######## focus_sweep_ctrl ########
Figure 1. Layout detail (focus_sweep_ctrl).
Bar = 20 um. Region (39, 65) to (89, 115) um. Cells in grey, sequential cells in the stronger grey; small squares are vias.
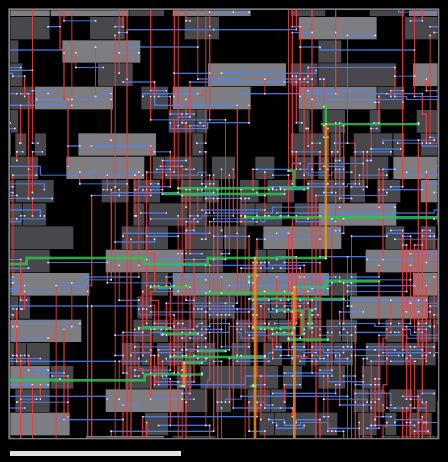

`src/rtl/focus_sweep_ctrl.sv`:
```
// Autofocus sequencer: sweeps the focus motor, scores Sobel sharpness over an ROI per
// position, then drives the motor back to the sharpest position.
module focus_sweep_ctrl #(
  parameter int unsigned MAX_POS       = 32,
  parameter int unsigned POS_W         = 6,
  parameter int unsigned SETTLE_FRAMES = 2,
  parameter int unsigned ROI_X0        = 80,
  parameter int unsigned ROI_X1        = 239,
  parameter int unsigned ROI_Y0        = 60,
  parameter int unsigned ROI_Y1        = 179,
  parameter int unsigned SCORE_W       = 28
) (
  input  logic               clk_25MHz,
  input  logic               reset,
  input  logic               start,
  input  logic               frame_start,
  input  logic               pixel_valid,
  input  logic [9:0]         x_pixel,
  input  logic [9:0]         y_pixel,
  input  logic [10:0]        integrated_data,
  input  logic               step_ack,
  output logic               sobel_en,
  output logic               step_req,
  output logic               step_dir,
  output logic [POS_W-1:0]   cur_pos,
  output logic [POS_W-1:0]   best_pos,
  output logic [SCORE_W-1:0] focus_score,
  output logic               score_valid,
  output logic               busy,
  output logic               done
);

  localparam int unsigned FCNT_W = $clog2(SETTLE_FRAMES + 1) + 1;
  localparam int unsigned ACC_W  = SCORE_W + 1;

  typedef enum logic [2:0] {
    S_IDLE, S_SETTLE, S_MEASURE, S_COMPARE, S_STEP, S_RETURN, S_FINISH
  } state_t;

  state_t             state;
  logic [FCNT_W-1:0]  frame_cnt;
  logic [SCORE_W-1:0] acc;
  logic [SCORE_W-1:0] best_score;
  logic               in_roi;
  logic [ACC_W-1:0]   acc_sum;
  logic [SCORE_W-1:0] acc_next;

  // ROI window test and saturating accumulate
  always_comb begin
    in_roi = pixel_valid
             && (x_pixel >= 10'(ROI_X0)) && (x_pixel <= 10'(ROI_X1))
             && (y_pixel >= 10'(ROI_Y0)) && (y_pixel <= 10'(ROI_Y1));
    acc_sum  = {1'b0, acc} + ACC_W'(integrated_data);
    acc_next = acc_sum[SCORE_W] ? '1 : acc_sum[SCORE_W-1:0];
  end

  // Sequencer; sobel_en and busy are registered alongside each state transition
  always_ff @(posedge clk_25MHz or negedge reset) begin
    if (!reset) begin
      state       <= S_IDLE;
      frame_cnt   <= '0;
      acc         <= '0;
      best_score  <= '0;
      sobel_en    <= 1'b0;
      step_req    <= 1'b0;
      step_dir    <= 1'b0;
      cur_pos     <= '0;
      best_pos    <= '0;
      focus_score <= '0;
      score_valid <= 1'b0;
      busy        <= 1'b0;
      done        <= 1'b0;
    end else begin
      score_valid <= 1'b0;
      done        <= 1'b0;
      case (state)
        S_IDLE: begin
          if (start) begin
            cur_pos    <= '0;
            best_pos   <= '0;
            best_score <= '0;
            frame_cnt  <= '0;
            busy       <= 1'b1;
            sobel_en   <= 1'b1;
            state      <= S_SETTLE;
          end
        end
        S_SETTLE: begin
          if (frame_start) begin
            if (frame_cnt == FCNT_W'(SETTLE_FRAMES)) begin
              acc   <= '0;
              state <= S_MEASURE;
            end else begin
              frame_cnt <= frame_cnt + FCNT_W'(1);
            end
          end
        end
        S_MEASURE: begin
          // The closing frame_start publishes the score; its own pixel is not summed
          if (frame_start) begin
            focus_score <= acc;
            score_valid <= 1'b1;
            state       <= S_COMPARE;
          end else if (in_roi) begin
            acc <= acc_next;
          end
        end
        S_COMPARE: begin
          sobel_en <= 1'b0;
          if (acc > best_score) begin
            best_score <= acc;
            best_pos   <= cur_pos;
          end
          if (cur_pos == POS_W'(MAX_POS - 1)) begin
            state <= S_RETURN;
          end else begin
            step_dir <= 1'b1;
            step_req <= 1'b1;
            state    <= S_STEP;
          end
        end
        S_STEP: begin
          if (step_ack) begin
            step_req <= 1'b0;
            if (step_dir) begin
              cur_pos   <= cur_pos + POS_W'(1);
              frame_cnt <= '0;
              sobel_en  <= 1'b1;
              state     <= S_SETTLE;
            end else begin
              cur_pos <= cur_pos - POS_W'(1);
              state   <= S_RETURN;
            end
          end
        end
        S_RETURN: begin
          if (cur_pos > best_pos) begin
            step_dir <= 1'b0;
            step_req <= 1'b1;
            state    <= S_STEP;
          end else begin
            done  <= 1'b1;
            state <= S_FINISH;
          end
        end
        S_FINISH: begin
          busy  <= 1'b0;
          state <= S_IDLE;
        end
        default: state <= S_IDLE;
      endcase
    end
  end

endmodule

```
`config.mk`:
```
export PLATFORM = sky130hd
export DESIGN_NAME = focus_sweep_ctrl
export DESIGN_NICKNAME = d
export VERILOG_FILES = /design/src/rtl/focus_sweep_ctrl.sv
export SDC_FILE = /design/constraint.sdc
export NUM_CORES = 1
export LEC_CHECK = 0
export CAP_MARGIN = 20
export CORE_MARGIN = 2
export CORE_UTILIZATION = 40
export CTS_CLUSTER_SIZE = 28
export DETAILED_ROUTE_END_ITERATION = 16
export PLACE_DENSITY = 0.67
export SYNTH_ARGS = -nofsm -noshare
export SYNTH_HDL_FRONTEND = slang
export SYNTH_SLANG_ARGS = --single-unit
```
`constraint.sdc`:
```
create_clock -name clk_25MHz -period 3.05 [get_ports clk_25MHz]
set_input_delay 0.61 -clock clk_25MHz [delete_from_list [all_inputs] [get_ports clk_25MHz]]
set_output_delay 0.61 -clock clk_25MHz [all_outputs]
set_load 0.005 [all_outputs]
```
######## gru_state_update_flat ########
**src/rtl/gru_state_update_if.sv**
```systemverilog
// Handshake bus between the gate multiply-add stage, the GRU state-update
// block and its downstream consumer. The slave modport is the state-update
// block itself; the master modport is whatever drives and consumes it.
interface gru_state_update_if #(
   parameter int DATA_WIDTH = 8,
   parameter int CNT_WIDTH  = 16
);
   logic                         in_valid;
   logic                         in_ready;
   logic signed [DATA_WIDTH-1:0] z_pre;
   logic signed [DATA_WIDTH-1:0] c_pre;
   logic                         first;
   logic                         out_valid;
   logic                         out_ready;
   logic signed [DATA_WIDTH-1:0] h_out;
   logic signed [DATA_WIDTH-1:0] h_state;
   logic [CNT_WIDTH-1:0]         step_cnt;

   modport master (
      output in_valid, z_pre, c_pre, first, out_ready,
      input  in_ready, out_valid, h_out, h_state, step_cnt
   );

   modport slave (
      input  in_valid, z_pre, c_pre, first, out_ready,
      output in_ready, out_valid, h_out, h_state, step_cnt
   );
endinterface

```
**src/rtl/gru_state_update.sv**
```systemverilog
// GRU hidden-state update: hard-sigmoid gate, hard-tanh candidate, then
// h_new = h + z*(c - h). The held h is fed back to the multiply-add stage.
// Optional step counter enabled by defining GRU_STEP_CNT_EN.
module gru_state_update #(
   parameter int DATA_WIDTH  = 8,
   parameter int FRACT_WIDTH = 5,
   parameter int CNT_WIDTH   = 16
) (
   input logic               clk,
   input logic               rst,
   gru_state_update_if.slave bus
);
   localparam int W  = DATA_WIDTH;
   localparam int EW = DATA_WIDTH + 2;   // activation arithmetic width
   localparam int DW = DATA_WIDTH + 1;   // difference / blend width
   localparam int PW = EW + DW;          // full product width
   localparam logic signed [EW-1:0] ONE_E  = EW'(1 <<< FRACT_WIDTH);
   localparam logic signed [EW-1:0] HALF_E = EW'(1 <<< (FRACT_WIDTH - 1));

   typedef enum logic [1:0] {IDLE, ACT, MIX, OUT} state_t;
   state_t state, state_nx;

   logic signed [W-1:0]  zp, cp, hw;
   logic signed [EW-1:0] z_r, c_r;
   logic signed [W-1:0]  h_out_r, h_state_r;

   logic signed [EW-1:0] z_ext, zs, z_c, c_ext, c_c;
   logic signed [DW-1:0] d, p, hs;
   logic signed [PW-1:0] prod;
   logic signed [W-1:0]  hn;

   // state register
   always_ff @(posedge clk) begin
      if (rst) state <= IDLE;
      else     state <= state_nx;
   end

   // next-state: fixed walk through ACT and MIX, wait in OUT for the consumer
   always_comb begin
      state_nx = state;
      case (state)
         IDLE:    if (bus.in_valid)  state_nx = ACT;
         ACT:                        state_nx = MIX;
         MIX:                        state_nx = OUT;
         OUT:     if (bus.out_ready) state_nx = IDLE;
         default:                    state_nx = IDLE;
      endcase
   end

   // handshake outputs are pure decodes of the state
   always_comb begin
      bus.in_ready  = (state == IDLE);
      bus.out_valid = (state == OUT);
   end

   // hard-sigmoid on the gate, hard-tanh on the candidate
   always_comb begin
      z_ext = EW'(zp);
      zs    = (z_ext >>> 2) + HALF_E;
      z_c   = zs;
      if (zs < 0)          z_c = '0;
      else if (zs > ONE_E) z_c = ONE_E;
      c_ext = EW'(cp);
      c_c   = c_ext;
      if (c_ext < -ONE_E)     c_c = -ONE_E;
      else if (c_ext > ONE_E) c_c = ONE_E;
   end

   // blend; the floor shift keeps z=0 exact and z=ONE lands exactly on c
   always_comb begin
      d    = DW'(c_r) - DW'(hw);
      prod = PW'(z_r) * PW'(d);
      p    = DW'(prod >>> FRACT_WIDTH);
      hs   = DW'(hw) + p;
      if (hs[DW-1] != hs[DW-2])
         hn = hs[DW-1] ? {1'b1, {(W-1){1'b0}}} : {1'b0, {(W-1){1'b1}}};
      else
         hn = hs[W-1:0];
   end

   // datapath registers: capture, activate, then commit the new h on OUT entry
   always_ff @(posedge clk) begin
      if (rst) begin
         zp        <= '0;
         cp        <= '0;
         hw        <= '0;
         z_r       <= '0;
         c_r       <= '0;
         h_out_r   <= '0;
         h_state_r <= '0;
      end else begin
         case (state)
            IDLE: if (bus.in_valid) begin
               zp <= bus.z_pre;
               cp <= bus.c_pre;
               // a new sequence starts from zero, not from the stale state
               hw <= bus.first ? '0 : h_state_r;
            end
            ACT: begin
               z_r <= z_c;
               c_r <= c_c;
            end
            MIX: begin
               h_state_r <= hn;
               h_out_r   <= hn;
            end
            default: ;
         endcase
      end
   end

   assign bus.h_out   = h_out_r;
   assign bus.h_state = h_state_r;

`ifdef GRU_STEP_CNT_EN
   logic                 fst;
   logic [CNT_WIDTH-1:0] cnt;

   // remember whether the transaction in flight opened a sequence
   always_ff @(posedge clk) begin
      if (rst)                                 fst <= 1'b0;
      else if (state == IDLE && bus.in_valid)  fst <= bus.first;
   end

   // count completed updates, restarting at 1 on a sequence start
   always_ff @(posedge clk) begin
      if (rst)               cnt <= '0;
      else if (state == MIX) cnt <= fst ? CNT_WIDTH'(1) : cnt + CNT_WIDTH'(1);
   end

   assign bus.step_cnt = cnt;
`else
   assign bus.step_cnt = '0;
`endif
endmodule
```
**src/flat_wrapper.sv**
```systemverilog
// flat-port wrapper written by rule: the top's interface ports become plain ports
module gru_state_update_flat 
#(
   parameter int DATA_WIDTH  = 8,
   parameter int FRACT_WIDTH = 5,
   parameter int CNT_WIDTH   = 16
)
  (clk, rst, bus_in_valid, bus_z_pre, bus_c_pre, bus_first, bus_out_ready, bus_in_ready, bus_out_valid, bus_h_out, bus_h_state, bus_step_cnt);
  gru_state_update_if #(.DATA_WIDTH(DATA_WIDTH), .CNT_WIDTH(CNT_WIDTH)) bus_i ();
  input logic clk;
  input logic rst;
  input wire logic [$bits(bus_i.in_valid)-1:0] bus_in_valid;
  input wire logic [$bits(bus_i.z_pre)-1:0] bus_z_pre;
  input wire logic [$bits(bus_i.c_pre)-1:0] bus_c_pre;
  input wire logic [$bits(bus_i.first)-1:0] bus_first;
  input wire logic [$bits(bus_i.out_ready)-1:0] bus_out_ready;
  output wire logic [$bits(bus_i.in_ready)-1:0] bus_in_ready;
  output wire logic [$bits(bus_i.out_valid)-1:0] bus_out_valid;
  output wire logic [$bits(bus_i.h_out)-1:0] bus_h_out;
  output wire logic [$bits(bus_i.h_state)-1:0] bus_h_state;
  output wire logic [$bits(bus_i.step_cnt)-1:0] bus_step_cnt;
  assign bus_i.in_valid = bus_in_valid;
  assign bus_i.z_pre = bus_z_pre;
  assign bus_i.c_pre = bus_c_pre;
  assign bus_i.first = bus_first;
  assign bus_i.out_ready = bus_out_ready;
  assign bus_in_ready = bus_i.in_ready;
  assign bus_out_valid = bus_i.out_valid;
  assign bus_h_out = bus_i.h_out;
  assign bus_h_state = bus_i.h_state;
  assign bus_step_cnt = bus_i.step_cnt;
  gru_state_update #(.DATA_WIDTH(DATA_WIDTH), .FRACT_WIDTH(FRACT_WIDTH), .CNT_WIDTH(CNT_WIDTH)) u_core (.clk(clk), .rst(rst), .bus(bus_i));
endmodule
```
**config.mk**
```make
export PLATFORM = sky130hd
export DESIGN_NAME = gru_state_update_flat
export DESIGN_NICKNAME = d
export VERILOG_FILES = /design/src/rtl/gru_state_update_if.sv /design/src/rtl/gru_state_update.sv /design/src/flat_wrapper.sv
export SDC_FILE = /design/constraint.sdc
export NUM_CORES = 1
export LEC_CHECK = 0
export ABC_AREA = 0
export CAP_MARGIN = 20
export CORE_ASPECT_RATIO = 1.75
export CORE_MARGIN = 3
export CORE_UTILIZATION = 52
export DETAILED_ROUTE_END_ITERATION = 8
export PLACE_DENSITY = 0.78
export SLEW_MARGIN = 20
export SYNTH_ARGS = -nofsm -noshare
export SYNTH_HDL_FRONTEND = slang
export SYNTH_SLANG_ARGS = --single-unit
```
**constraint.sdc**
```tcl
create_clock -name clk -period 8.21 [get_ports clk]
set_clock_uncertainty 0.1 [all_clocks]
set_input_delay 1.642 -clock clk [delete_from_list [all_inputs] [get_ports clk]]
set_output_delay 1.642 -clock clk [all_outputs]
set_load 0.03 [all_outputs]
```
######## buscador_vizinhos ########
### config.mk
export PLATFORM = sky130hd
export DESIGN_NAME = buscador_vizinhos
export DESIGN_NICKNAME = d
export VERILOG_FILES = /design/src/rtl/buscador_vizinhos.sv
export SDC_FILE = /design/constraint.sdc
export NUM_CORES = 1
export LEC_CHECK = 0
export ABC_AREA = 1
export CAP_MARGIN = 20
export CELL_PAD_IN_SITES_DETAIL_PLACEMENT = 1
export CELL_PAD_IN_SITES_GLOBAL_PLACEMENT = 1
export CORE_MARGIN = 2
export CORE_UTILIZATION = 25
export CTS_BUF_LIST = sky130_fd_sc_hd__clkbuf_2
export DETAILED_ROUTE_END_ITERATION = 10
export HOLD_SLACK_MARGIN = 0.06
export PLACE_DENSITY_LB_ADDON = 0.1
export SYNTH_ARGS = -nofsm -noshare
export SYNTH_HDL_FRONTEND = slang
export SYNTH_SLANG_ARGS = --single-unit
### constraint.sdc
create_clock -name clk -period 2.1 [get_ports clk]
set_input_delay 0.21 -clock clk [delete_from_list [all_inputs] [get_ports clk]]
set_output_delay 0.21 -clock clk [all_outputs]
set_load 0.02 [all_outputs]
### src/rtl/buscador_vizinhos.sv
// Neighbour expansion: walks a node's relation slots, filters blocked or null
// neighbours via the obstacle RAM and streams free ones over valid/ready.
module buscador_vizinhos #(
    parameter int ADDR_WIDTH = 8,
    parameter int VIZ_BITS   = 2
) (
    input  logic                  clk,
    input  logic                  rst,
    input  logic                  start_in,
    input  logic [ADDR_WIDTH-1:0] node_in,
    output logic                  busy_out,
    output logic                  done_out,
    output logic [VIZ_BITS:0]     n_vizinhos_out,
    output logic                  vizinho_valid_out,
    output logic [ADDR_WIDTH-1:0] vizinho_out,
    input  logic                  vizinho_ready_in,
    output logic                  relacoes_rd_enable_out,
    output logic [ADDR_WIDTH-1:0] relacoes_rd_addr_out,
    input  logic [ADDR_WIDTH-1:0] relacoes_rd_data_in,
    output logic                  obstaculos_rd_enable_out,
    output logic [ADDR_WIDTH-1:0] obstaculos_rd_addr_out,
    input  logic                  obstaculos_rd_data_in
);

    typedef enum logic [2:0] {
        IDLE, LE_REL, ESP_REL, LE_OBS, ESP_OBS, ENTREGA, FIM
    } estado_t;

    localparam logic [VIZ_BITS-1:0] K_UM = VIZ_BITS'(1);
    localparam logic [VIZ_BITS:0]   N_UM = (VIZ_BITS + 1)'(1);

    estado_t                        estado, estado_next;
    logic [ADDR_WIDTH-VIZ_BITS-1:0] node_q;
    logic [VIZ_BITS-1:0]            k_q;
    logic [ADDR_WIDTH-1:0]          cand_q;
    logic [VIZ_BITS:0]              n_viz_q;
    logic                           avanca;

    // Upper node bits do not participate in the relations address.
    logic unused_node_hi;
    assign unused_node_hi = ^node_in[ADDR_WIDTH-1:ADDR_WIDTH-VIZ_BITS];

    assign n_vizinhos_out = n_viz_q;

    always_ff @(posedge clk) begin
        if (rst) begin
            estado  <= IDLE;
            node_q  <= '0;
            k_q     <= '0;
            cand_q  <= '0;
            n_viz_q <= '0;
        end else begin
            estado <= estado_next;
            case (estado)
                IDLE: begin
                    if (start_in) begin
                        node_q  <= node_in[ADDR_WIDTH-VIZ_BITS-1:0];
                        k_q     <= '0;
                        n_viz_q <= '0;
                    end
                end
                ESP_REL: cand_q <= relacoes_rd_data_in;
                ENTREGA: begin
                    if (vizinho_ready_in)
                        n_viz_q <= n_viz_q + N_UM;
                end
                default: ;
            endcase
            // k saturates on the last slot so it never wraps within an expansion.
            if (avanca && (k_q != '1))
                k_q <= k_q + K_UM;
        end
    end

    always_comb begin
        estado_next              = estado;
        avanca                   = 1'b0;
        busy_out                 = (estado != IDLE);
        done_out                 = 1'b0;
        vizinho_valid_out        = 1'b0;
        vizinho_out              = '0;
        relacoes_rd_enable_out   = 1'b0;
        relacoes_rd_addr_out     = '0;
        obstaculos_rd_enable_out = 1'b0;
        obstaculos_rd_addr_out   = '0;
        case (estado)
            IDLE: begin
                if (start_in)
                    estado_next = LE_REL;
            end
            LE_REL: begin
                relacoes_rd_enable_out = 1'b1;
                relacoes_rd_addr_out   = {node_q, k_q};
                estado_next            = ESP_REL;
            end
            ESP_REL: begin
                if (relacoes_rd_data_in == '1)
                    avanca = 1'b1;
                else
                    estado_next = LE_OBS;
            end
            LE_OBS: begin
                obstaculos_rd_enable_out = 1'b1;
                obstaculos_rd_addr_out   = cand_q;
                estado_next              = ESP_OBS;
            end
            ESP_OBS: begin
                if (obstaculos_rd_data_in)
                    avanca = 1'b1;
                else
                    estado_next = ENTREGA;
            end
            ENTREGA: begin
                vizinho_valid_out = 1'b1;
                vizinho_out       = cand_q;
                if (vizinho_ready_in)
                    avanca = 1'b1;
            end
            FIM: begin
                done_out    = 1'b1;
                estado_next = IDLE;
            end
            default: estado_next = IDLE;
        endcase
        if (avanca)
            estado_next = (k_q == '1) ? FIM : LE_REL;
    end

endmodule


==> screenshots <==
I/O pins on the die edge.
picture 1
Bar = 20 um. Pins as bars across the die edge, other pins in grey.
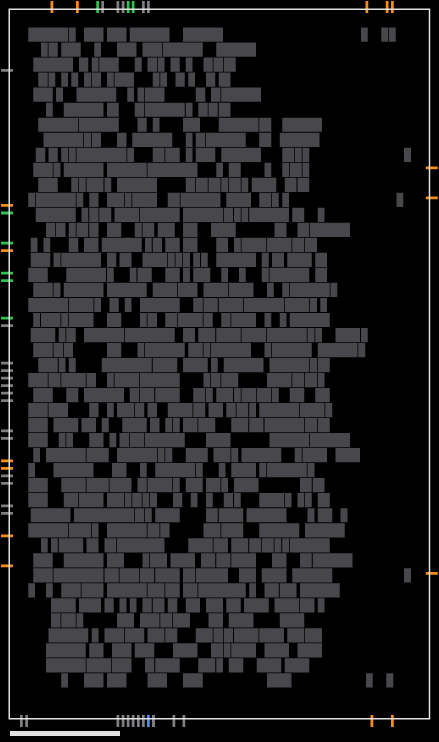
picture 2
Bar = 20 um. Pins as bars across the die edge, other pins in grey.
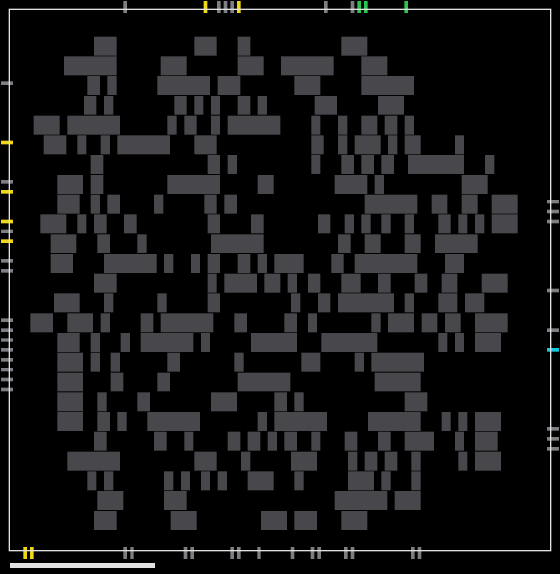
picture 3
Bar = 50 um. Pins as bars across the die edge, other pins in grey.
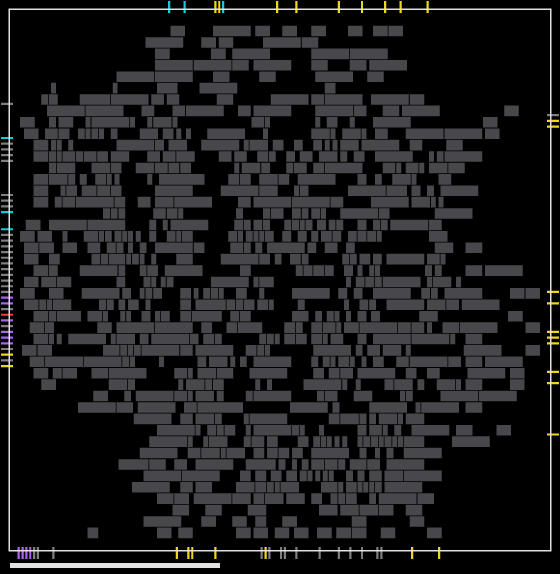
The one with the smallest die is picture 2.
The one with the largest die is picture 3.
Picture 3 is focus_sweep_ctrl.
Picture 1 is gru_state_update_flat.
Picture 2 is buscador_vizinhos.

Figure 2. Sequential cells grouped by signal name (focus_sweep_ctrl).
Bar = 50 um. Other sequential cells in the stronger grey, the rest of the logic in the fainter grey.
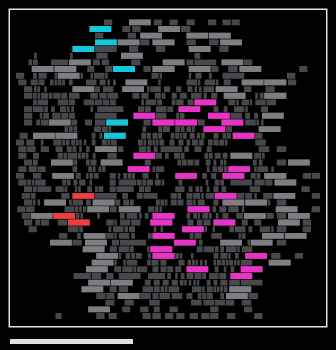
Key: best_pos = cyan [flops 6]; acc = magenta [flops 28]; frame_cnt = red [flops 3]
register fraction of the total cell area: 0.348
Util after Layout: 0.511

Figure 3. Signal wires on met1 (focus_sweep_ctrl).
Bar = 50 um.
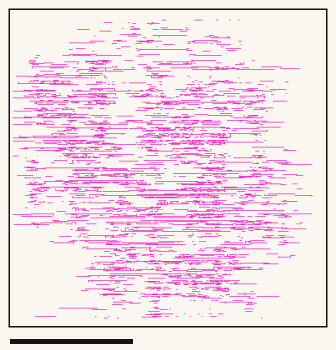
740 nets have wire on it. The wires run mostly horizontal. The layer holds 44% of the routed length.
routing usage on met1: 0.255
aggregate routed wire length: 15.5 mm
DR vias: 5,253

About Figure 1:
Key: metal 4 = orange; metal 1 = blue; metal 3 = green; metal 2 = red
150 logic cells have their middle in the window. Netlist names of flops here include acc (8), best_score (7), best_pos (3). Most frequent: dfrtp_1 (21), inv_1 (15), buf_4 (12). Sequential cells in the window: 21.

==> Flow_metrics.wiki, focus_sweep_ctrl <==
== Metrics ==
{| class="wikitable"
! Metric !! Value
|-
| Status || complete, no violations
|-
| Largest incremental delay on the critical path || 0.41 ns
|-
| Dpl cell area || ~7400 sq um
|-
| Hold violation total from the final report || 0
|-
| Area occupied by registers || around 2700 sq um
|-
| Most common cell in the synthesized netlist || sky130_fd_sc_hd__dfrtp_1
|-
| Number of top-level pins || 83
|-
| Number of nets at floorplan || ~720
|-
| Tally of yosys warning messages || 0
|-
| CP max stage cell || sky130_fd_sc_hd__clkdlybuf4s50_1
|-
| Number of warnings in the stage logs || 33
|-
| Arrival time of the worst setup path || about 3.2 ns
|-
| Number of standard cells reported by yosys || 632
|-
| Kind of launch point of the worst setup path || primary input
|-
| Clock tree root buffer cell || sky130_fd_sc_hd__clkbuf_16
|-
| Top FF cell, synth || sky130_fd_sc_hd__dfrtp_1
|-
| Most used routing layer in global routing || met2
|-
| Count of TritonRoute iterations in the first routing pass || 5
|-
| Die area || about 17,000 sq um
|-
| Slew at the pin closest to its max-slew limit || about 0.67 ns
|-
| Die X || roughly 130 um
|-
| # port buffers || about 76
|-
| Endpoint type of the worst setup path || register
|-
| Std-Cell Core Area || ~15,000 sq um
|-
| Hold buffer count at CTS || 0
|-
| Nets@finish || around 820
|-
| Ordered list of cells on the worst path || clkdlybuf4s50_1 > ha_1 > fa_1 > a211oi_2 > o21ai_1 > a211o_1 > buf_4 > and2_1 > a31oi_1 > nor2_1 > nor3_1
|-
| Accumulated negative setup slack || 0 ns
|-
| Number of enable-type register cells in the synthesized netlist || 0
|-
| Multiplexer share of the synthesized area || 0.0556
|-
| Compound-gate portion of the synthesized area || 0.206
|-
| Logic area || ~3200 sq um
|-
| Flop pwr share || 0.376
|-
| Well-Tap Cells || 188
|-
| Startpoint-to-endpoint class of the critical path || in -> reg
|-
| Total cell area reported by yosys after synthesis || roughly 6200 sq um
|}
focus_sweep_ctrl: final timing paths:
check	from	endpoint	slack (ns)	cells after the start
setup / recovery	integrated_data[0]	acc[22]	0.17	11
setup reg to reg	acc[0]	acc[22]	0.34	10
max in group asynchronous	reset	focus_score[19]	2.03	2
hold / removal	reset	focus_score[5]	0.27	1
hold reg to reg	best_score[20]	best_score[20]	0.50	1
min in group clk_25MHz	best_score[20]	best_score[20]	0.50	1
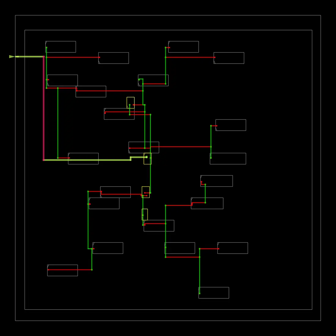
Figure 4: buscador_vizinhos, the clock network.
number of sequential cells: 22
worst clock skew on the final layout: 0.0257 ns
count of clock-net buffers in the final layout: 3
total clock network power: 0.179 mW
CTS sink count: 22

==> Flow_metrics.wiki, buscador_vizinhos <==
== Metrics ==
{| class="wikitable"
! Metric !! Value
|-
| Required time of the critical path || ~1.9 ns
|-
| Tally of yosys warning messages || 0
|-
| Post-cts repair resize count || 21
|-
| Compound-gate portion of the synthesized area || 0.160
|-
| Std-Cell Core Area || about 4800 sq um
|-
| RSZ-0062 raised after global routing || no
|-
| Cell type taking the most area || combinational gates
|-
| Multi-input gate count || approximately 110
|-
| Area occupied by registers || between 400 and 500 sq um
|-
| Synth Register Bits || 22
|-
| Register with the most flip-flops || cand_q
|-
| Number of standard cells reported by yosys || ~170
|-
| Fraction of registers with async set/reset || 0
|-
| Switching share of total power || 0.378
|-
| Power in sequential cells || between 0.5 and 0.6 mW
|-
| Register-to-register path setup slack || a little over 0.6 ns
|-
| Post-synthesis share of cell area spent on xor and xnor gates || 0
|-
| Cell count along the critical path || 4
|-
| End point of the worst hold path || node_q[4]
|-
| Clock tree root buffer cell || sky130_fd_sc_hd__clkbuf_2
|-
| Group drawing the most power || registers
|-
| Global-route wire length before repair || ~5.6 mm
|-
| Status || complete, no violations
|-
| Count of TritonRoute iterations in the first routing pass || 4
|-
| Cts bufs inserted || 3
|}
-- buscador_vizinhos: layer usage --
metal | global-route usage | routed length (um) | vias to the layer above
li1 | - | - | 642
met1 | 0.168 | 1620 | 586
met2 | 0.225 | 1700 | 26
met3 | 0.0203 | 134 | 2
met4 | 0.0417 | 25 | 0
met5 | 0 | 0 | -
-- buscador_vizinhos: per-stage QoR --
stage | instance area [sq um] | util | instances
after floorplan | 1240 | - | 171
after global placement | 1790 | 0.377 | 286
after detailed placement | 1790 | 0.377 | 286
after CTS | 1800 | 0.378 | 290
after global routing | 1810 | 0.380 | 290
final | 1810 | 0.380 | 290
Figure 5. Layout detail (gru_state_update_flat).
Bar = 20 um. Region (13, 65) to (63, 115) um. Cells in grey, sequential cells in the stronger grey; small squares are vias.
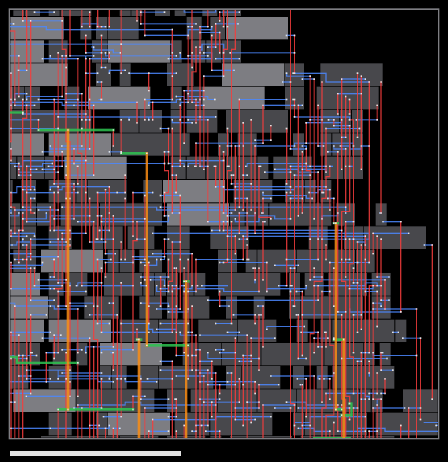
Key: metal 3 = green; metal 1 = blue; metal 2 = red; metal 4 = orange
Most frequent: inv_1 (27), dfxtp_1 (20), ha_1 (19). Netlist names of flops here include u_core.c_r (8), u_core.z_r (5), u_core.cp (2). 184 logic cells have their middle in the window. Sequential cells in the window: 20.

Figure 6. The clock network (gru_state_update_flat).
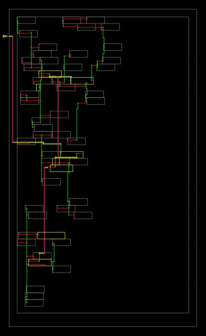
count of clock-net buffers in the final layout: 6
cts bufs inserted: 5

==> Flow_metrics.wiki, gru_state_update_flat <==
== Metrics ==
{| class="wikitable"
! Metric !! Value
|-
| Detail-routed via count per cell || between 5 and 6
|-
| Pins over their slew limit || 0
|-
| Antenna fix cells || 0
|-
| Critical register-to-register path endpoint || u_core.bus.h_state[1]
|-
| Synth Register Bits || around 46
|-
| DR vias || roughly 3,500
|-
| Maximum achievable frequency || 126 MHz
|-
| Post-cts repair resize count || 1
|-
| Most used routing layer in global routing || met2
|-
| Path class of the lowest-slack min-delay path || reg -> reg
|-
| Count of cell types in the netlist || roughly 50
|-
| Share of the yosys chip area belonging to registers || 0.207
|-
| Maximum number of pins on one net before global-route repair || between 40 and 50
|-
| Multiplexer share of the synthesized area || 0.00676
|-
| Fraction of synthesized cell area taken by the top area cell type || 0.207
|-
| Count of TritonRoute iterations in the first routing pass || 4
|-
| Hold violation total from the final report || 0
|-
| Switching share of total power || 0.455
|-
| Top FF cell, synth || sky130_fd_sc_hd__dfxtp_1
|-
| Minimum setup slack in the final design || around 0.25 ns
|-
| Fraction of layout instances using a drive strength above 1 || 0.0823
|-
| Endpoint type of the worst setup path || register
|-
| Total clock network power || roughly 0.23 mW
|-
| Shortest period the worst path allows || between 7 and 8 ns
|-
| Startpoint of the tightest hold check path || u_core.zp[2]
|-
| Worst setup endpoint || u_core.bus.h_state[1]
|-
| Number of antenna violations at the first check in global routing || 0
|-
| Number of standard cells reported by yosys || between 500 and 600
|-
| Area growth syn-to-layout || 13.7%
|-
| Util after Layout || 0.607
|-
| Hold_ws || between 0.3 and 0.4 ns
|-
| Number of H-tree branching levels || 2
|-
| Max Buffers Root-to-Sink || 2
|-
| Status || complete, no violations
|-
| Period Utilization, post-route || 0.969
|-
| Number of DRC violations after detailed-routing iteration 0 || around 100
|-
| HPWL reported at the end of detailed placement || about 7.7 mm
|-
| Family with the most delay on the worst path || adder cells
|}
## gru_state_update_flat: cell families after synthesis
group,Yosys count
compound gates,85
other cells,1
mux,3
simple gates,173
fa+ha+maj,94
flops,46
buf+inv,91
xor+xnor,21
## gru_state_update_flat: area by class of cell
cell class              count  area share
well taps                 115      0.0285
repair buffers             46      0.0853
flip-flops and latches     46       0.182
clock buffers               6      0.0255
clock inverters             2     0.00744
multi-input cells         393       0.631
inverters                  54      0.0402

######## id_ex_stage ########
Figure 7. Signal wires on met1 (id_ex_stage).
Bar = 50 um.
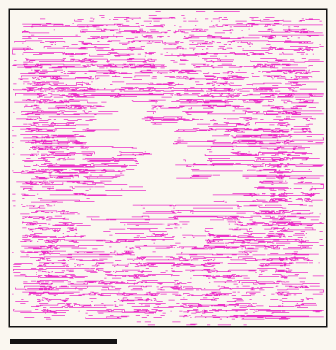

`src/rtl/id_ex_stage.sv`:
```
// ID/EX pipeline register for the RV32I core.
// Selects ALU operand sources, resolves RAW hazards by forwarding from EX/MEM and MEM/WB,
// and holds the result behind a valid/ready handshake with stall and flush support.
module id_ex_stage #(
    parameter int unsigned XLEN    = 32,
    parameter int unsigned ALUOP_W = 4
) (
    input  logic               i_clk,
    input  logic               i_rst,
    // Decode side
    input  logic               i_id_valid,
    output logic               o_id_ready,
    input  logic [XLEN-1:0]    i_pc,
    input  logic [4:0]         i_rs1_addr,
    input  logic [4:0]         i_rs2_addr,
    input  logic [XLEN-1:0]    i_rs1_data,
    input  logic [XLEN-1:0]    i_rs2_data,
    input  logic [XLEN-1:0]    i_imm,
    input  logic [ALUOP_W-1:0] i_alu_op,
    input  logic               i_op_a_sel,
    input  logic               i_op_b_sel,
    input  logic [4:0]         i_rd_addr,
    input  logic               i_rd_we,
    // Forwarding sources
    input  logic               i_exmem_rd_we,
    input  logic [4:0]         i_exmem_rd_addr,
    input  logic [XLEN-1:0]    i_exmem_data,
    input  logic               i_memwb_rd_we,
    input  logic [4:0]         i_memwb_rd_addr,
    input  logic [XLEN-1:0]    i_memwb_data,
    // Control
    input  logic               i_flush,
    input  logic               i_ex_ready,
    // Execute side
    output logic               o_ex_valid,
    output logic [XLEN-1:0]    o_op_a,
    output logic [XLEN-1:0]    o_op_b,
    output logic [ALUOP_W-1:0] o_alu_op,
    output logic [XLEN-1:0]    o_store_data,
    output logic [4:0]         o_rd_addr,
    output logic               o_rd_we,
    output logic [XLEN-1:0]    o_pc
);

    logic               r_ex_valid;
    logic [XLEN-1:0]    r_op_a;
    logic [XLEN-1:0]    r_op_b;
    logic [ALUOP_W-1:0] r_alu_op;
    logic [XLEN-1:0]    r_store_data;
    logic [4:0]         r_rd_addr;
    logic               r_rd_we;
    logic [XLEN-1:0]    r_pc;

    logic               w_accept;
    logic [XLEN-1:0]    w_fwd_rs1;
    logic [XLEN-1:0]    w_fwd_rs2;

    // Ready depends only on the held slot, never on i_id_valid, to avoid a comb loop upstream.
    assign o_id_ready = !r_ex_valid || i_ex_ready;
    assign w_accept   = i_id_valid && o_id_ready && !i_flush;

    // rs1 forwarding: EX/MEM beats MEM/WB beats register file; x0 never forwards.
    always_comb begin
        w_fwd_rs1 = i_rs1_data;
        if (i_rs1_addr != 5'd0) begin
            if (i_exmem_rd_we && (i_exmem_rd_addr == i_rs1_addr)) begin
                w_fwd_rs1 = i_exmem_data;
            end else if (i_memwb_rd_we && (i_memwb_rd_addr == i_rs1_addr)) begin
                w_fwd_rs1 = i_memwb_data;
            end
        end
    end

    // rs2 forwarding: same priority as rs1.
    always_comb begin
        w_fwd_rs2 = i_rs2_data;
        if (i_rs2_addr != 5'd0) begin
            if (i_exmem_rd_we && (i_exmem_rd_addr == i_rs2_addr)) begin
                w_fwd_rs2 = i_exmem_data;
            end else if (i_memwb_rd_we && (i_memwb_rd_addr == i_rs2_addr)) begin
                w_fwd_rs2 = i_memwb_data;
            end
        end
    end

    // Pipeline register: flush beats capture beats drain; otherwise everything holds (stall).
    always_ff @(posedge i_clk or posedge i_rst) begin
        if (i_rst) begin
            r_ex_valid   <= 1'b0;
            r_op_a       <= '0;
            r_op_b       <= '0;
            r_alu_op     <= '0;
            r_store_data <= '0;
            r_rd_addr    <= '0;
            r_rd_we      <= 1'b0;
            r_pc         <= '0;
        end else if (i_flush) begin
            r_ex_valid <= 1'b0;
            r_rd_we    <= 1'b0;
        end else if (w_accept) begin
            r_ex_valid   <= 1'b1;
            r_op_a       <= i_op_a_sel ? i_pc : w_fwd_rs1;
            r_op_b       <= i_op_b_sel ? i_imm : w_fwd_rs2;
            r_alu_op     <= i_alu_op;
            r_store_data <= w_fwd_rs2;
            r_rd_addr    <= i_rd_addr;
            r_rd_we      <= i_rd_we;
            r_pc         <= i_pc;
        end else if (r_ex_valid && i_ex_ready) begin
            r_ex_valid <= 1'b0;
        end
    end

    assign o_ex_valid   = r_ex_valid;
    assign o_op_a       = r_op_a;
    assign o_op_b       = r_op_b;
    assign o_alu_op     = r_alu_op;
    assign o_store_data = r_store_data;
    assign o_rd_addr    = r_rd_addr;
    // A drained slot keeps its payload, so the write enable must be qualified here.
    assign o_rd_we      = r_rd_we && r_ex_valid;
    assign o_pc         = r_pc;

endmodule

```
`config.mk`:
```
export PLATFORM = sky130hd
export DESIGN_NAME = id_ex_stage
export DESIGN_NICKNAME = d
export VERILOG_FILES = /design/src/rtl/id_ex_stage.sv
export SDC_FILE = /design/constraint.sdc
export NUM_CORES = 1
export LEC_CHECK = 0
export CORE_MARGIN = 1
export CORE_UTILIZATION = 38
export DETAILED_ROUTE_END_ITERATION = 10
export PLACE_DENSITY = 0.78
export SETUP_SLACK_MARGIN = 0.4
export SLEW_MARGIN = 20
export SYNTH_ARGS = -nofsm -noshare
export SYNTH_HDL_FRONTEND = slang
export SYNTH_SLANG_ARGS = --single-unit
```
`constraint.sdc`:
```
create_clock -name i_clk -period 5.02 [get_ports i_clk]
set_input_delay 1.506 -clock i_clk [delete_from_list [all_inputs] [get_ports i_clk]]
set_output_delay 1.506 -clock i_clk [all_outputs]
set_load 0.05 [all_outputs]
```
######## cpu_sequencer ########
**config.mk**
```make
export PLATFORM = sky130hd
export DESIGN_NAME = cpu_sequencer
export DESIGN_NICKNAME = d
export VERILOG_FILES = /design/src/rtl/cpu_sequencer.sv
export SDC_FILE = /design/constraint.sdc
export NUM_CORES = 1
export LEC_CHECK = 0
export CAP_MARGIN = 10
export CORE_MARGIN = 1.5
export CORE_UTILIZATION = 42
export CTS_CLUSTER_DIAMETER = 100
export DETAILED_ROUTE_END_ITERATION = 10
export PLACE_DENSITY = 0.77
export SYNTH_ARGS = -nofsm -noshare
export SYNTH_HDL_FRONTEND = slang
export SYNTH_SLANG_ARGS = --single-unit
```
**constraint.sdc**
```tcl
create_clock -name clk_pi -period 1.84 [get_ports clk_pi]
set_input_delay 0.184 -clock clk_pi [delete_from_list [all_inputs] [get_ports clk_pi]]
set_output_delay 0.184 -clock clk_pi [all_outputs]
set_load 0.01 [all_outputs]
```
**src/rtl/cpu_sequencer.sv**
```systemverilog
// Instruction-phase sequencer for a small CPU: steps IDLE/FETCH/EXEC/MEM/WB,
// handles single-step, one hardware breakpoint, memory-ack timeout and the retire counter.
module cpu_sequencer #(
    parameter int PC_W    = 16,
    parameter int CNT_W   = 32,
    parameter int TIMEOUT = 15
) (
    input  logic             clk_pi,
    input  logic             reset_pi,
    input  logic             clk_en_pi,
    input  logic             run_mode_pi,
    input  logic             step_pi,
    input  logic             halt_cmd_pi,
    input  logic             load_pi,
    input  logic             store_pi,
    input  logic             mem_ack_pi,
    input  logic [PC_W-1:0]  pc_pi,
    input  logic [PC_W-1:0]  bkpt_addr_pi,
    input  logic             bkpt_en_pi,
    output logic             fetch_en_po,
    output logic             commit_po,
    output logic             mem_req_po,
    output logic             halted_po,
    output logic             fault_po,
    output logic             bkpt_hit_po,
    output logic [2:0]       state_po,
    output logic [CNT_W-1:0] instr_count_po
);

    localparam logic [2:0] S_IDLE  = 3'd0;
    localparam logic [2:0] S_FETCH = 3'd1;
    localparam logic [2:0] S_EXEC  = 3'd2;
    localparam logic [2:0] S_MEM   = 3'd3;
    localparam logic [2:0] S_WB    = 3'd4;
    localparam logic [2:0] S_HALT  = 3'd5;
    localparam logic [2:0] S_FAULT = 3'd6;

    localparam logic [7:0] TIMEOUT_C = 8'(TIMEOUT);

    logic [2:0]       state_q, state_d;
    logic [CNT_W-1:0] instr_count_q, instr_count_d;
    logic             bkpt_hit_q, bkpt_hit_d;
    logic             step_pend_q, step_pend_d;
    logic             skip_bkpt_q, skip_bkpt_d;
    logic             step_prev_q;
    logic [7:0]       wait_cnt_q, wait_cnt_d;

    logic             step_edge;
    logic             bkpt_match;
    logic [7:0]       wait_inc;
    logic             fetch_en;
    logic             commit;
    logic             mem_req;

    always_comb begin
        step_edge     = step_pi & ~step_prev_q;
        // skip_bkpt lets the instruction sitting on the breakpoint execute once after a step
        bkpt_match    = bkpt_en_pi && (pc_pi == bkpt_addr_pi) && !skip_bkpt_q;
        wait_inc      = wait_cnt_q + 8'd1;

        state_d       = state_q;
        instr_count_d = instr_count_q;
        bkpt_hit_d    = bkpt_hit_q;
        step_pend_d   = step_pend_q | ((state_q == S_IDLE) & step_edge);
        skip_bkpt_d   = skip_bkpt_q;
        wait_cnt_d    = wait_cnt_q;
        fetch_en      = 1'b0;
        commit        = 1'b0;
        mem_req       = 1'b0;

        case (state_q)
            S_IDLE: begin
                if (clk_en_pi) begin
                    if (step_pend_q) begin
                        state_d     = S_FETCH;
                        step_pend_d = 1'b0;
                        bkpt_hit_d  = 1'b0;
                        skip_bkpt_d = 1'b1;
                    end else if (run_mode_pi && !bkpt_hit_q) begin
                        state_d     = S_FETCH;
                        step_pend_d = 1'b0;
                    end
                end
            end
            S_FETCH: begin
                if (clk_en_pi) begin
                    if (bkpt_match) begin
                        state_d    = S_IDLE;
                        bkpt_hit_d = 1'b1;
                    end else begin
                        fetch_en    = 1'b1;
                        state_d     = S_EXEC;
                        skip_bkpt_d = 1'b0;
                    end
                end
            end
            S_EXEC: begin
                if (clk_en_pi) begin
                    if (load_pi || store_pi) begin
                        state_d    = S_MEM;
                        wait_cnt_d = 8'd0;
                    end else begin
                        state_d = S_WB;
                    end
                end
            end
            S_MEM: begin
                // Runs on every clock, not the CPU tick; an ack in the timeout cycle still completes
                mem_req    = 1'b1;
                wait_cnt_d = wait_inc;
                if (mem_ack_pi) begin
                    state_d = S_WB;
                end else if (wait_inc == TIMEOUT_C) begin
                    state_d = S_FAULT;
                end
            end
            S_WB: begin
                if (clk_en_pi) begin
                    commit        = 1'b1;
                    instr_count_d = instr_count_q + CNT_W'(1);
                    if (halt_cmd_pi) begin
                        state_d = S_HALT;
                    end else if (run_mode_pi) begin
                        state_d = S_FETCH;
                    end else begin
                        state_d = S_IDLE;
                    end
                end
            end
            S_HALT:  state_d = S_HALT;
            S_FAULT: state_d = S_FAULT;
            default: state_d = S_IDLE;
        endcase
    end

    always_ff @(posedge clk_pi) begin
        step_prev_q <= step_pi;
        if (reset_pi) begin
            state_q       <= S_IDLE;
            instr_count_q <= '0;
            bkpt_hit_q    <= 1'b0;
            step_pend_q   <= 1'b0;
            skip_bkpt_q   <= 1'b0;
            wait_cnt_q    <= 8'd0;
        end else begin
            state_q       <= state_d;
            instr_count_q <= instr_count_d;
            bkpt_hit_q    <= bkpt_hit_d;
            step_pend_q   <= step_pend_d;
            skip_bkpt_q   <= skip_bkpt_d;
            wait_cnt_q    <= wait_cnt_d;
        end
    end

    assign fetch_en_po    = fetch_en & ~reset_pi;
    assign commit_po      = commit & ~reset_pi;
    assign mem_req_po     = mem_req & ~reset_pi;
    assign halted_po      = (state_q == S_HALT);
    assign fault_po       = (state_q == S_FAULT);
    assign bkpt_hit_po    = bkpt_hit_q;
    assign state_po       = state_q;
    assign instr_count_po = instr_count_q;

endmodule

```
Figure 8. The clock network (id_ex_stage).
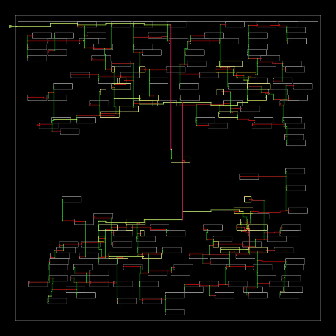
worst clock skew on the final layout: 0.00668 ns
total clock network power: 1.28 mW
count of clock-net buffers in the final layout: 19
Worst-Skew Late Latency: 0.42 ns
cts bufs inserted: 17

## Picture notes: Figure 7
The wires run mostly horizontal. The layer carries 12,400 um of wire. The layer holds 37% of the routed length. 1,271 nets have wire on it. The longest straight run is 59.8 um.
DR vias: 8,852
routing usage on met1: 0.354
aggregate routed wire length: 33.3 mm

==> Flow_metrics.wiki, id_ex_stage <==
== Metrics ==
{| class="wikitable"
! Metric !! Value
|-
| Std-Cell Core Area || 20,400 sq um
|-
| Startpoint of the worst-slack reg-to-reg timing path || o_ex_valid
|-
| Minimum setup slack in the final design || 0.569 ns
|-
| Leakage || 5.12 nW
|-
| Number of nets at floorplan || approximately 1,200
|-
| Fraction of layout instances using a drive strength above 1 || 0.0488
|-
| Nets@finish || 1,470
|-
| Status || complete, no violations
|-
| Dpl cell area || around 12,000 sq um
|-
| Vias in the first global route || slightly below 9,000
|-
| Main area contributors after synthesis || sky130_fd_sc_hd__dfrtp_1, sky130_fd_sc_hd__nand2_1, sky130_fd_sc_hd__nand3b_1
|-
| Accumulated negative setup slack || 0 ns
|-
| Pwr Density || ~350 nW/um^2
|-
| Worst Hold Depth || 2
|-
| Number of warnings in the stage logs || 29
|-
| Arrival time of the worst setup path || slightly below 3 ns
|-
| Combined area of all synthesized cells || about 8000 sq um
|-
| Clock Power Share || 0.292
|-
| Endpoint type of the worst setup path || primary output
|-
| Die area || about 22,000 sq um
|-
| Routed wire length on met3 || between 2 and 3 mm
|-
| Slew Limit Headroom || 0.256
|}
-- id_ex_stage: final cells by class --
type,count,area [sq um],area share
Antenna cell,2,5.00,0.000401
Clock inverter,12,139,0.0111
Clock buffer,19,443,0.0355
Multi-Input combinational cell,689,4180,0.335
Inverter,2,11.3,0.000903
Sequential cell,139,3480,0.279
Tap cell,270,338,0.0271
Timing Repair Buffer,390,3880,0.311
-- id_ex_stage: sequential cells by signal, indices dropped and copies added, names as in the netlist --
name / flops
o_alu_op: 4
o_ex_valid: 1
o_op_a: 32
o_op_b: 32
o_pc: 32
o_rd_addr: 5
o_store_data: 32
r_rd_we: 1
Figure 9. Sequential cells grouped by signal name (cpu_sequencer).
Bar = 20 um. Other sequential cells in the stronger grey, the rest of the logic in the fainter grey.
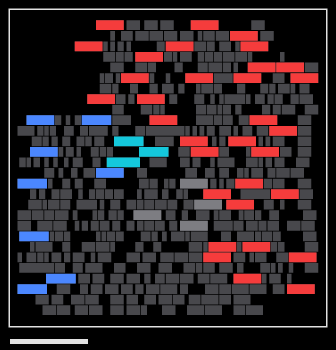
Key: instr_count_po = red [flops 32]; state_po = cyan [flops 3]; wait_cnt_q = blue [flops 8]
Another 4 sequential cells are not coloured.
area occupied by registers: 953 sq um
power in sequential cells: 1.04 mW
register fraction of the total cell area: 0.245
Util after Layout: 0.657

Figure 10. I/O pins on the die edge (cpu_sequencer).
Bar = 20 um. Pins as bars across the die edge, other pins in grey.
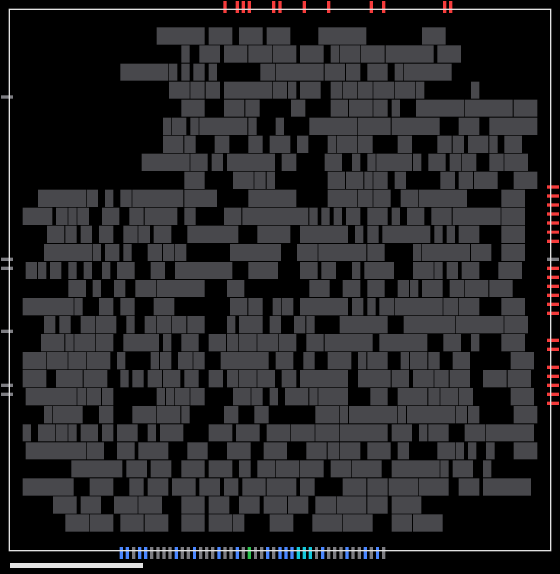
Key: bkpt_addr_pi = blue [pins 16, direction input, edge bottom]; fetch_en_po = green [pins 1, direction output, edge bottom]; instr_count_po = red [pins 32, direction output, edge 20 right, 12 top]; state_po = cyan [pins 3, direction output, edge bottom]
All pins by edge: 44 bottom, 21 right, 12 top, 6 left.
die extent in y: 81.5 um
# port buffers: 82
Die X: 81.5 um

==> Flow_metrics.wiki, cpu_sequencer <==
== Metrics ==
{| class="wikitable"
! Metric !! Value
|-
| Antenna fix cells || 0
|-
| Count of TritonRoute iterations in the first routing pass || 4
|-
| Post-synthesis share of cell area spent on xor and xnor gates || 0.146
|-
| Top FF cell, synth || sky130_fd_sc_hd__dfxtp_1
|-
| Number of nets at floorplan || roughly 360
|-
| Status || complete, no violations
|-
| Slew at the pin closest to its max-slew limit || 0.507 ns
|-
| Switching power summed over all nets || between 0.5 and 0.6 mW
|-
| Main area contributors after synthesis || sky130_fd_sc_hd__dfxtp_1, sky130_fd_sc_hd__xor2_1, sky130_fd_sc_hd__nor2_1
|-
| Maximum number of pins on one net before global-route repair || around 42
|-
| CP max stage cell || sky130_fd_sc_hd__nor4_4
|-
| Total cell area reported by yosys after synthesis || 2580 sq um
|-
| Area growth syn-to-layout || 50.5%
|-
| Arrival time of the worst setup path || a little under 2 ns
|-
| DR WL/cell || about 13 um
|-
| Final estimated routing congestion in global placement || 0.799
|-
| Path class of the lowest-slack min-delay path || in -> reg
|-
| Accumulated negative setup slack || 0 ns
|-
| Family with the most delay on the worst path || simple AND/OR/NAND/NOR gates
|-
| Worst-Skew Late Latency || ~0.30 ns
|-
| Filler-free cell count of the finished design || roughly 510
|-
| Leakage || roughly 1.5 nW
|-
| Clock tree root buffer cell || sky130_fd_sc_hd__clkbuf_8
|-
| Share of the yosys chip area belonging to registers || 0.364
|-
| GR Overflow Total || 0
|-
| Met3 demand-to-capacity share in global routing || 0.0389
|}
## cpu_sequencer: area by class of cell
class                           count  share of cell area
Inverter                            4             0.00386
Clock buffer                        5              0.0177
Sequential cell                    47               0.245
Tap cell                           75              0.0241
Multi-Input combinational cell    252               0.418
Clock inverter                      2             0.00354
Timing Repair Buffer              120               0.288
## cpu_sequencer: repair_timing
item | 4_1_cts | 5_1_grt
endpoints found under the setup margin | 5 | 11
hold buffers | 0 | 0
resized | 8 | 27
buffers inserted | 1 | 0
pin swaps | 3 | 14

######## fifo_umbral ########
Figure 11. Sequential cells grouped by signal name (fifo_umbral).
Bar = 20 um. Other sequential cells in the stronger grey, the rest of the logic in the fainter grey.
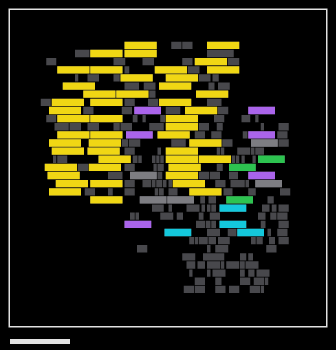

===== src/rtl/fifo_pkg.sv =====
// Shared defaults for the threshold FIFO: payload width, depth and count width.
// CNT_W is one bit wider than the address so the count can reach DEPTH.
package fifo_pkg;

  localparam int FIFO_DATA_W = 6;
  localparam int FIFO_DEPTH  = 8;
  localparam int FIFO_ADDR_W = 3;
  localparam int FIFO_CNT_W  = FIFO_ADDR_W + 1;

endpackage


===== src/rtl/fifo_mem.sv =====
// Dual-port register array: one synchronous write port, one asynchronous read port.
// Contents are deliberately not reset; the pointers decide what is valid.
module fifo_mem
  import fifo_pkg::*;
#(
  parameter int DATA_W = FIFO_DATA_W,
  parameter int DEPTH  = FIFO_DEPTH,
  parameter int ADDR_W = FIFO_ADDR_W
) (
  input  logic              clk,
  input  logic              we,
  input  logic [ADDR_W-1:0] waddr,
  input  logic [DATA_W-1:0] wdata,
  input  logic [ADDR_W-1:0] raddr,
  output logic [DATA_W-1:0] rdata
);

  logic [DATA_W-1:0] mem_q [DEPTH];

  always_ff @(posedge clk) begin
    if (we) begin
      mem_q[waddr] <= wdata;
    end
  end

  assign rdata = mem_q[raddr];

endmodule


===== src/rtl/fifo_umbral.sv =====
// Synchronous FIFO with live almost-empty/almost-full thresholds and a sticky error flag.
// Define FIFO_FWFT_EN for first-word-fall-through output; default is a registered read.
module fifo_umbral
  import fifo_pkg::*;
#(
  parameter int DATA_W = FIFO_DATA_W,
  parameter int DEPTH  = FIFO_DEPTH,
  parameter int ADDR_W = FIFO_ADDR_W
) (
  input  logic              clk,
  input  logic              reset_L,
  input  logic              wr_en,
  input  logic [DATA_W-1:0] data_in,
  input  logic              rd_en,
  output logic [DATA_W-1:0] data_out,
  output logic              valid_out,
  input  logic [ADDR_W-1:0] umbral_L,
  input  logic [ADDR_W-1:0] umbral_H,
  output logic              empty,
  output logic              full,
  output logic              almost_empty,
  output logic              almost_full,
  output logic              error
);

  localparam int CNT_W = ADDR_W + 1;
  localparam logic [CNT_W-1:0] FULL_CNT = CNT_W'(DEPTH);

  logic [ADDR_W-1:0] wr_ptr_q, wr_ptr_d;
  logic [ADDR_W-1:0] rd_ptr_q, rd_ptr_d;
  logic [CNT_W-1:0]  count_q, count_d;
  logic              error_q, error_d;
  logic              wr_acc, rd_acc;
  logic [DATA_W-1:0] rdata;

  fifo_mem #(
    .DATA_W (DATA_W),
    .DEPTH  (DEPTH),
    .ADDR_W (ADDR_W)
  ) u_mem (
    .clk   (clk),
    .we    (wr_acc),
    .waddr (wr_ptr_q),
    .wdata (data_in),
    .raddr (rd_ptr_q),
    .rdata (rdata)
  );

  assign empty        = (count_q == '0);
  assign full         = (count_q == FULL_CNT);
  assign almost_empty = (count_q <= {1'b0, umbral_L});
  assign almost_full  = (count_q >= {1'b0, umbral_H});
  assign error        = error_q;

  // When full, a simultaneous pop frees the slot the push lands in.
  assign wr_acc = wr_en && (!full || rd_en);
  assign rd_acc = rd_en && !empty;

  always_comb begin
    wr_ptr_d = wr_ptr_q;
    rd_ptr_d = rd_ptr_q;
    count_d  = count_q;
    error_d  = error_q;
    if (wr_acc) begin
      wr_ptr_d = wr_ptr_q + 1'b1;
    end
    if (rd_acc) begin
      rd_ptr_d = rd_ptr_q + 1'b1;
    end
    if (wr_acc && !rd_acc) begin
      count_d = count_q + 1'b1;
    end else if (!wr_acc && rd_acc) begin
      count_d = count_q - 1'b1;
    end
    if ((wr_en && full && !rd_en) || (rd_en && empty)) begin
      error_d = 1'b1;
    end
  end

  always_ff @(posedge clk or negedge reset_L) begin
    if (!reset_L) begin
      wr_ptr_q <= '0;
      rd_ptr_q <= '0;
      count_q  <= '0;
      error_q  <= 1'b0;
    end else begin
      wr_ptr_q <= wr_ptr_d;
      rd_ptr_q <= rd_ptr_d;
      count_q  <= count_d;
      error_q  <= error_d;
    end
  end

`ifdef FIFO_FWFT_EN
  assign data_out  = rdata;
  assign valid_out = !empty;
`else
  logic [DATA_W-1:0] data_out_q, data_out_d;
  logic              valid_q, valid_d;

  always_comb begin
    data_out_d = data_out_q;
    valid_d    = rd_acc;
    if (rd_acc) begin
      data_out_d = rdata;
    end
  end

  always_ff @(posedge clk or negedge reset_L) begin
    if (!reset_L) begin
      data_out_q <= '0;
      valid_q    <= 1'b0;
    end else begin
      data_out_q <= data_out_d;
      valid_q    <= valid_d;
    end
  end

  assign data_out  = data_out_q;
  assign valid_out = valid_q;
`endif

endmodule


===== config.mk =====
export PLATFORM = sky130hd
export DESIGN_NAME = fifo_umbral
export DESIGN_NICKNAME = d
export VERILOG_FILES = /design/src/rtl/fifo_pkg.sv /design/src/rtl/fifo_mem.sv /design/src/rtl/fifo_umbral.sv
export SDC_FILE = /design/constraint.sdc
export NUM_CORES = 1
export LEC_CHECK = 0
export CAP_MARGIN = 10
export CORE_MARGIN = 10
export CORE_UTILIZATION = 40
export CTS_CLUSTER_DIAMETER = 120
export DETAILED_ROUTE_END_ITERATION = 8
export PLACE_DENSITY = 0.67
export RECOVER_POWER = 50
export SYNTH_ARGS = -nofsm -noshare
export SYNTH_HDL_FRONTEND = slang
export SYNTH_SLANG_ARGS = --single-unit

===== constraint.sdc =====
create_clock -name clk -period 7 [get_ports clk]
set_input_delay 0.7 -clock clk [delete_from_list [all_inputs] [get_ports clk]]
set_output_delay 0.7 -clock clk [all_outputs]
set_load 0.01 [all_outputs]

######## ps2_kbd_ctrl_flat ########
==> config.mk <==
export PLATFORM = sky130hd
export DESIGN_NAME = ps2_kbd_ctrl_flat
export DESIGN_NICKNAME = d
export VERILOG_FILES = /design/src/rtl/ps2_kbd_ctrl_if.sv /design/src/rtl/ps2_kbd_ctrl.sv /design/src/flat_wrapper.sv
export SDC_FILE = /design/constraint.sdc
export NUM_CORES = 1
export LEC_CHECK = 0
export CAP_MARGIN = 25
export CORE_MARGIN = 2
export CORE_UTILIZATION = 50
export CTS_CLUSTER_SIZE = 10
export DETAILED_ROUTE_END_ITERATION = 12
export MAX_ROUTING_LAYER = met4
export PLACE_DENSITY = 0.69
export SYNTH_ARGS = -nofsm -noshare
export SYNTH_HDL_FRONTEND = slang
export SYNTH_SLANG_ARGS = --single-unit
==> constraint.sdc <==
create_clock -name sys_clk -period 4.05 [get_ports sys_clk]
set_input_delay 0.81 -clock sys_clk [delete_from_list [all_inputs] [get_ports sys_clk]]
set_output_delay 0.81 -clock sys_clk [all_outputs]
set_load 0.05 [all_outputs]
==> src/rtl/ps2_kbd_ctrl_if.sv <==
// rtl/ps2_kbd_ctrl_if.sv - command/response link between ps2_kbd_ctrl and the ps2_host byte engine
interface ps2_kbd_ctrl_if;
  logic [7:0] host_tx_data;
  logic       host_send_req;
  logic       host_busy;
  logic [7:0] host_rx_data;
  logic       host_ready;
  logic       host_error;

  modport master (
    output host_tx_data, host_send_req,
    input  host_busy, host_rx_data, host_ready, host_error
  );

  modport slave (
    input  host_tx_data, host_send_req,
    output host_busy, host_rx_data, host_ready, host_error
  );
endinterface

==> src/rtl/ps2_kbd_ctrl.sv <==
// rtl/ps2_kbd_ctrl.sv - PS/2 keyboard reset/BAT sequencer with scancode FIFO; LED update built with PS2_KBD_LED_EN
module ps2_kbd_ctrl #(
  parameter int TIMEOUT_CYCLES = 1_000_000,
  parameter int BAT_CYCLES     = 50_000_000,
  parameter int MAX_RETRY      = 3,
  parameter int FIFO_DEPTH     = 16
) (
  input  logic       sys_clk,
  input  logic       sys_rst,
  ps2_kbd_ctrl_if.master host,
  input  logic [2:0] led_val,
  input  logic       led_req,
  output logic       led_busy,
  output logic       kbd_ok,
  output logic       kbd_fail,
  output logic [7:0] scan_data,
  output logic       scan_valid,
  input  logic       scan_pop,
  output logic       fifo_ovf
);
  localparam int AW = $clog2(FIFO_DEPTH);
  localparam int RW = (MAX_RETRY < 1) ? 1 : $clog2(MAX_RETRY + 1);
  localparam logic [AW:0] DEPTH_CNT = (AW + 1)'(FIFO_DEPTH);
  localparam logic [7:0] CMD_RESET    = 8'hFF;
  localparam logic [7:0] RSP_ACK      = 8'hFA;
  localparam logic [7:0] RSP_RESEND   = 8'hFE;
  localparam logic [7:0] RSP_BAT_OK   = 8'hAA;
  localparam logic [7:0] RSP_BAT_FAIL = 8'hFC;

`ifdef PS2_KBD_LED_EN
  localparam logic [7:0] CMD_LED = 8'hED;
  typedef enum logic [3:0] {
    RST_SEND, RST_ACK, BAT_WAIT, IDLE, CMD_SEND, CMD_ACK, ARG_SEND, ARG_ACK, FAIL
  } state_t;
  logic       led_pend;
  logic [2:0] led_cap;
  assign led_busy = led_pend;
`else
  typedef enum logic [3:0] {RST_SEND, RST_ACK, BAT_WAIT, IDLE, FAIL} state_t;
  logic led_unused;
  assign led_unused = ^{led_req, led_val};
  assign led_busy   = 1'b0;
`endif

  state_t        state, ack_next, ack_resend;
  logic [31:0]   tmr;
  logic [RW-1:0] retry;
  logic          is_ack, ack_ok, ack_retry, tmo;
  logic          push, push_ok, pop_ok, full;
  logic [7:0]    mem [FIFO_DEPTH];
  logic [AW-1:0] wptr, rptr;
  logic [AW:0]   count;

  always_comb begin
    is_ack     = 1'b0;
    ack_next   = IDLE;
    ack_resend = RST_SEND;
    case (state)
      RST_ACK: begin is_ack = 1'b1; ack_next = BAT_WAIT; ack_resend = RST_SEND; end
`ifdef PS2_KBD_LED_EN
      CMD_ACK: begin is_ack = 1'b1; ack_next = ARG_SEND; ack_resend = CMD_SEND; end
      ARG_ACK: begin is_ack = 1'b1; ack_next = IDLE;     ack_resend = ARG_SEND; end
`endif
      default: ;
    endcase
  end

  // Timeout counts only idle-bus cycles, so it measures time since the frame left the wire.
  assign tmo       = !host.host_busy && (tmr == 32'(TIMEOUT_CYCLES - 1));
  assign ack_ok    = is_ack && host.host_ready && !host.host_error && (host.host_rx_data == RSP_ACK);
  assign ack_retry = is_ack && !ack_ok &&
                     ((host.host_ready && (host.host_error || host.host_rx_data == RSP_RESEND)) || tmo);

  assign push = host.host_ready && !host.host_error &&
                (state == IDLE || state == FAIL ||
                 (is_ack && host.host_rx_data != RSP_ACK && host.host_rx_data != RSP_RESEND));
  assign full       = (count == DEPTH_CNT);
  assign pop_ok     = scan_pop && (count != '0);
  assign push_ok    = push && (!full || pop_ok);
  assign scan_valid = (count != '0);
  assign scan_data  = scan_valid ? mem[rptr] : 8'h00;

  always_ff @(posedge sys_clk) begin
    if (push_ok) mem[wptr] <= host.host_rx_data;
  end

  always_ff @(posedge sys_clk) begin
    if (sys_rst) begin
      wptr     <= '0;
      rptr     <= '0;
      count    <= '0;
      fifo_ovf <= 1'b0;
    end else begin
      if (push_ok) wptr <= wptr + AW'(1);
      if (pop_ok)  rptr <= rptr + AW'(1);
      if (push && !push_ok) fifo_ovf <= 1'b1;
      count <= count + (AW + 1)'(push_ok) - (AW + 1)'(pop_ok);
    end
  end

  always_ff @(posedge sys_clk) begin
    if (sys_rst) begin
      state              <= RST_SEND;
      tmr                <= '0;
      retry              <= '0;
      host.host_tx_data  <= 8'h00;
      host.host_send_req <= 1'b0;
      kbd_ok             <= 1'b0;
      kbd_fail           <= 1'b0;
`ifdef PS2_KBD_LED_EN
      led_pend           <= 1'b0;
      led_cap            <= 3'b000;
`endif
    end else begin
      host.host_send_req <= 1'b0;
      if (is_ack) begin
        tmr <= host.host_busy ? 32'd0 : tmr + 32'd1;
        if (ack_ok) begin
          retry <= '0;
          state <= ack_next;
`ifdef PS2_KBD_LED_EN
          if (ack_next == IDLE) led_pend <= 1'b0;
`endif
        end else if (ack_retry) begin
          if (retry == RW'(MAX_RETRY)) begin
            state    <= FAIL;
            kbd_ok   <= 1'b0;
            kbd_fail <= 1'b1;
          end else begin
            retry <= retry + RW'(1);
            state <= ack_resend;
          end
        end
      end
      case (state)
        RST_SEND: if (!host.host_busy) begin
          host.host_tx_data  <= CMD_RESET;
          host.host_send_req <= 1'b1;
          tmr                <= '0;
          state              <= RST_ACK;
        end
        BAT_WAIT: begin
          tmr <= tmr + 32'd1;
          if (host.host_ready && (host.host_error || host.host_rx_data == RSP_BAT_FAIL)) begin
            state    <= FAIL;
            kbd_fail <= 1'b1;
          end else if (host.host_ready && host.host_rx_data == RSP_BAT_OK) begin
            state  <= IDLE;
            kbd_ok <= 1'b1;
          end else if (tmr == 32'(BAT_CYCLES - 1)) begin
            state    <= FAIL;
            kbd_fail <= 1'b1;
          end
        end
`ifdef PS2_KBD_LED_EN
        IDLE: if (led_pend) state <= CMD_SEND;
        CMD_SEND: if (!host.host_busy) begin
          host.host_tx_data  <= CMD_LED;
          host.host_send_req <= 1'b1;
          tmr                <= '0;
          state              <= CMD_ACK;
        end
        ARG_SEND: if (!host.host_busy) begin
          host.host_tx_data  <= {5'b00000, led_cap};
          host.host_send_req <= 1'b1;
          tmr                <= '0;
          state              <= ARG_ACK;
        end
`endif
        default: ;
      endcase
`ifdef PS2_KBD_LED_EN
      // A new request always wins over the end-of-sequence clear on the same edge.
      if (led_req) begin
        led_pend <= 1'b1;
        led_cap  <= led_val;
      end
`endif
    end
  end
endmodule

==> src/flat_wrapper.sv <==
// flat-port wrapper written by rule: the top's interface ports become plain ports
module ps2_kbd_ctrl_flat 
#(
  parameter int TIMEOUT_CYCLES = 1_000_000,
  parameter int BAT_CYCLES     = 50_000_000,
  parameter int MAX_RETRY      = 3,
  parameter int FIFO_DEPTH     = 16
)
  (sys_clk, sys_rst, led_val, led_req, led_busy, kbd_ok, kbd_fail, scan_data, scan_valid, scan_pop, fifo_ovf, host_host_tx_data, host_host_send_req, host_host_busy, host_host_rx_data, host_host_ready, host_host_error);
  ps2_kbd_ctrl_if host_i ();
  input  logic sys_clk;
  input  logic sys_rst;
  input  logic [2:0] led_val;
  input  logic led_req;
  output logic led_busy;
  output logic kbd_ok;
  output logic kbd_fail;
  output logic [7:0] scan_data;
  output logic scan_valid;
  input  logic scan_pop;
  output logic fifo_ovf;
  output wire logic [$bits(host_i.host_tx_data)-1:0] host_host_tx_data;
  output wire logic [$bits(host_i.host_send_req)-1:0] host_host_send_req;
  input wire logic [$bits(host_i.host_busy)-1:0] host_host_busy;
  input wire logic [$bits(host_i.host_rx_data)-1:0] host_host_rx_data;
  input wire logic [$bits(host_i.host_ready)-1:0] host_host_ready;
  input wire logic [$bits(host_i.host_error)-1:0] host_host_error;
  assign host_host_tx_data = host_i.host_tx_data;
  assign host_host_send_req = host_i.host_send_req;
  assign host_i.host_busy = host_host_busy;
  assign host_i.host_rx_data = host_host_rx_data;
  assign host_i.host_ready = host_host_ready;
  assign host_i.host_error = host_host_error;
  ps2_kbd_ctrl #(.TIMEOUT_CYCLES(TIMEOUT_CYCLES), .BAT_CYCLES(BAT_CYCLES), .MAX_RETRY(MAX_RETRY), .FIFO_DEPTH(FIFO_DEPTH)) u_core (.sys_clk(sys_clk), .sys_rst(sys_rst), .host(host_i), .led_val(led_val), .led_req(led_req), .led_busy(led_busy), .kbd_ok(kbd_ok), .kbd_fail(kbd_fail), .scan_data(scan_data), .scan_valid(scan_valid), .scan_pop(scan_pop), .fifo_ovf(fifo_ovf));
endmodule
######## uart_tx_framer ########
## config.mk

```make
export PLATFORM = sky130hd
export DESIGN_NAME = uart_tx_framer
export DESIGN_NICKNAME = d
export VERILOG_FILES = /design/src/rtl/uart_tx_framer.sv
export SDC_FILE = /design/constraint.sdc
export NUM_CORES = 1
export LEC_CHECK = 0
export CAP_MARGIN = 20
export CORE_ASPECT_RATIO = 1.1
export CORE_MARGIN = 3
export CORE_UTILIZATION = 54
export CTS_CLUSTER_DIAMETER = 150
export DETAILED_ROUTE_END_ITERATION = 8
export HOLD_SLACK_MARGIN = 0.03
export PLACE_DENSITY = 0.81
export SLEW_MARGIN = 15
export SYNTH_ARGS = -nofsm -noshare
export SYNTH_HDL_FRONTEND = slang
export SYNTH_SLANG_ARGS = --single-unit
```

## constraint.sdc

```tcl
create_clock -name CLK_SYS -period 2.8 [get_ports CLK_SYS]
set_input_delay 0.42 -clock CLK_SYS [delete_from_list [all_inputs] [get_ports CLK_SYS]]
set_output_delay 0.42 -clock CLK_SYS [all_outputs]
set_load 0.02 [all_outputs]
```

## src/rtl/uart_tx_framer.sv

```systemverilog
// Payload FIFO plus frame sequencer: sends HEADER, LEN, payload bytes (and CHK when
// UART_FRAMER_CHECKSUM_EN is defined) to an EN/busy byte sender, with ack timeout.
module uart_tx_framer #(
   parameter int unsigned FIFO_DEPTH  = 16,
   parameter logic [7:0]  HEADER      = 8'hA5,
   parameter int unsigned ACK_TIMEOUT = 15
) (
   input  logic                        CLK_SYS,
   input  logic                        CLK_RST,
   input  logic                        Wr_en,
   input  logic [7:0]                  Wr_data,
   output logic                        Fifo_full,
   output logic [$clog2(FIFO_DEPTH):0] Fifo_level,
   input  logic                        Frame_go,
   output logic                        Frame_busy,
   output logic                        Overflow,
   output logic                        Timeout_err,
   input  logic                        Err_clr,
   output logic                        Uart_TX_EN,
   output logic [7:0]                  Uart_din,
   input  logic                        Uart_TX_busy
);
   localparam int PTR_W = $clog2(FIFO_DEPTH);
   localparam int LVL_W = PTR_W + 1;
   localparam int TMR_W = $clog2(ACK_TIMEOUT + 1);

   typedef enum logic [2:0] {IDLE, LOAD, EN_HI, WAIT_DONE, GAP, FLUSH} state_e;
   typedef enum logic [2:0] {SEL_HDR, SEL_LEN, SEL_PAY, SEL_CHK, SEL_END} sel_e;

`ifdef UART_FRAMER_CHECKSUM_EN
   localparam sel_e SEL_TAIL = SEL_CHK;
`else
   localparam sel_e SEL_TAIL = SEL_END;
`endif

   logic [7:0]       mem_q [FIFO_DEPTH];
   logic [PTR_W-1:0] wr_ptr_q, rd_ptr_q;
   logic [LVL_W-1:0] level_q;
   logic [7:0]       head;
   logic             full, push, pop;

   state_e           state_q;
   sel_e             sel_q;
   logic [LVL_W-1:0] rem_q;
   logic [TMR_W-1:0] tmr_q;
   logic             gap_q;
   logic             tx_en_q;
   logic [7:0]       din_q;
   logic             ovf_q, tmo_q;
`ifdef UART_FRAMER_CHECKSUM_EN
   logic [7:0]       chk_q;
`endif

   assign full = (level_q == LVL_W'(FIFO_DEPTH));
   assign head = mem_q[rd_ptr_q];
   // A pop in the same cycle frees a slot, so a write while full is still accepted.
   assign push = Wr_en && (!full || pop);
   assign pop  = ((state_q == LOAD) && (sel_q == SEL_PAY)) ||
                 ((state_q == FLUSH) && (rem_q != '0));

   // NOTE: the byte array has no reset; emptiness is defined by the pointers and level only.
   always_ff @(posedge CLK_SYS) begin
      if (push) mem_q[wr_ptr_q] <= Wr_data;
   end

   // NOTE: all state below uses non-blocking assignments so every register sees pre-edge values.
   always_ff @(posedge CLK_SYS or posedge CLK_RST) begin
      if (CLK_RST) begin
         wr_ptr_q <= '0;
         rd_ptr_q <= '0;
         level_q  <= '0;
      end else begin
         if (push) wr_ptr_q <= wr_ptr_q + PTR_W'(1);
         if (pop)  rd_ptr_q <= rd_ptr_q + PTR_W'(1);
         case ({push, pop})
            2'b10:   level_q <= level_q + LVL_W'(1);
            2'b01:   level_q <= level_q - LVL_W'(1);
            default: level_q <= level_q;
         endcase
      end
   end

   always_ff @(posedge CLK_SYS or posedge CLK_RST) begin
      if (CLK_RST) begin
         state_q <= IDLE;
         sel_q   <= SEL_HDR;
         rem_q   <= '0;
         tmr_q   <= '0;
         gap_q   <= 1'b0;
         tx_en_q <= 1'b0;
         din_q   <= 8'h00;
`ifdef UART_FRAMER_CHECKSUM_EN
         chk_q   <= 8'h00;
`endif
      end else begin
         case (state_q)
            IDLE: begin
               if (Frame_go) begin
                  state_q <= LOAD;
                  sel_q   <= SEL_HDR;
                  rem_q   <= level_q;
`ifdef UART_FRAMER_CHECKSUM_EN
                  chk_q   <= 8'(level_q);
`endif
               end
            end
            LOAD: begin
               state_q <= EN_HI;
               tx_en_q <= 1'b1;
               tmr_q   <= '0;
               case (sel_q)
                  SEL_HDR: begin
                     din_q <= HEADER;
                     sel_q <= SEL_LEN;
                  end
                  SEL_LEN: begin
                     din_q <= 8'(rem_q);
                     sel_q <= (rem_q != '0) ? SEL_PAY : SEL_TAIL;
                  end
                  SEL_PAY: begin
                     din_q <= head;
                     rem_q <= rem_q - LVL_W'(1);
                     sel_q <= (rem_q == LVL_W'(1)) ? SEL_TAIL : SEL_PAY;
`ifdef UART_FRAMER_CHECKSUM_EN
                     chk_q <= chk_q ^ head;
`endif
                  end
`ifdef UART_FRAMER_CHECKSUM_EN
                  SEL_CHK: begin
                     din_q <= chk_q;
                     sel_q <= SEL_END;
                  end
`endif
                  default: begin
                     state_q <= IDLE;
                     tx_en_q <= 1'b0;
                  end
               endcase
            end
            EN_HI: begin
               if (Uart_TX_busy) begin
                  state_q <= WAIT_DONE;
                  tx_en_q <= 1'b0;
               end else if (tmr_q == TMR_W'(ACK_TIMEOUT - 1)) begin
                  state_q <= FLUSH;
                  tx_en_q <= 1'b0;
               end else begin
                  tmr_q <= tmr_q + TMR_W'(1);
               end
            end
            WAIT_DONE: begin
               if (!Uart_TX_busy) begin
                  state_q <= GAP;
                  gap_q   <= 1'b0;
               end
            end
            GAP: begin
               if (gap_q) state_q <= (sel_q == SEL_END) ? IDLE : LOAD;
               else       gap_q   <= 1'b1;
            end
            FLUSH: begin
               // Discard the unsent payload of this frame only; later writes stay queued.
               if (rem_q != '0)          rem_q   <= rem_q - LVL_W'(1);
               if (rem_q <= LVL_W'(1))   state_q <= IDLE;
            end
            default: state_q <= IDLE;
         endcase
      end
   end

   always_ff @(posedge CLK_SYS or posedge CLK_RST) begin
      if (CLK_RST) begin
         ovf_q <= 1'b0;
         tmo_q <= 1'b0;
      end else begin
         if (Wr_en && !push)     ovf_q <= 1'b1;
         else if (Err_clr)       ovf_q <= 1'b0;
         if (state_q == FLUSH)   tmo_q <= 1'b1;
         else if (Err_clr)       tmo_q <= 1'b0;
      end
   end

   assign Fifo_full   = full;
   assign Fifo_level  = level_q;
   assign Frame_busy  = (state_q != IDLE);
   assign Overflow    = ovf_q;
   assign Timeout_err = tmo_q;
   assign Uart_TX_EN  = tx_en_q;
   assign Uart_din    = din_q;

endmodule

```

######## muldiv_sequencer ########
===== src/rtl/muldiv_pkg.sv =====
// Shared definitions for the sequential MULTU/DIVU engine: FSM states,
// ALU selection codes and the iteration count.
`timescale 1ns/1ps
package muldiv_pkg;

  typedef enum logic [1:0] {
    ST_IDLE = 2'd0,
    ST_MUL  = 2'd1,
    ST_DIV  = 2'd2,
    ST_DONE = 2'd3
  } state_t;

  localparam logic [3:0] ALU_ADD     = 4'b0010;
  localparam logic [3:0] ALU_SUB     = 4'b0110;
  localparam int         MULDIV_ITER = 32;

endpackage


===== src/rtl/muldiv_sequencer.sv =====
// Sequential unsigned multiply (shift-add) and restoring divide that borrow an
// external ALU_Unit for the per-iteration add/subtract.
`timescale 1ns/1ps
module muldiv_sequencer
  import muldiv_pkg::*;
#(
  parameter int DATA_W = 32
) (
  input  logic              clk,
  input  logic              reset,
  input  logic              start,
  input  logic              op,
  input  logic [DATA_W-1:0] rs_val,
  input  logic [DATA_W-1:0] rt_val,
  output logic              busy,
  output logic              done,
  output logic [DATA_W-1:0] hi,
  output logic [DATA_W-1:0] lo,
  output logic [DATA_W-1:0] alu_in1,
  output logic [DATA_W-1:0] alu_in2,
  output logic [3:0]        alu_sel,
  input  logic [DATA_W-1:0] alu_result
);

  localparam int CNT_W = $clog2(MULDIV_ITER);
  localparam logic [CNT_W-1:0] LAST_ITER = CNT_W'(MULDIV_ITER - 1);

  state_t            r_state, w_state_nxt;
  logic [DATA_W-1:0] r_hi, r_lo, r_operand;
  logic [DATA_W-1:0] w_hi_nxt, w_lo_nxt, w_operand_nxt;
  logic [CNT_W-1:0]  r_count, w_count_nxt;
  logic [DATA_W-1:0] w_rem;
  logic              w_carry;
  logic              w_sub_ok;

  // Remainder shifted left by one; its lost top bit (r_hi MSB) forces a subtract.
  assign w_rem    = {r_hi[DATA_W-2:0], r_lo[DATA_W-1]};
  assign w_carry  = (alu_result < r_hi);
  assign w_sub_ok = r_hi[DATA_W-1] || (w_rem >= r_operand);

  assign busy = (r_state != ST_IDLE);
  assign done = (r_state == ST_DONE);
  assign hi   = r_hi;
  assign lo   = r_lo;

  // ALU drive depends only on registered state, keeping alu_result out of a loop.
  always_comb begin
    alu_sel = ALU_ADD;
    alu_in1 = '0;
    alu_in2 = '0;
    case (r_state)
      ST_MUL: begin
        alu_in1 = r_hi;
        alu_in2 = r_operand;
      end
      ST_DIV: begin
        alu_sel = ALU_SUB;
        alu_in1 = w_rem;
        alu_in2 = r_operand;
      end
      default: ;
    endcase
  end

  // NOTE: every output of this block gets a default first so no latch is inferred.
  always_comb begin
    w_state_nxt   = r_state;
    w_hi_nxt      = r_hi;
    w_lo_nxt      = r_lo;
    w_operand_nxt = r_operand;
    w_count_nxt   = r_count;
    case (r_state)
      ST_IDLE: begin
        if (start) begin
          w_operand_nxt = rt_val;
          w_count_nxt   = '0;
          w_hi_nxt      = '0;
          w_lo_nxt      = rs_val;
          if (!op) begin
            w_state_nxt = ST_MUL;
          end else if (rt_val != '0) begin
            w_state_nxt = ST_DIV;
          end else begin
            w_state_nxt = ST_DONE;
            w_hi_nxt    = rs_val;
            w_lo_nxt    = '1;
          end
        end
      end
      ST_MUL: begin
        if (r_lo[0]) begin
          {w_hi_nxt, w_lo_nxt} = {w_carry, alu_result, r_lo[DATA_W-1:1]};
        end else begin
          {w_hi_nxt, w_lo_nxt} = {1'b0, r_hi, r_lo[DATA_W-1:1]};
        end
        w_count_nxt = r_count + 1'b1;
        if (r_count == LAST_ITER) w_state_nxt = ST_DONE;
      end
      ST_DIV: begin
        if (w_sub_ok) begin
          w_hi_nxt = alu_result;
          w_lo_nxt = {r_lo[DATA_W-2:0], 1'b1};
        end else begin
          w_hi_nxt = w_rem;
          w_lo_nxt = {r_lo[DATA_W-2:0], 1'b0};
        end
        w_count_nxt = r_count + 1'b1;
        if (r_count == LAST_ITER) w_state_nxt = ST_DONE;
      end
      ST_DONE: w_state_nxt = ST_IDLE;
      default: w_state_nxt = ST_IDLE;
    endcase
  end

  // NOTE: sequential state uses non-blocking assignments so all registers update together.
  always_ff @(posedge clk or posedge reset) begin
    if (reset) r_state <= ST_IDLE;
    else       r_state <= w_state_nxt;
  end

  always_ff @(posedge clk or posedge reset) begin
    if (reset) begin
      r_hi      <= '0;
      r_lo      <= '0;
      r_operand <= '0;
      r_count   <= '0;
    end else begin
      r_hi      <= w_hi_nxt;
      r_lo      <= w_lo_nxt;
      r_operand <= w_operand_nxt;
      r_count   <= w_count_nxt;
    end
  end

endmodule


===== config.mk =====
export PLATFORM = sky130hd
export DESIGN_NAME = muldiv_sequencer
export DESIGN_NICKNAME = d
export VERILOG_FILES = /design/src/rtl/muldiv_pkg.sv /design/src/rtl/muldiv_sequencer.sv
export SDC_FILE = /design/constraint.sdc
export NUM_CORES = 1
export LEC_CHECK = 0
export CAP_MARGIN = 0
export CORE_ASPECT_RATIO = 0.5
export CORE_MARGIN = 2
export CORE_UTILIZATION = 65
export DETAILED_ROUTE_END_ITERATION = 12
export DONT_BUFFER_PORTS = 1
export GPL_ROUTABILITY_DRIVEN = 0
export PLACE_DENSITY = 0.83
export SETUP_SLACK_MARGIN = 0.4
export SLEW_MARGIN = 20
export SYNTH_ARGS = -nofsm -noshare
export SYNTH_HDL_FRONTEND = slang
export SYNTH_SLANG_ARGS = --single-unit

===== constraint.sdc =====
create_clock -name clk -period 5.2 [get_ports clk]
set_clock_uncertainty 0.2 [all_clocks]
set_input_delay 1.04 -clock clk [delete_from_list [all_inputs] [get_ports clk]]
set_output_delay 1.04 -clock clk [all_outputs]
set_load 0.005 [all_outputs]

Figure 12. Layout detail (ps2_kbd_ctrl_flat).
Bar = 20 um. Region (42, 68) to (92, 118) um. Cells in grey, sequential cells in the stronger grey; small squares are vias.
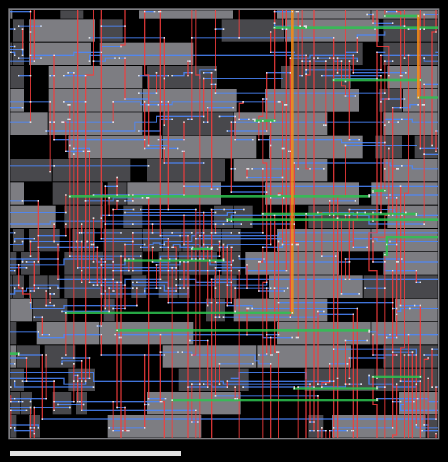
Key: metal 1 = blue; metal 4 = orange; metal 2 = red; metal 3 = green
Sequential cells in the window: 38. Most frequent: edfxtp_1 (33), and3_1 (15), mux4_2 (11). Netlist names of flops here include u_core.mem (33), u_core.wptr (2). 105 logic cells have their middle in the window.

==> Flow_metrics.wiki, ps2_kbd_ctrl_flat <==
== Metrics ==
{| class="wikitable"
! Metric !! Value
|-
| Well-Tap Cells || 220
|-
| Global-route wire length before repair || roughly 29 mm
|-
| Biggest regs || u_core.mem x128, u_core.tmr x32, u_core.count x5
|-
| Kind of launch point of the worst setup path || register
|-
| Path class of the lowest-slack min-delay path || reg -> reg
|-
| GR Util All Layers || 0.226
|-
| Compound-gate portion of the synthesized area || 0.0745
|-
| Leakage || between 3 and 4 nW
|-
| Multi-input gate count || ~360
|-
| Largest incremental delay on the critical path || 0.69 ns
|-
| Synth Instances || around 600
|-
| Die X || roughly 130 um
|-
| Accumulated negative setup slack || 0 ns
|-
| DR vias || between 5,000 and 6,000
|-
| Count of cell types in the netlist || around 74
|-
| Worst clock skew on the final layout || 0.00995 ns
|-
| Number of antenna violations at the first check in global routing || 0
|-
| Dominant logic cell types in the final layout || sky130_fd_sc_hd__edfxtp_1, sky130_fd_sc_hd__dfxtp_1, sky130_fd_sc_hd__mux4_2, sky130_fd_sc_hd__nor2_1, sky130_fd_sc_hd__clkdlybuf4s50_1
|-
| Register with the most flip-flops || u_core.mem
|-
| Adder and majority cell fraction of the synthesized area || 0.0218
|-
| RSZ-0062 raised after global routing || no
|-
| Share of the final layout cell area in multi-input gates || 0.324
|-
| Area growth syn-to-layout || 13.3%
|-
| Count of TritonRoute iterations in the first routing pass || 4
|-
| Hold violation total from the final report || 0
|-
| Top FF cell, synth || sky130_fd_sc_hd__edfxtp_1
|-
| Register fraction of the total cell area || 0.531
|-
| Detail-routed via count per cell || slightly above 6
|-
| Clock tree root buffer cell || sky130_fd_sc_hd__clkbuf_16
|-
| Slew Limit Headroom || 0.363
|-
| Combined area of all synthesized cells || 8390 sq um
|-
| CTS sink count || between 150 and 200
|-
| Status || complete, no violations
|-
| Main area contributors after synthesis || sky130_fd_sc_hd__edfxtp_1, sky130_fd_sc_hd__dfxtp_1, sky130_fd_sc_hd__mux4_2
|-
| Pwr Density || 513 nW/um^2
|-
| Maximum number of pins on one net before global-route repair || 33
|-
| Endpoint type of the worst setup path || primary output
|-
| Hold_ws || 0.455 ns
|-
| Number of filler cells placed in the layout || 1,308
|-
| CP max stage cell || sky130_fd_sc_hd__clkdlybuf4s50_1
|-
| Final non-clock buffer share || 0.0489
|-
| Hold buffer count at CTS || 0
|}
## ps2_kbd_ctrl_flat: path summary, 6_finish.rpt
check / end / slack, ns / depth (start not counted)
worst min-delay path: u_core.fifo_ovf / 0.45 / 2
worst min register to register: u_core.fifo_ovf / 0.45 / 2
worst max-delay path: scan_data[4] / 0.15 / 5
worst max register to register: u_core.count[4] / 0.97 / 14
## ps2_kbd_ctrl_flat: where the power goes
group	switching [mW]	internal (mW)
registers	0.0489	2.09
logic	0.637	0.517
clock network	0.770	0.818
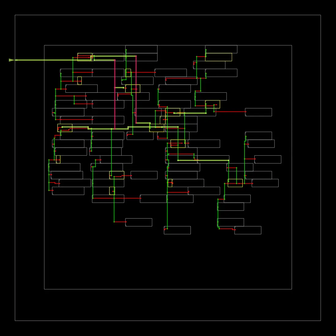
Figure 13: fifo_umbral, the clock network.
total clock network power: 0.277 mW
Worst-Skew Late Latency: 0.33 ns
count of clock-net buffers in the final layout: 13
CTS sink count: 66

About Figure 11:
Key: count_q = cyan [flops 4]; data_out = purple [flops 6]; u_mem.mem_q = yellow [flops 48]; rd_ptr_q = green [flops 3]
Another 5 sequential cells are not coloured.
Util after Layout: 0.474
area occupied by registers: 1890 sq um
power in sequential cells: 0.582 mW

==> Flow_metrics.wiki, fifo_umbral <==
== Metrics ==
{| class="wikitable"
! Metric !! Value
|-
| Flop pwr share || 0.428
|-
| Slew at the pin closest to its max-slew limit || 2.04 ns
|-
| DP Cell Count || ~320
|-
| DR vias || 1,657
|-
| CP Max Fanout || 16
|-
| Total of endpoints with negative setup slack in the final report || 0
|-
| FP Util || 0.407
|-
| Worst clock skew on the final layout || 0.00720 ns
|-
| Well-Tap Cells || just under 100
|-
| Synth Register Bits || about 66
|-
| Number of buffers inserted by post-CTS setup repair || 0
|-
| DR WL/cell || between 15 and 20 um
|-
| Most used logic cell in the final layout || sky130_fd_sc_hd__edfxtp_1
|-
| Violations in the final reports || capacitance limit, slew limit
|-
| Pwr Density || slightly below 400 nW/um^2
|-
| Slew Limit Headroom || -0.376
|-
| Top non-seq family || multiplexers
|-
| Dpl cell area || between 3000 and 4000 sq um
|-
| Number of warnings in the stage logs || 26
|-
| Number of sequential cells || around 66
|-
| Fraction of synthesized cell area taken by the top area cell type || 0.491
|-
| Max Cap Violations || 1
|-
| Die area || about 11,000 sq um
|-
| Number of filler cells placed in the layout || around 650
|-
| Pins over their slew limit || 17
|-
| Std-Cell Core Area || a little over 7000 sq um
|-
| Status || finished with violations
|-
| Count of cell types in the netlist || 35
|-
| Synthesized area per cell || between 10 and 15 sq um
|-
| Setup Slack @ Placement || about 3.7 ns
|}
## fifo_umbral: path summary, 6_finish.rpt
kind,endpoint,slack [ns],depth (start not counted)
worst min-delay path,data_out[4],0.48,2
worst max-delay path,count_q[3],2.80,8
max in group asynchronous,wr_ptr_q[2],5.57,1
worst max register to register,count_q[3],2.80,8
worst min register to register,data_out[4],0.48,2
min in group asynchronous,count_q[2],0.92,1
## fifo_umbral: registers in the layout, indices dropped and copies added (netlist names)
signal	count
u_mem.mem_q	48
count_q	4
rd_ptr_q	3
data_out	6
valid_out	1
wr_ptr_q	3
error	1
Figure 14. Sequential cells grouped by signal name (muldiv_sequencer).
Bar = 50 um. Other sequential cells in the stronger grey, the rest of the logic in the fainter grey.
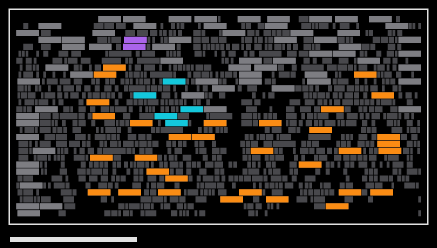
Key: r_count = cyan [flops 5, where centre]; hi = orange [flops 32]; r_state = purple [flops 2]
Another 64 sequential cells are not coloured.
Util after Layout: 0.685
power in sequential cells: 1.95 mW
register fraction of the total cell area: 0.300
area occupied by registers: 2580 sq um

==> Flow_metrics.wiki, muldiv_sequencer <==
== Metrics ==
{| class="wikitable"
! Metric !! Value
|-
| Hold buffer count at CTS || 0
|-
| CTS sink count || between 100 and 150
|-
| Global-route wire length before repair || between 30 and 40 mm
|-
| Dominant logic cell types in the final layout || sky130_fd_sc_hd__dfrtp_1, sky130_fd_sc_hd__nor2_1, sky130_fd_sc_hd__a21oi_1, sky130_fd_sc_hd__nand2_1, sky130_fd_sc_hd__inv_1
|-
| Number of H-tree branching levels || 3
|-
| Number of top-level pins || approximately 230
|-
| Slew Limit Headroom || 0.340
|-
| Multi-input gate count || around 770
|-
| Maximum achievable frequency || approximately 230 MHz
|-
| Ordered list of cells on the worst path || inv_1 > ha_1 > inv_2 > buf_4 > nor2_1
|-
| Clock tree root buffer cell || sky130_fd_sc_hd__clkbuf_16
|-
| Pwr Density || 867 nW/um^2
|-
| Die area || 13,700 sq um
|-
| Synth Register Bits || roughly 100
|-
| Share of the yosys chip area belonging to registers || 0.311
|-
| Hold violation total from the final report || 0
|-
| Die X || around 160 um
|-
| WL met1 || between 10 and 15 mm
|-
| Startpoint of the worst-slack reg-to-reg timing path || r_state[1]
|-
| Worst Hold Depth || 2
|-
| Routed wire length on met3 || ~3.3 mm
|-
| Number of DRC violations after detailed-routing iteration 0 || between 1,000 and 1,500
|-
| Cts bufs inserted || 9
|-
| Total DRC errors in the routed layout || 0
|-
| Number of standard cells reported by yosys || about 1,000
|-
| Maximum number of pins on one net before global-route repair || between 80 and 90
|-
| Clock Power Share || 0.090
|-
| Endpoint type of the worst setup path || primary output
|-
| Clock-pin slew of the registers on the worst-case setup and hold paths || about 0.07 ns
|-
| Flop pwr share || 0.261
|-
| Well-Tap Cells || 170
|-
| Hold_ws || 0.297 ns
|-
| Accumulated negative setup slack || 0 ns
|-
| Most common cell in the synthesized netlist || sky130_fd_sc_hd__dfrtp_1
|-
| Synthesized area per cell || just over 8 sq um
|-
| FP Util || 0.660
|-
| Status || complete, no violations
|-
| Post-synthesis share of cell area spent on xor and xnor gates || 0
|-
| Detail-routed via count per cell || about 7
|-
| Startpoint of the worst setup timing path || r_state[0]
|-
| Filler-free cell count of the finished design || around 1,100
|}
==> muldiv_sequencer: state kept, by name, summed over array words and instances, names as in the netlist <==
| register | flops |
|---|---|
| hi | 32 |
| lo | 32 |
| r_operand | 32 |
| r_count | 5 |
| r_state | 2 |
==> muldiv_sequencer: power groups by stage <==
stage	logic, mW	registers, mW	clock network, mW
after CTS	4.76	1.93	0.669
after floorplan	3.82	1.66	0
after global routing	5.39	2.00	0.703
final	4.84	1.95	0.674
after detailed placement	4.73	1.94	0
after global placement	4.51	1.92	0
Figure 15. Layout detail (uart_tx_framer).
Bar = 20 um. Region (34, 65) to (84, 115) um. Cells in grey, sequential cells in the stronger grey; small squares are vias.
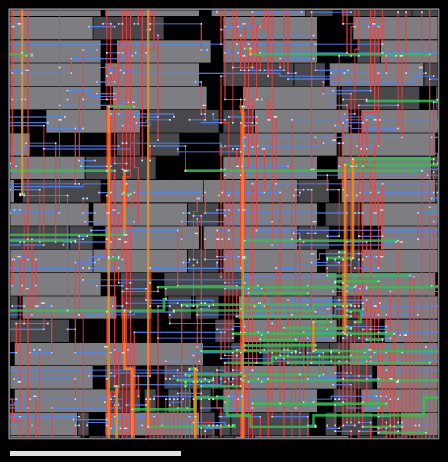
Key: metal 3 = green; metal 4 = orange; metal 2 = red; metal 1 = blue
Netlist names of flops here include mem_q (54). Most frequent: edfxtp_1 (54), mux2i_1 (14), nor2_1 (8). Sequential cells in the window: 54. 109 logic cells have their middle in the window.

==> Flow_metrics.wiki, uart_tx_framer <==
== Metrics ==
{| class="wikitable"
! Metric !! Value
|-
| Status || complete, no violations
|-
| Worst IR Drop VDD || approximately 0.58 mV
|-
| FF-to-FF path depth || 11
|-
| Synth Register Bits || about 170
|-
| Total Power Consumption || approximately 9.4 mW
|-
| Number of filler cells placed in the layout || between 800 and 900
|-
| CTS sink count || around 170
|-
| GR Util All Layers || 0.222
|-
| Kind of launch point of the worst setup path || register
|-
| Required time of the critical path || 3.16 ns
|-
| Dpl cell area || between 7000 and 8000 sq um
|-
| Worst-Skew Late Latency || approximately 0.43 ns
|-
| Worst clock skew on the final layout || about 0.0068 ns
|-
| DR WL/cell || ~22 um
|-
| Number of standard cells reported by yosys || just under 500
|-
| Compound-gate portion of the synthesized area || 0.0817
|-
| Fraction of layout instances using a drive strength above 1 || 0.194
|-
| HPWL reported at the end of detailed placement || between 10 and 15 mm
|-
| Top FF cell, synth || sky130_fd_sc_hd__edfxtp_1
|-
| Number of enable-type register cells in the synthesized netlist || 128
|-
| Util after Layout || 0.663
|-
| Critical register-to-register path endpoint || Fifo_level[4]
|-
| Number of buffers inserted by post-CTS setup repair || 0
|-
| Library cell with the largest summed area after synthesis || sky130_fd_sc_hd__edfxtp_1
|-
| Endpoint type of the worst setup path || register
|}
==> uart_tx_framer: metal layers <==
layer	vias up	part of all wire	track usage	wire, um
met4	0	0.021	0.0897	329
met1	2189	0.40	0.298	6210
met5	-	0	0	0
li1	1986	-	-	-
met3	38	0.066	0.0458	1020
met2	190	0.51	0.354	7900
==> uart_tx_framer: where the power goes <==
group / total, mW / leakage, nW / internal [mW] / switching [mW]
clock: 2.24 / 0.281 / 1.19 / 1.06
combinational: 3.59 / 1.11 / 1.63 / 1.96
sequential: 3.56 / 1.65 / 3.15 / 0.410

==> layout pictures side by side <==
I/O pins on the die edge.
panel A
Bar = 20 um. Pins as bars across the die edge, other pins in grey.
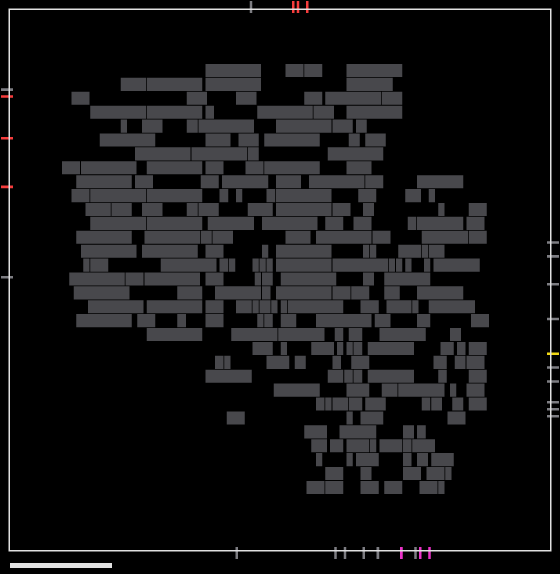
panel B
Bar = 50 um. Pins as bars across the die edge, other pins in grey.
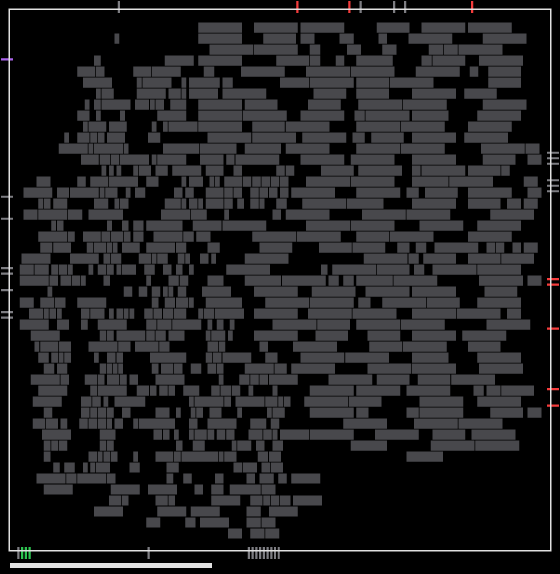
panel C
Bar = 50 um. Pins as bars across the die edge, other pins in grey.
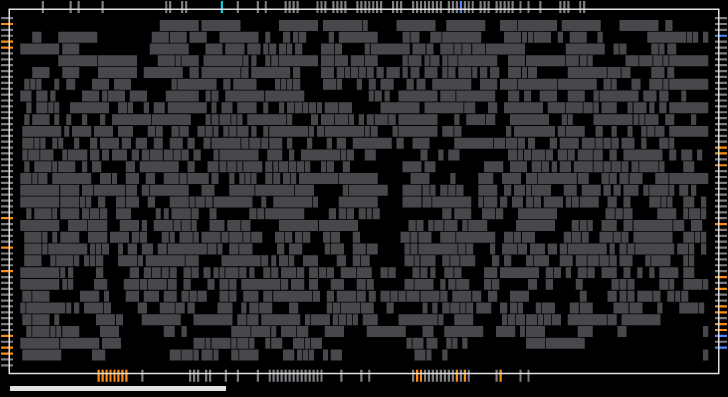
panel D
Bar = 20 um. Pins as bars across the die edge, other pins in grey.
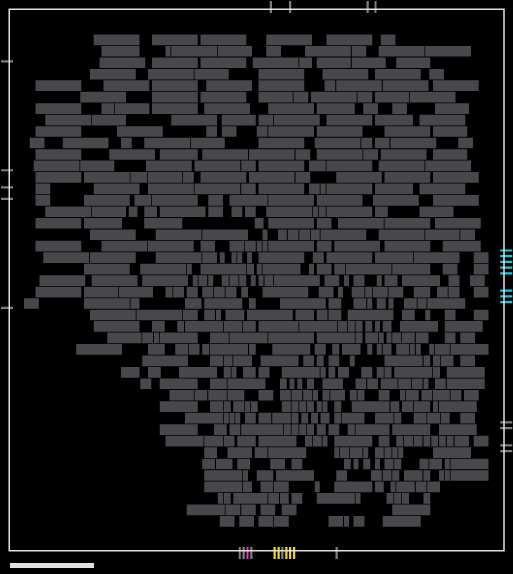
Panel A is fifo_umbral.
Panel D is uart_tx_framer.
Panel B is ps2_kbd_ctrl_flat.
Panel C is muldiv_sequencer.
- most pins: panel C

Key to panel C:
Key: alu_sel = blue [pins 4, direction output, edge 3 right, 1 top]; op = cyan [pins 1, direction input, edge top]; hi = orange [pins 32, direction output, edge 13 bottom, 10 right, 9 left]


######## bpred_update_sched ########
Figure 16. The clock network (bpred_update_sched).
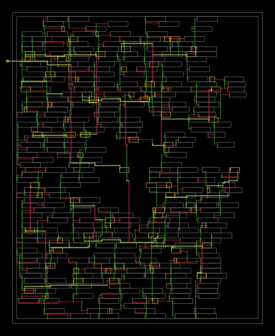

## src/rtl/bpred_update_sched.sv

```systemverilog
// ---------------------------------------------------------------------------
// bpred_update_sched
//
// Buffers resolved-branch updates coming from execute in a small in-order
// FIFO and issues them, at most one per cycle, to the next-PC predictor's
// update port. Also sequences a full predictor flush:
//   IDLE -> DRAIN (empty the FIFO) -> WALK (invalidate pulse, then clear every
//   BHT/BTB index once) -> DONE (one-cycle completion pulse) -> IDLE.
// Fetch-side prediction is held off (pred_stall_o) for the whole flush.
//
// Ports
//   clk_i, rst_ni                 clock, asynchronous active-low reset
//   ex_valid_i / ex_ready_o       update handshake from execute
//   ex_source_i, ex_target_i      branch PC and resolved target
//   ex_taken_i, ex_not_taken_i    conditional outcome (taken wins if both set)
//   ex_is_call_i/ret_i/jmp_i      branch type
//   upd_hold_i                    predictor cannot accept updates this cycle
//   flush_req_i                   pulse: start a full predictor flush
//   branch_*                      head-of-queue update to the predictor
//   invalidate_o                  one-cycle predictor invalidate
//   clr_valid_o, clr_bht_idx_o    BHT clear port
//   clr_btb_valid_o, clr_btb_idx_o BTB clear port
//   pred_stall_o, flush_busy_o    flush in progress
//   flush_done_o                  one-cycle pulse when the flush completes
// ---------------------------------------------------------------------------
module bpred_update_sched #(
  parameter int FIFO_DEPTH        = 4,
  parameter int FIFO_DEPTH_W      = 2,
  parameter int NUM_BHT_ENTRIES   = 512,
  parameter int NUM_BHT_ENTRIES_W = 9,
  parameter int NUM_BTB_ENTRIES   = 32,
  parameter int NUM_BTB_ENTRIES_W = 5
) (
  input  logic                         clk_i,
  input  logic                         rst_ni,
  input  logic                         ex_valid_i,
  output logic                         ex_ready_o,
  input  logic [31:0]                  ex_source_i,
  input  logic [31:0]                  ex_target_i,
  input  logic                         ex_taken_i,
  input  logic                         ex_not_taken_i,
  input  logic                         ex_is_call_i,
  input  logic                         ex_is_ret_i,
  input  logic                         ex_is_jmp_i,
  input  logic                         upd_hold_i,
  input  logic                         flush_req_i,
  output logic                         branch_request_o,
  output logic [31:0]                  branch_source_o,
  output logic [31:0]                  branch_pc_o,
  output logic                         branch_is_taken_o,
  output logic                         branch_is_not_taken_o,
  output logic                         branch_is_call_o,
  output logic                         branch_is_ret_o,
  output logic                         branch_is_jmp_o,
  output logic                         invalidate_o,
  output logic                         clr_valid_o,
  output logic [NUM_BHT_ENTRIES_W-1:0] clr_bht_idx_o,
  output logic                         clr_btb_valid_o,
  output logic [NUM_BTB_ENTRIES_W-1:0] clr_btb_idx_o,
  output logic                         pred_stall_o,
  output logic                         flush_busy_o,
  output logic                         flush_done_o
);

  localparam logic [1:0] IDLE  = 2'd0;
  localparam logic [1:0] DRAIN = 2'd1;
  localparam logic [1:0] WALK  = 2'd2;
  localparam logic [1:0] DONE  = 2'd3;

  localparam logic [FIFO_DEPTH_W:0]        FULL_CNT = (FIFO_DEPTH_W+1)'(FIFO_DEPTH);
  localparam logic [NUM_BHT_ENTRIES_W-1:0] LAST_IDX = NUM_BHT_ENTRIES_W'(NUM_BHT_ENTRIES - 1);
  // One extra bit so the compare still works when the BTB is as large as the BHT.
  localparam logic [NUM_BHT_ENTRIES_W:0]   BTB_LIM  = (NUM_BHT_ENTRIES_W+1)'(NUM_BTB_ENTRIES);

  logic [1:0]                   state;
  logic [FIFO_DEPTH_W-1:0]      wr_ptr;
  logic [FIFO_DEPTH_W-1:0]      rd_ptr;
  logic [FIFO_DEPTH_W:0]        count;
  logic [NUM_BHT_ENTRIES_W-1:0] idx;

  // Entry payload; not reset, only the pointers/count qualify it.
  logic [31:0] src_mem   [FIFO_DEPTH];
  logic [31:0] tgt_mem   [FIFO_DEPTH];
  logic [4:0]  flags_mem [FIFO_DEPTH];   // {taken, not_taken, call, ret, jmp}

  logic empty;
  logic full;
  logic push;
  logic pop;
  logic walking;
  logic [4:0] head_flags;

  assign empty   = (count == '0);
  assign full    = (count == FULL_CNT);
  assign walking = (state == WALK);

  assign ex_ready_o       = ~full & (state == IDLE);
  assign push             = ex_valid_i & ex_ready_o;
  assign branch_request_o = ~empty & ~upd_hold_i & ((state == IDLE) | (state == DRAIN));
  assign pop              = branch_request_o;

  // Head fields are forced to zero while the queue is empty so the update
  // port never shows stale payload (and is all-zero out of reset).
  assign head_flags            = empty ? 5'd0 : flags_mem[rd_ptr];
  assign branch_source_o       = empty ? 32'd0 : src_mem[rd_ptr];
  assign branch_pc_o           = empty ? 32'd0 : tgt_mem[rd_ptr];
  assign branch_is_taken_o     = head_flags[4];
  assign branch_is_not_taken_o = head_flags[3];
  assign branch_is_call_o      = head_flags[2];
  assign branch_is_ret_o       = head_flags[1];
  assign branch_is_jmp_o       = head_flags[0];

  // The walk counter is still 0 only on the first WALK cycle.
  assign invalidate_o    = walking & (idx == '0);
  assign clr_valid_o     = walking;
  assign clr_bht_idx_o   = walking ? idx : '0;
  assign clr_btb_valid_o = walking & ({1'b0, idx} < BTB_LIM);
  assign clr_btb_idx_o   = clr_btb_valid_o ? idx[NUM_BTB_ENTRIES_W-1:0] : '0;

  assign flush_busy_o = (state != IDLE);
  assign pred_stall_o = flush_busy_o;
  assign flush_done_o = (state == DONE);

  // Payload storage
  always_ff @(posedge clk_i) begin
    if (push) begin
      src_mem[wr_ptr]   <= ex_source_i;
      tgt_mem[wr_ptr]   <= ex_target_i;
      // A branch flagged both ways is recorded as taken.
      flags_mem[wr_ptr] <= {ex_taken_i, ex_not_taken_i & ~ex_taken_i,
                            ex_is_call_i, ex_is_ret_i, ex_is_jmp_i};
    end
  end

  // Queue control, flush sequencer and walk counter
  always_ff @(posedge clk_i or negedge rst_ni) begin
    if (!rst_ni) begin
      state  <= IDLE;
      wr_ptr <= '0;
      rd_ptr <= '0;
      count  <= '0;
      idx    <= '0;
    end else begin
      if (push) wr_ptr <= wr_ptr + 1'b1;
      if (pop)  rd_ptr <= rd_ptr + 1'b1;
      case ({push, pop})
        2'b10:   count <= count + 1'b1;
        2'b01:   count <= count - 1'b1;
        default: count <= count;
      endcase

      case (state)
        IDLE: begin
          if (flush_req_i) state <= DRAIN;
        end
        DRAIN: begin
          // Intake is closed here, so once empty the queue stays empty.
          if (empty) state <= WALK;
        end
        WALK: begin
          if (idx == LAST_IDX) begin
            idx   <= '0;
            state <= DONE;
          end else begin
            idx <= idx + 1'b1;
          end
        end
        default: begin
          idx   <= '0;
          state <= IDLE;
        end
      endcase
    end
  end

endmodule

```

## config.mk

```make
export PLATFORM = sky130hd
export DESIGN_NAME = bpred_update_sched
export DESIGN_NICKNAME = d
export VERILOG_FILES = /design/src/rtl/bpred_update_sched.sv
export SDC_FILE = /design/constraint.sdc
export NUM_CORES = 1
export LEC_CHECK = 0
export CAP_MARGIN = 20
export CORE_ASPECT_RATIO = 1.25
export CORE_MARGIN = 2
export CORE_UTILIZATION = 54
export CTS_BUF_LIST = sky130_fd_sc_hd__clkbuf_4 sky130_fd_sc_hd__clkbuf_8
export DETAILED_ROUTE_END_ITERATION = 16
export PLACE_DENSITY = 0.84
export SYNTH_ARGS = -nofsm -noshare
export SYNTH_HDL_FRONTEND = slang
export SYNTH_SLANG_ARGS = --single-unit
```

## constraint.sdc

```tcl
create_clock -name clk_i -period 5.4 [get_ports clk_i]
set_input_delay 1.08 -clock clk_i [delete_from_list [all_inputs] [get_ports clk_i]]
set_output_delay 1.08 -clock clk_i [all_outputs]
set_load 0.03 [all_outputs]
```

######## simple_restoring_div ########
`config.mk`:
```
export PLATFORM = sky130hd
export DESIGN_NAME = simple_restoring_div
export DESIGN_NICKNAME = d
export VERILOG_FILES = /design/src/rtl/simple_restoring_div.sv
export SDC_FILE = /design/constraint.sdc
export NUM_CORES = 1
export LEC_CHECK = 0
export CORE_ASPECT_RATIO = 2
export CORE_UTILIZATION = 53
export CTS_CLUSTER_DIAMETER = 150
export DETAILED_ROUTE_END_ITERATION = 10
export PLACE_DENSITY = 0.88
export SYNTH_ARGS = -nofsm -noshare
export SYNTH_HDL_FRONTEND = slang
export SYNTH_SLANG_ARGS = --single-unit
```
`constraint.sdc`:
```
create_clock -name clk -period 2.68 [get_ports clk]
set_input_delay 0.536 -clock clk [delete_from_list [all_inputs] [get_ports clk]]
set_output_delay 0.536 -clock clk [all_outputs]
set_load 0.01 [all_outputs]
```
`src/rtl/simple_restoring_div.sv`:
```
// Sequential restoring divider: 2N-bit dividend / N-bit divisor,
// one quotient bit per cycle, valid/ready handshake on both sides.
module simple_restoring_div #(
  parameter int N = 8
) (
  input  logic           clk,
  input  logic           rst,
  input  logic           in_valid,
  output logic           in_ready,
  input  logic [2*N-1:0] a,
  input  logic [N-1:0]   b,
  output logic           out_valid,
  input  logic           out_ready,
  output logic [2*N-1:0] q,
  output logic [N-1:0]   r,
  output logic           dz
);

  localparam int CW = $clog2(2*N);

  typedef enum logic [1:0] {IDLE, CALC, DONE} state_t;

  state_t          state, state_nxt;
  logic [CW-1:0]   cnt;
  logic [N-1:0]    prem;      // partial remainder, always < divisor
  logic [N-1:0]    bq;        // divisor captured at the input handshake
  logic [2*N-1:0]  sh;        // dividend bits shift out the top, quotient bits in the bottom
  logic [N:0]      trial;
  logic [N:0]      diff;
  logic            ge;
  logic [N-1:0]    prem_nxt;
  logic            in_hs;

  // One restoring step: bring in the next dividend bit, subtract if it fits
  always_comb begin
    trial    = {prem, sh[2*N-1]};
    ge       = (trial >= {1'b0, bq});
    diff     = trial - {1'b0, bq};
    prem_nxt = ge ? diff[N-1:0] : trial[N-1:0];
  end

  // Input handshake qualifier
  always_comb in_hs = in_valid && in_ready;

  // State register
  always_ff @(posedge clk or posedge rst) begin
    if (rst) state <= IDLE;
    else     state <= state_nxt;
  end

  // Next-state logic; divide-by-zero skips CALC entirely
  always_comb begin
    state_nxt = state;
    case (state)
      IDLE:    if (in_hs) state_nxt = (b == '0) ? DONE : CALC;
      CALC:    if (cnt == '0) state_nxt = DONE;
      DONE:    if (out_ready) state_nxt = IDLE;
      default: state_nxt = IDLE;
    endcase
  end

  // Handshake outputs decoded from state
  always_comb begin
    in_ready  = (state == IDLE);
    out_valid = (state == DONE);
  end

  // Datapath: operand capture, iteration, result registers (held until next result)
  always_ff @(posedge clk or posedge rst) begin
    if (rst) begin
      cnt  <= '0;
      prem <= '0;
      bq   <= '0;
      sh   <= '0;
      q    <= '0;
      r    <= '0;
      dz   <= 1'b0;
    end else begin
      case (state)
        IDLE: if (in_hs) begin
          bq   <= b;
          sh   <= a;
          prem <= '0;
          cnt  <= CW'(2*N-1);
          if (b == '0) begin
            q  <= '1;
            r  <= a[N-1:0];
            dz <= 1'b1;
          end
        end
        CALC: begin
          prem <= prem_nxt;
          sh   <= {sh[2*N-2:0], ge};
          if (cnt == '0) begin
            q  <= {sh[2*N-2:0], ge};
            r  <= prem_nxt;
            dz <= 1'b0;
          end else begin
            cnt <= cnt - CW'(1);
          end
        end
        default: ;
      endcase
    end
  end

endmodule

```

==> gallery <==
Signal wires on met1.
shot_01.png
Bar = 50 um.
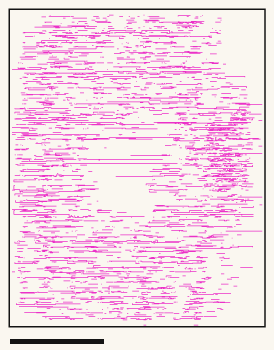
shot_02.png
Bar = 20 um.
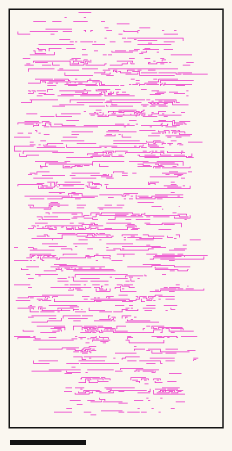
- shot_02.png = simple_restoring_div
- shot_01.png = bpred_update_sched
Of these, largest die: shot_01.png

Key to shot_01.png:
751 nets have wire on it. The layer holds 38% of the routed length. The longest straight run is 59.3 um. The wires run mostly horizontal. The layer carries 8,470 um of wire.

Figure 17. I/O pins on the die edge (simple_restoring_div).
Bar = 20 um. Pins as bars across the die edge, other pins in grey.
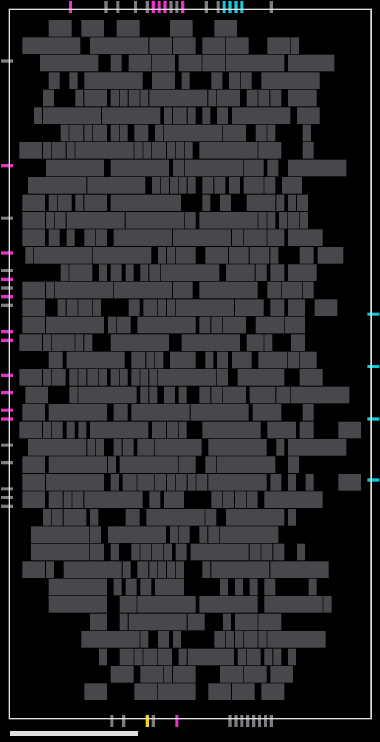
Key: r = cyan [pins 8, direction output, edge 4 right, 4 top]; in_ready = yellow [pins 1, direction output, edge bottom]; a = magenta [pins 16, direction input, edge 10 left, 5 top, 1 bottom]
All pins by edge: 20 left, 18 top, 13 bottom, 4 right.
die extent in y: 110 um
Die X: 56.1 um
# port buffers: 54

==> Flow_metrics.wiki, simple_restoring_div <==
== Metrics ==
{| class="wikitable"
! Metric !! Value
|-
| Worst IR Drop VDD || approximately 1.4 mV
|-
| Most common cell in the synthesized netlist || sky130_fd_sc_hd__dfrtp_1
|-
| Total cell area reported by yosys after synthesis || 3110 sq um
|-
| Pwr Density || ~1400 nW/um^2
|-
| Total DRC errors in the routed layout || 0
|-
| Startpoint of the worst setup timing path || sh[15]
|-
| Status || complete, no violations
|-
| Routing usage on met1 || 0.297
|-
| GR Overflow Total || 0
|-
| Count of clock-net buffers in the final layout || 10
|-
| Tally of yosys warning messages || 0
|-
| Hold buffer count at CTS || 0
|-
| Startpoint of the tightest hold check path || bq[0]
|-
| Fraction of registers with async set/reset || 1.00
|-
| Area occupied by registers || 1580 sq um
|-
| Switching share of total power || 0.408
|-
| Cell Int Power || 3.37 mW
|-
| Invs w/o clock || 15
|-
| Total of endpoints with negative setup slack in the final report || 0
|-
| Family with the most delay on the worst path || simple AND/OR/NAND/NOR gates
|-
| Most used logic cell in the final layout || sky130_fd_sc_hd__dfrtp_1
|-
| Synth Instances || roughly 350
|-
| Hold_ws || 0.524 ns
|-
| Filler-free cell count of the finished design || ~470
|-
| Maximum number of pins on one net before global-route repair || around 50
|-
| Hold violation total from the final report || 0
|-
| Maximum achievable frequency || about 440 MHz
|-
| Dpl cell area || about 3700 sq um
|-
| Clock Power Share || 0.195
|-
| Most used routing layer in global routing || met2
|-
| RSZ-0062 raised after global routing || no
|-
| Dominant logic cell types in the final layout || sky130_fd_sc_hd__dfrtp_1, sky130_fd_sc_hd__nand2_1, sky130_fd_sc_hd__clkdlybuf4s50_1, sky130_fd_sc_hd__nor2_1
|-
| Number of H-tree branching levels || 3
|-
| Total non-filler cell area in the finished layout || roughly 4000 sq um
|}
[simple_restoring_div: cells by family (layout without fill, tap and decap cells)]
logic type,count (synthesis),count (layout),share of synthesized area
simple gates,145,145,0.199
compound gates,88,88,0.167
flops,63,63,0.507
buf+inv,34,91,0.0455
fa+ha+maj,10,10,0.0427
mux,8,8,0.0266
xor+xnor,4,4,0.0113
[simple_restoring_div: tightest hold or removal path, cell delays in order (launching register included)]
cell	delay (ns)
sky130_fd_sc_hd__dfrtp_1	0.38
sky130_fd_sc_hd__nand2_1	0.06
sky130_fd_sc_hd__nand2_1	0.06
Figure 18. I/O pins on the die edge (bpred_update_sched).
Bar = 50 um. Pins as bars across the die edge, other pins in grey.
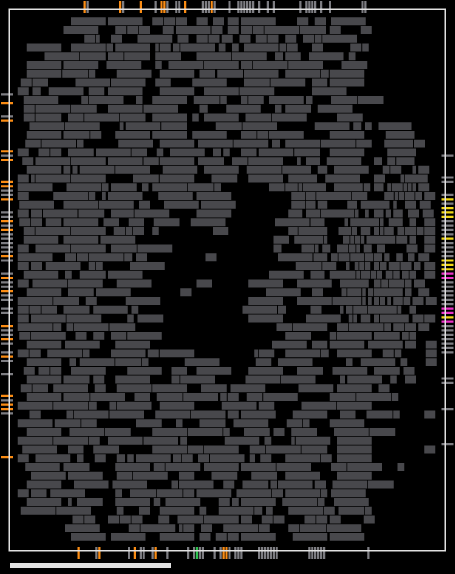
Key: clr_bht_idx_o = yellow [pins 9, direction output, edge right]; clr_btb_idx_o = magenta [pins 5, direction output, edge right]; branch_is_ret_o = green [pins 1, direction output, edge bottom]; ex_source_i = orange [pins 32, direction input, edge 19 left, 7 top, 6 bottom]
# port buffers: 164
Die X: 135 um
die extent in y: 168 um

Notes on Figure 16 above:
cts bufs inserted: 43
Worst-Skew Late Latency: 0.54 ns
count of clock-net buffers in the final layout: 62
number of sequential cells: 294
total clock network power: 1.67 mW

==> Flow_metrics.wiki, bpred_update_sched <==
== Metrics ==
{| class="wikitable"
! Metric !! Value
|-
| Status || complete, no violations
|-
| Number of standard cells reported by yosys || between 500 and 600
|-
| Dominant logic cell types in the final layout || sky130_fd_sc_hd__edfxtp_1, sky130_fd_sc_hd__clkdlybuf4s50_1, sky130_fd_sc_hd__nor2b_1, sky130_fd_sc_hd__mux4_2, sky130_fd_sc_hd__clkbuf_8
|-
| Switching power summed over all nets || between 2 and 3 mW
|-
| FF-to-FF path depth || 4
|-
| Synth cell count leaders || sky130_fd_sc_hd__edfxtp_1, sky130_fd_sc_hd__nor2b_1, sky130_fd_sc_hd__mux4_2, sky130_fd_sc_hd__clkbuf_1, sky130_fd_sc_hd__dfrtp_1
|-
| FP Util || 0.545
|-
| Worst Hold Depth || 2
|-
| Compound-gate portion of the synthesized area || 0.00990
|-
| Group drawing the most power || combinational cells
|-
| Pwr Density || between 500 and 600 nW/um^2
|-
| Power in sequential cells || around 3 mW
|-
| Util after Layout || 0.674
|-
| Total DRC errors in the routed layout || 0
|-
| Vias in the first global route || between 6,000 and 7,000
|-
| Flop pwr share || 0.383
|-
| Fraction of synthesized cell area taken by the top area cell type || 0.713
|-
| Count of TritonRoute iterations in the first routing pass || 5
|-
| DR vias || 5,982
|-
| Adder and majority cell fraction of the synthesized area || 0.0157
|-
| Cell type taking the most area || registers
|-
| CP max stage cell || sky130_fd_sc_hd__dfrtp_4
|-
| Most common cell in the synthesized netlist || sky130_fd_sc_hd__edfxtp_1
|-
| Clock Power Share || 0.210
|-
| Critical register-to-register path endpoint || tgt_mem[3][13]
|-
| Leakage || 4.79 nW
|-
| Setup Slack @ Placement || 1.67 ns
|-
| Tally of yosys warning messages || 0
|-
| Total cell area reported by yosys after synthesis || 11,600 sq um
|-
| Startpoint of the worst setup timing path || rd_ptr[0]
|-
| Worst setup endpoint || branch_pc_o[11]
|-
| End point of the worst hold path || idx[8]
|-
| Count of cell types in the netlist || about 43
|-
| Largest incremental delay on the critical path || between 0.8 and 0.9 ns
|-
| Synthesized area per cell || about 20 sq um
|-
| Shortest period the worst path allows || between 4 and 5 ns
|-
| Max Buffers Root-to-Sink || 3
|-
| Slew Limit Headroom || 0.278
|-
| Share of the final layout cell area in multi-input gates || 0.189
|}
[bpred_update_sched: metrics by stage]
step	hold slack, ns	std cells	total power [mW]
5_1_grt	0.595	1068	8.32
3_3_place_gp	0.523	991	6.27
2_1_floorplan	0.482	574	5.11
6_report	0.574	1068	7.95
3_5_place_dp	0.553	991	6.36
4_1_cts	0.568	1067	8.04
[bpred_update_sched: metal layers]
metal  share of wire  up-vias  global-route usage
met5          0.0011        -                   0
met4           0.017        4              0.0607
met3           0.072       42              0.0539
met2            0.53      223               0.356
met1            0.38     3073               0.245
li1                -     2640                   -


==> layout pictures side by side <==
The clock network.
(a)
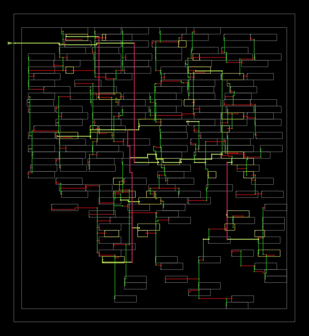
(b)
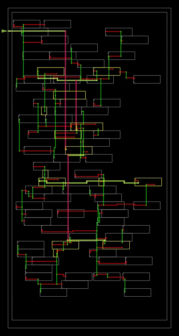
(c)
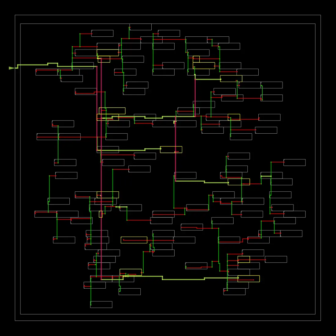
(d)
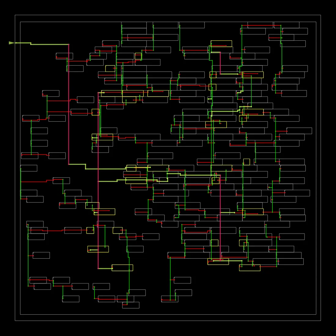
(e)
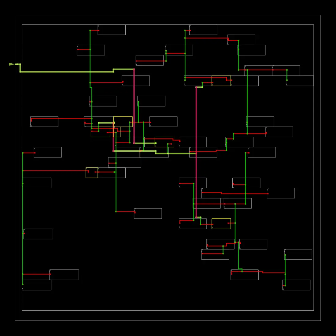
(f)
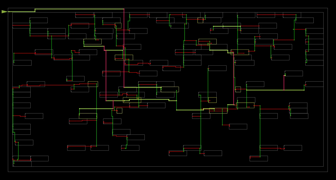
(f) is muldiv_sequencer.
(e) is cpu_sequencer.
(b) is simple_restoring_div.
(c) is focus_sweep_ctrl.
(a) is uart_tx_framer.
(d) is ps2_kbd_ctrl_flat.
The one with the fewest sequential cells is (e).
The one with the fewest clock buffers is (e).


==> screenshots <==
Sequential cells grouped by signal name.
Plate I
Bar = 20 um. Other sequential cells in the stronger grey, the rest of the logic in the fainter grey.
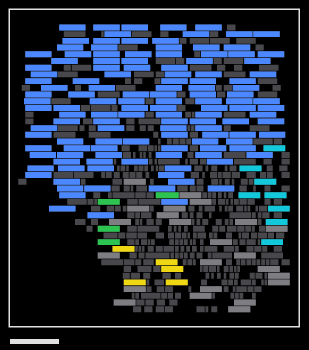
Plate II
Bar = 20 um. Other sequential cells in the stronger grey, the rest of the logic in the fainter grey.
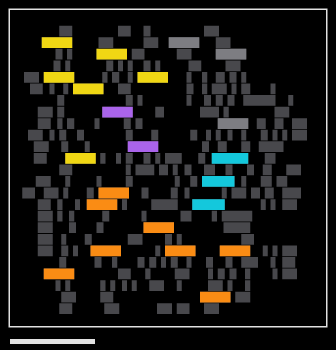
Plate III
Bar = 50 um. Other sequential cells in the stronger grey, the rest of the logic in the fainter grey.
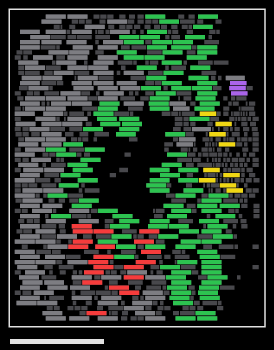
Plate IV
Bar = 50 um. Other sequential cells in the stronger grey, the rest of the logic in the fainter grey.
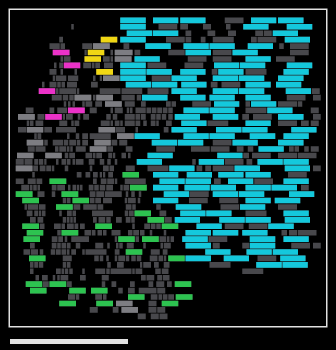
Plate V
Bar = 20 um. Other sequential cells in the stronger grey, the rest of the logic in the fainter grey.
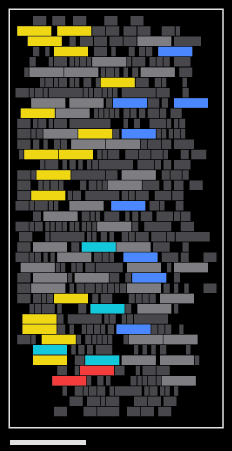
Plate VI
Bar = 50 um. Other sequential cells in the stronger grey, the rest of the logic in the fainter grey.
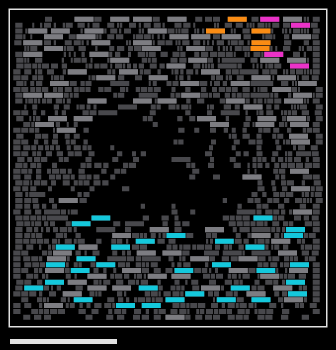
Plate II: buscador_vizinhos
Plate I: uart_tx_framer
Plate VI: id_ex_stage
Plate V: simple_restoring_div
Plate IV: ps2_kbd_ctrl_flat
Plate III: bpred_update_sched
The one with the fewest cells is Plate II.

Key to Plate II:
Key: k_q = purple [flops 2]; estado = cyan [flops 3]; cand_q = orange [flops 8]; node_q = yellow [flops 6, where upper left]
Another 3 sequential cells are not coloured.

Power figures rest on the tool's default switching activity, not on a simulated workload.
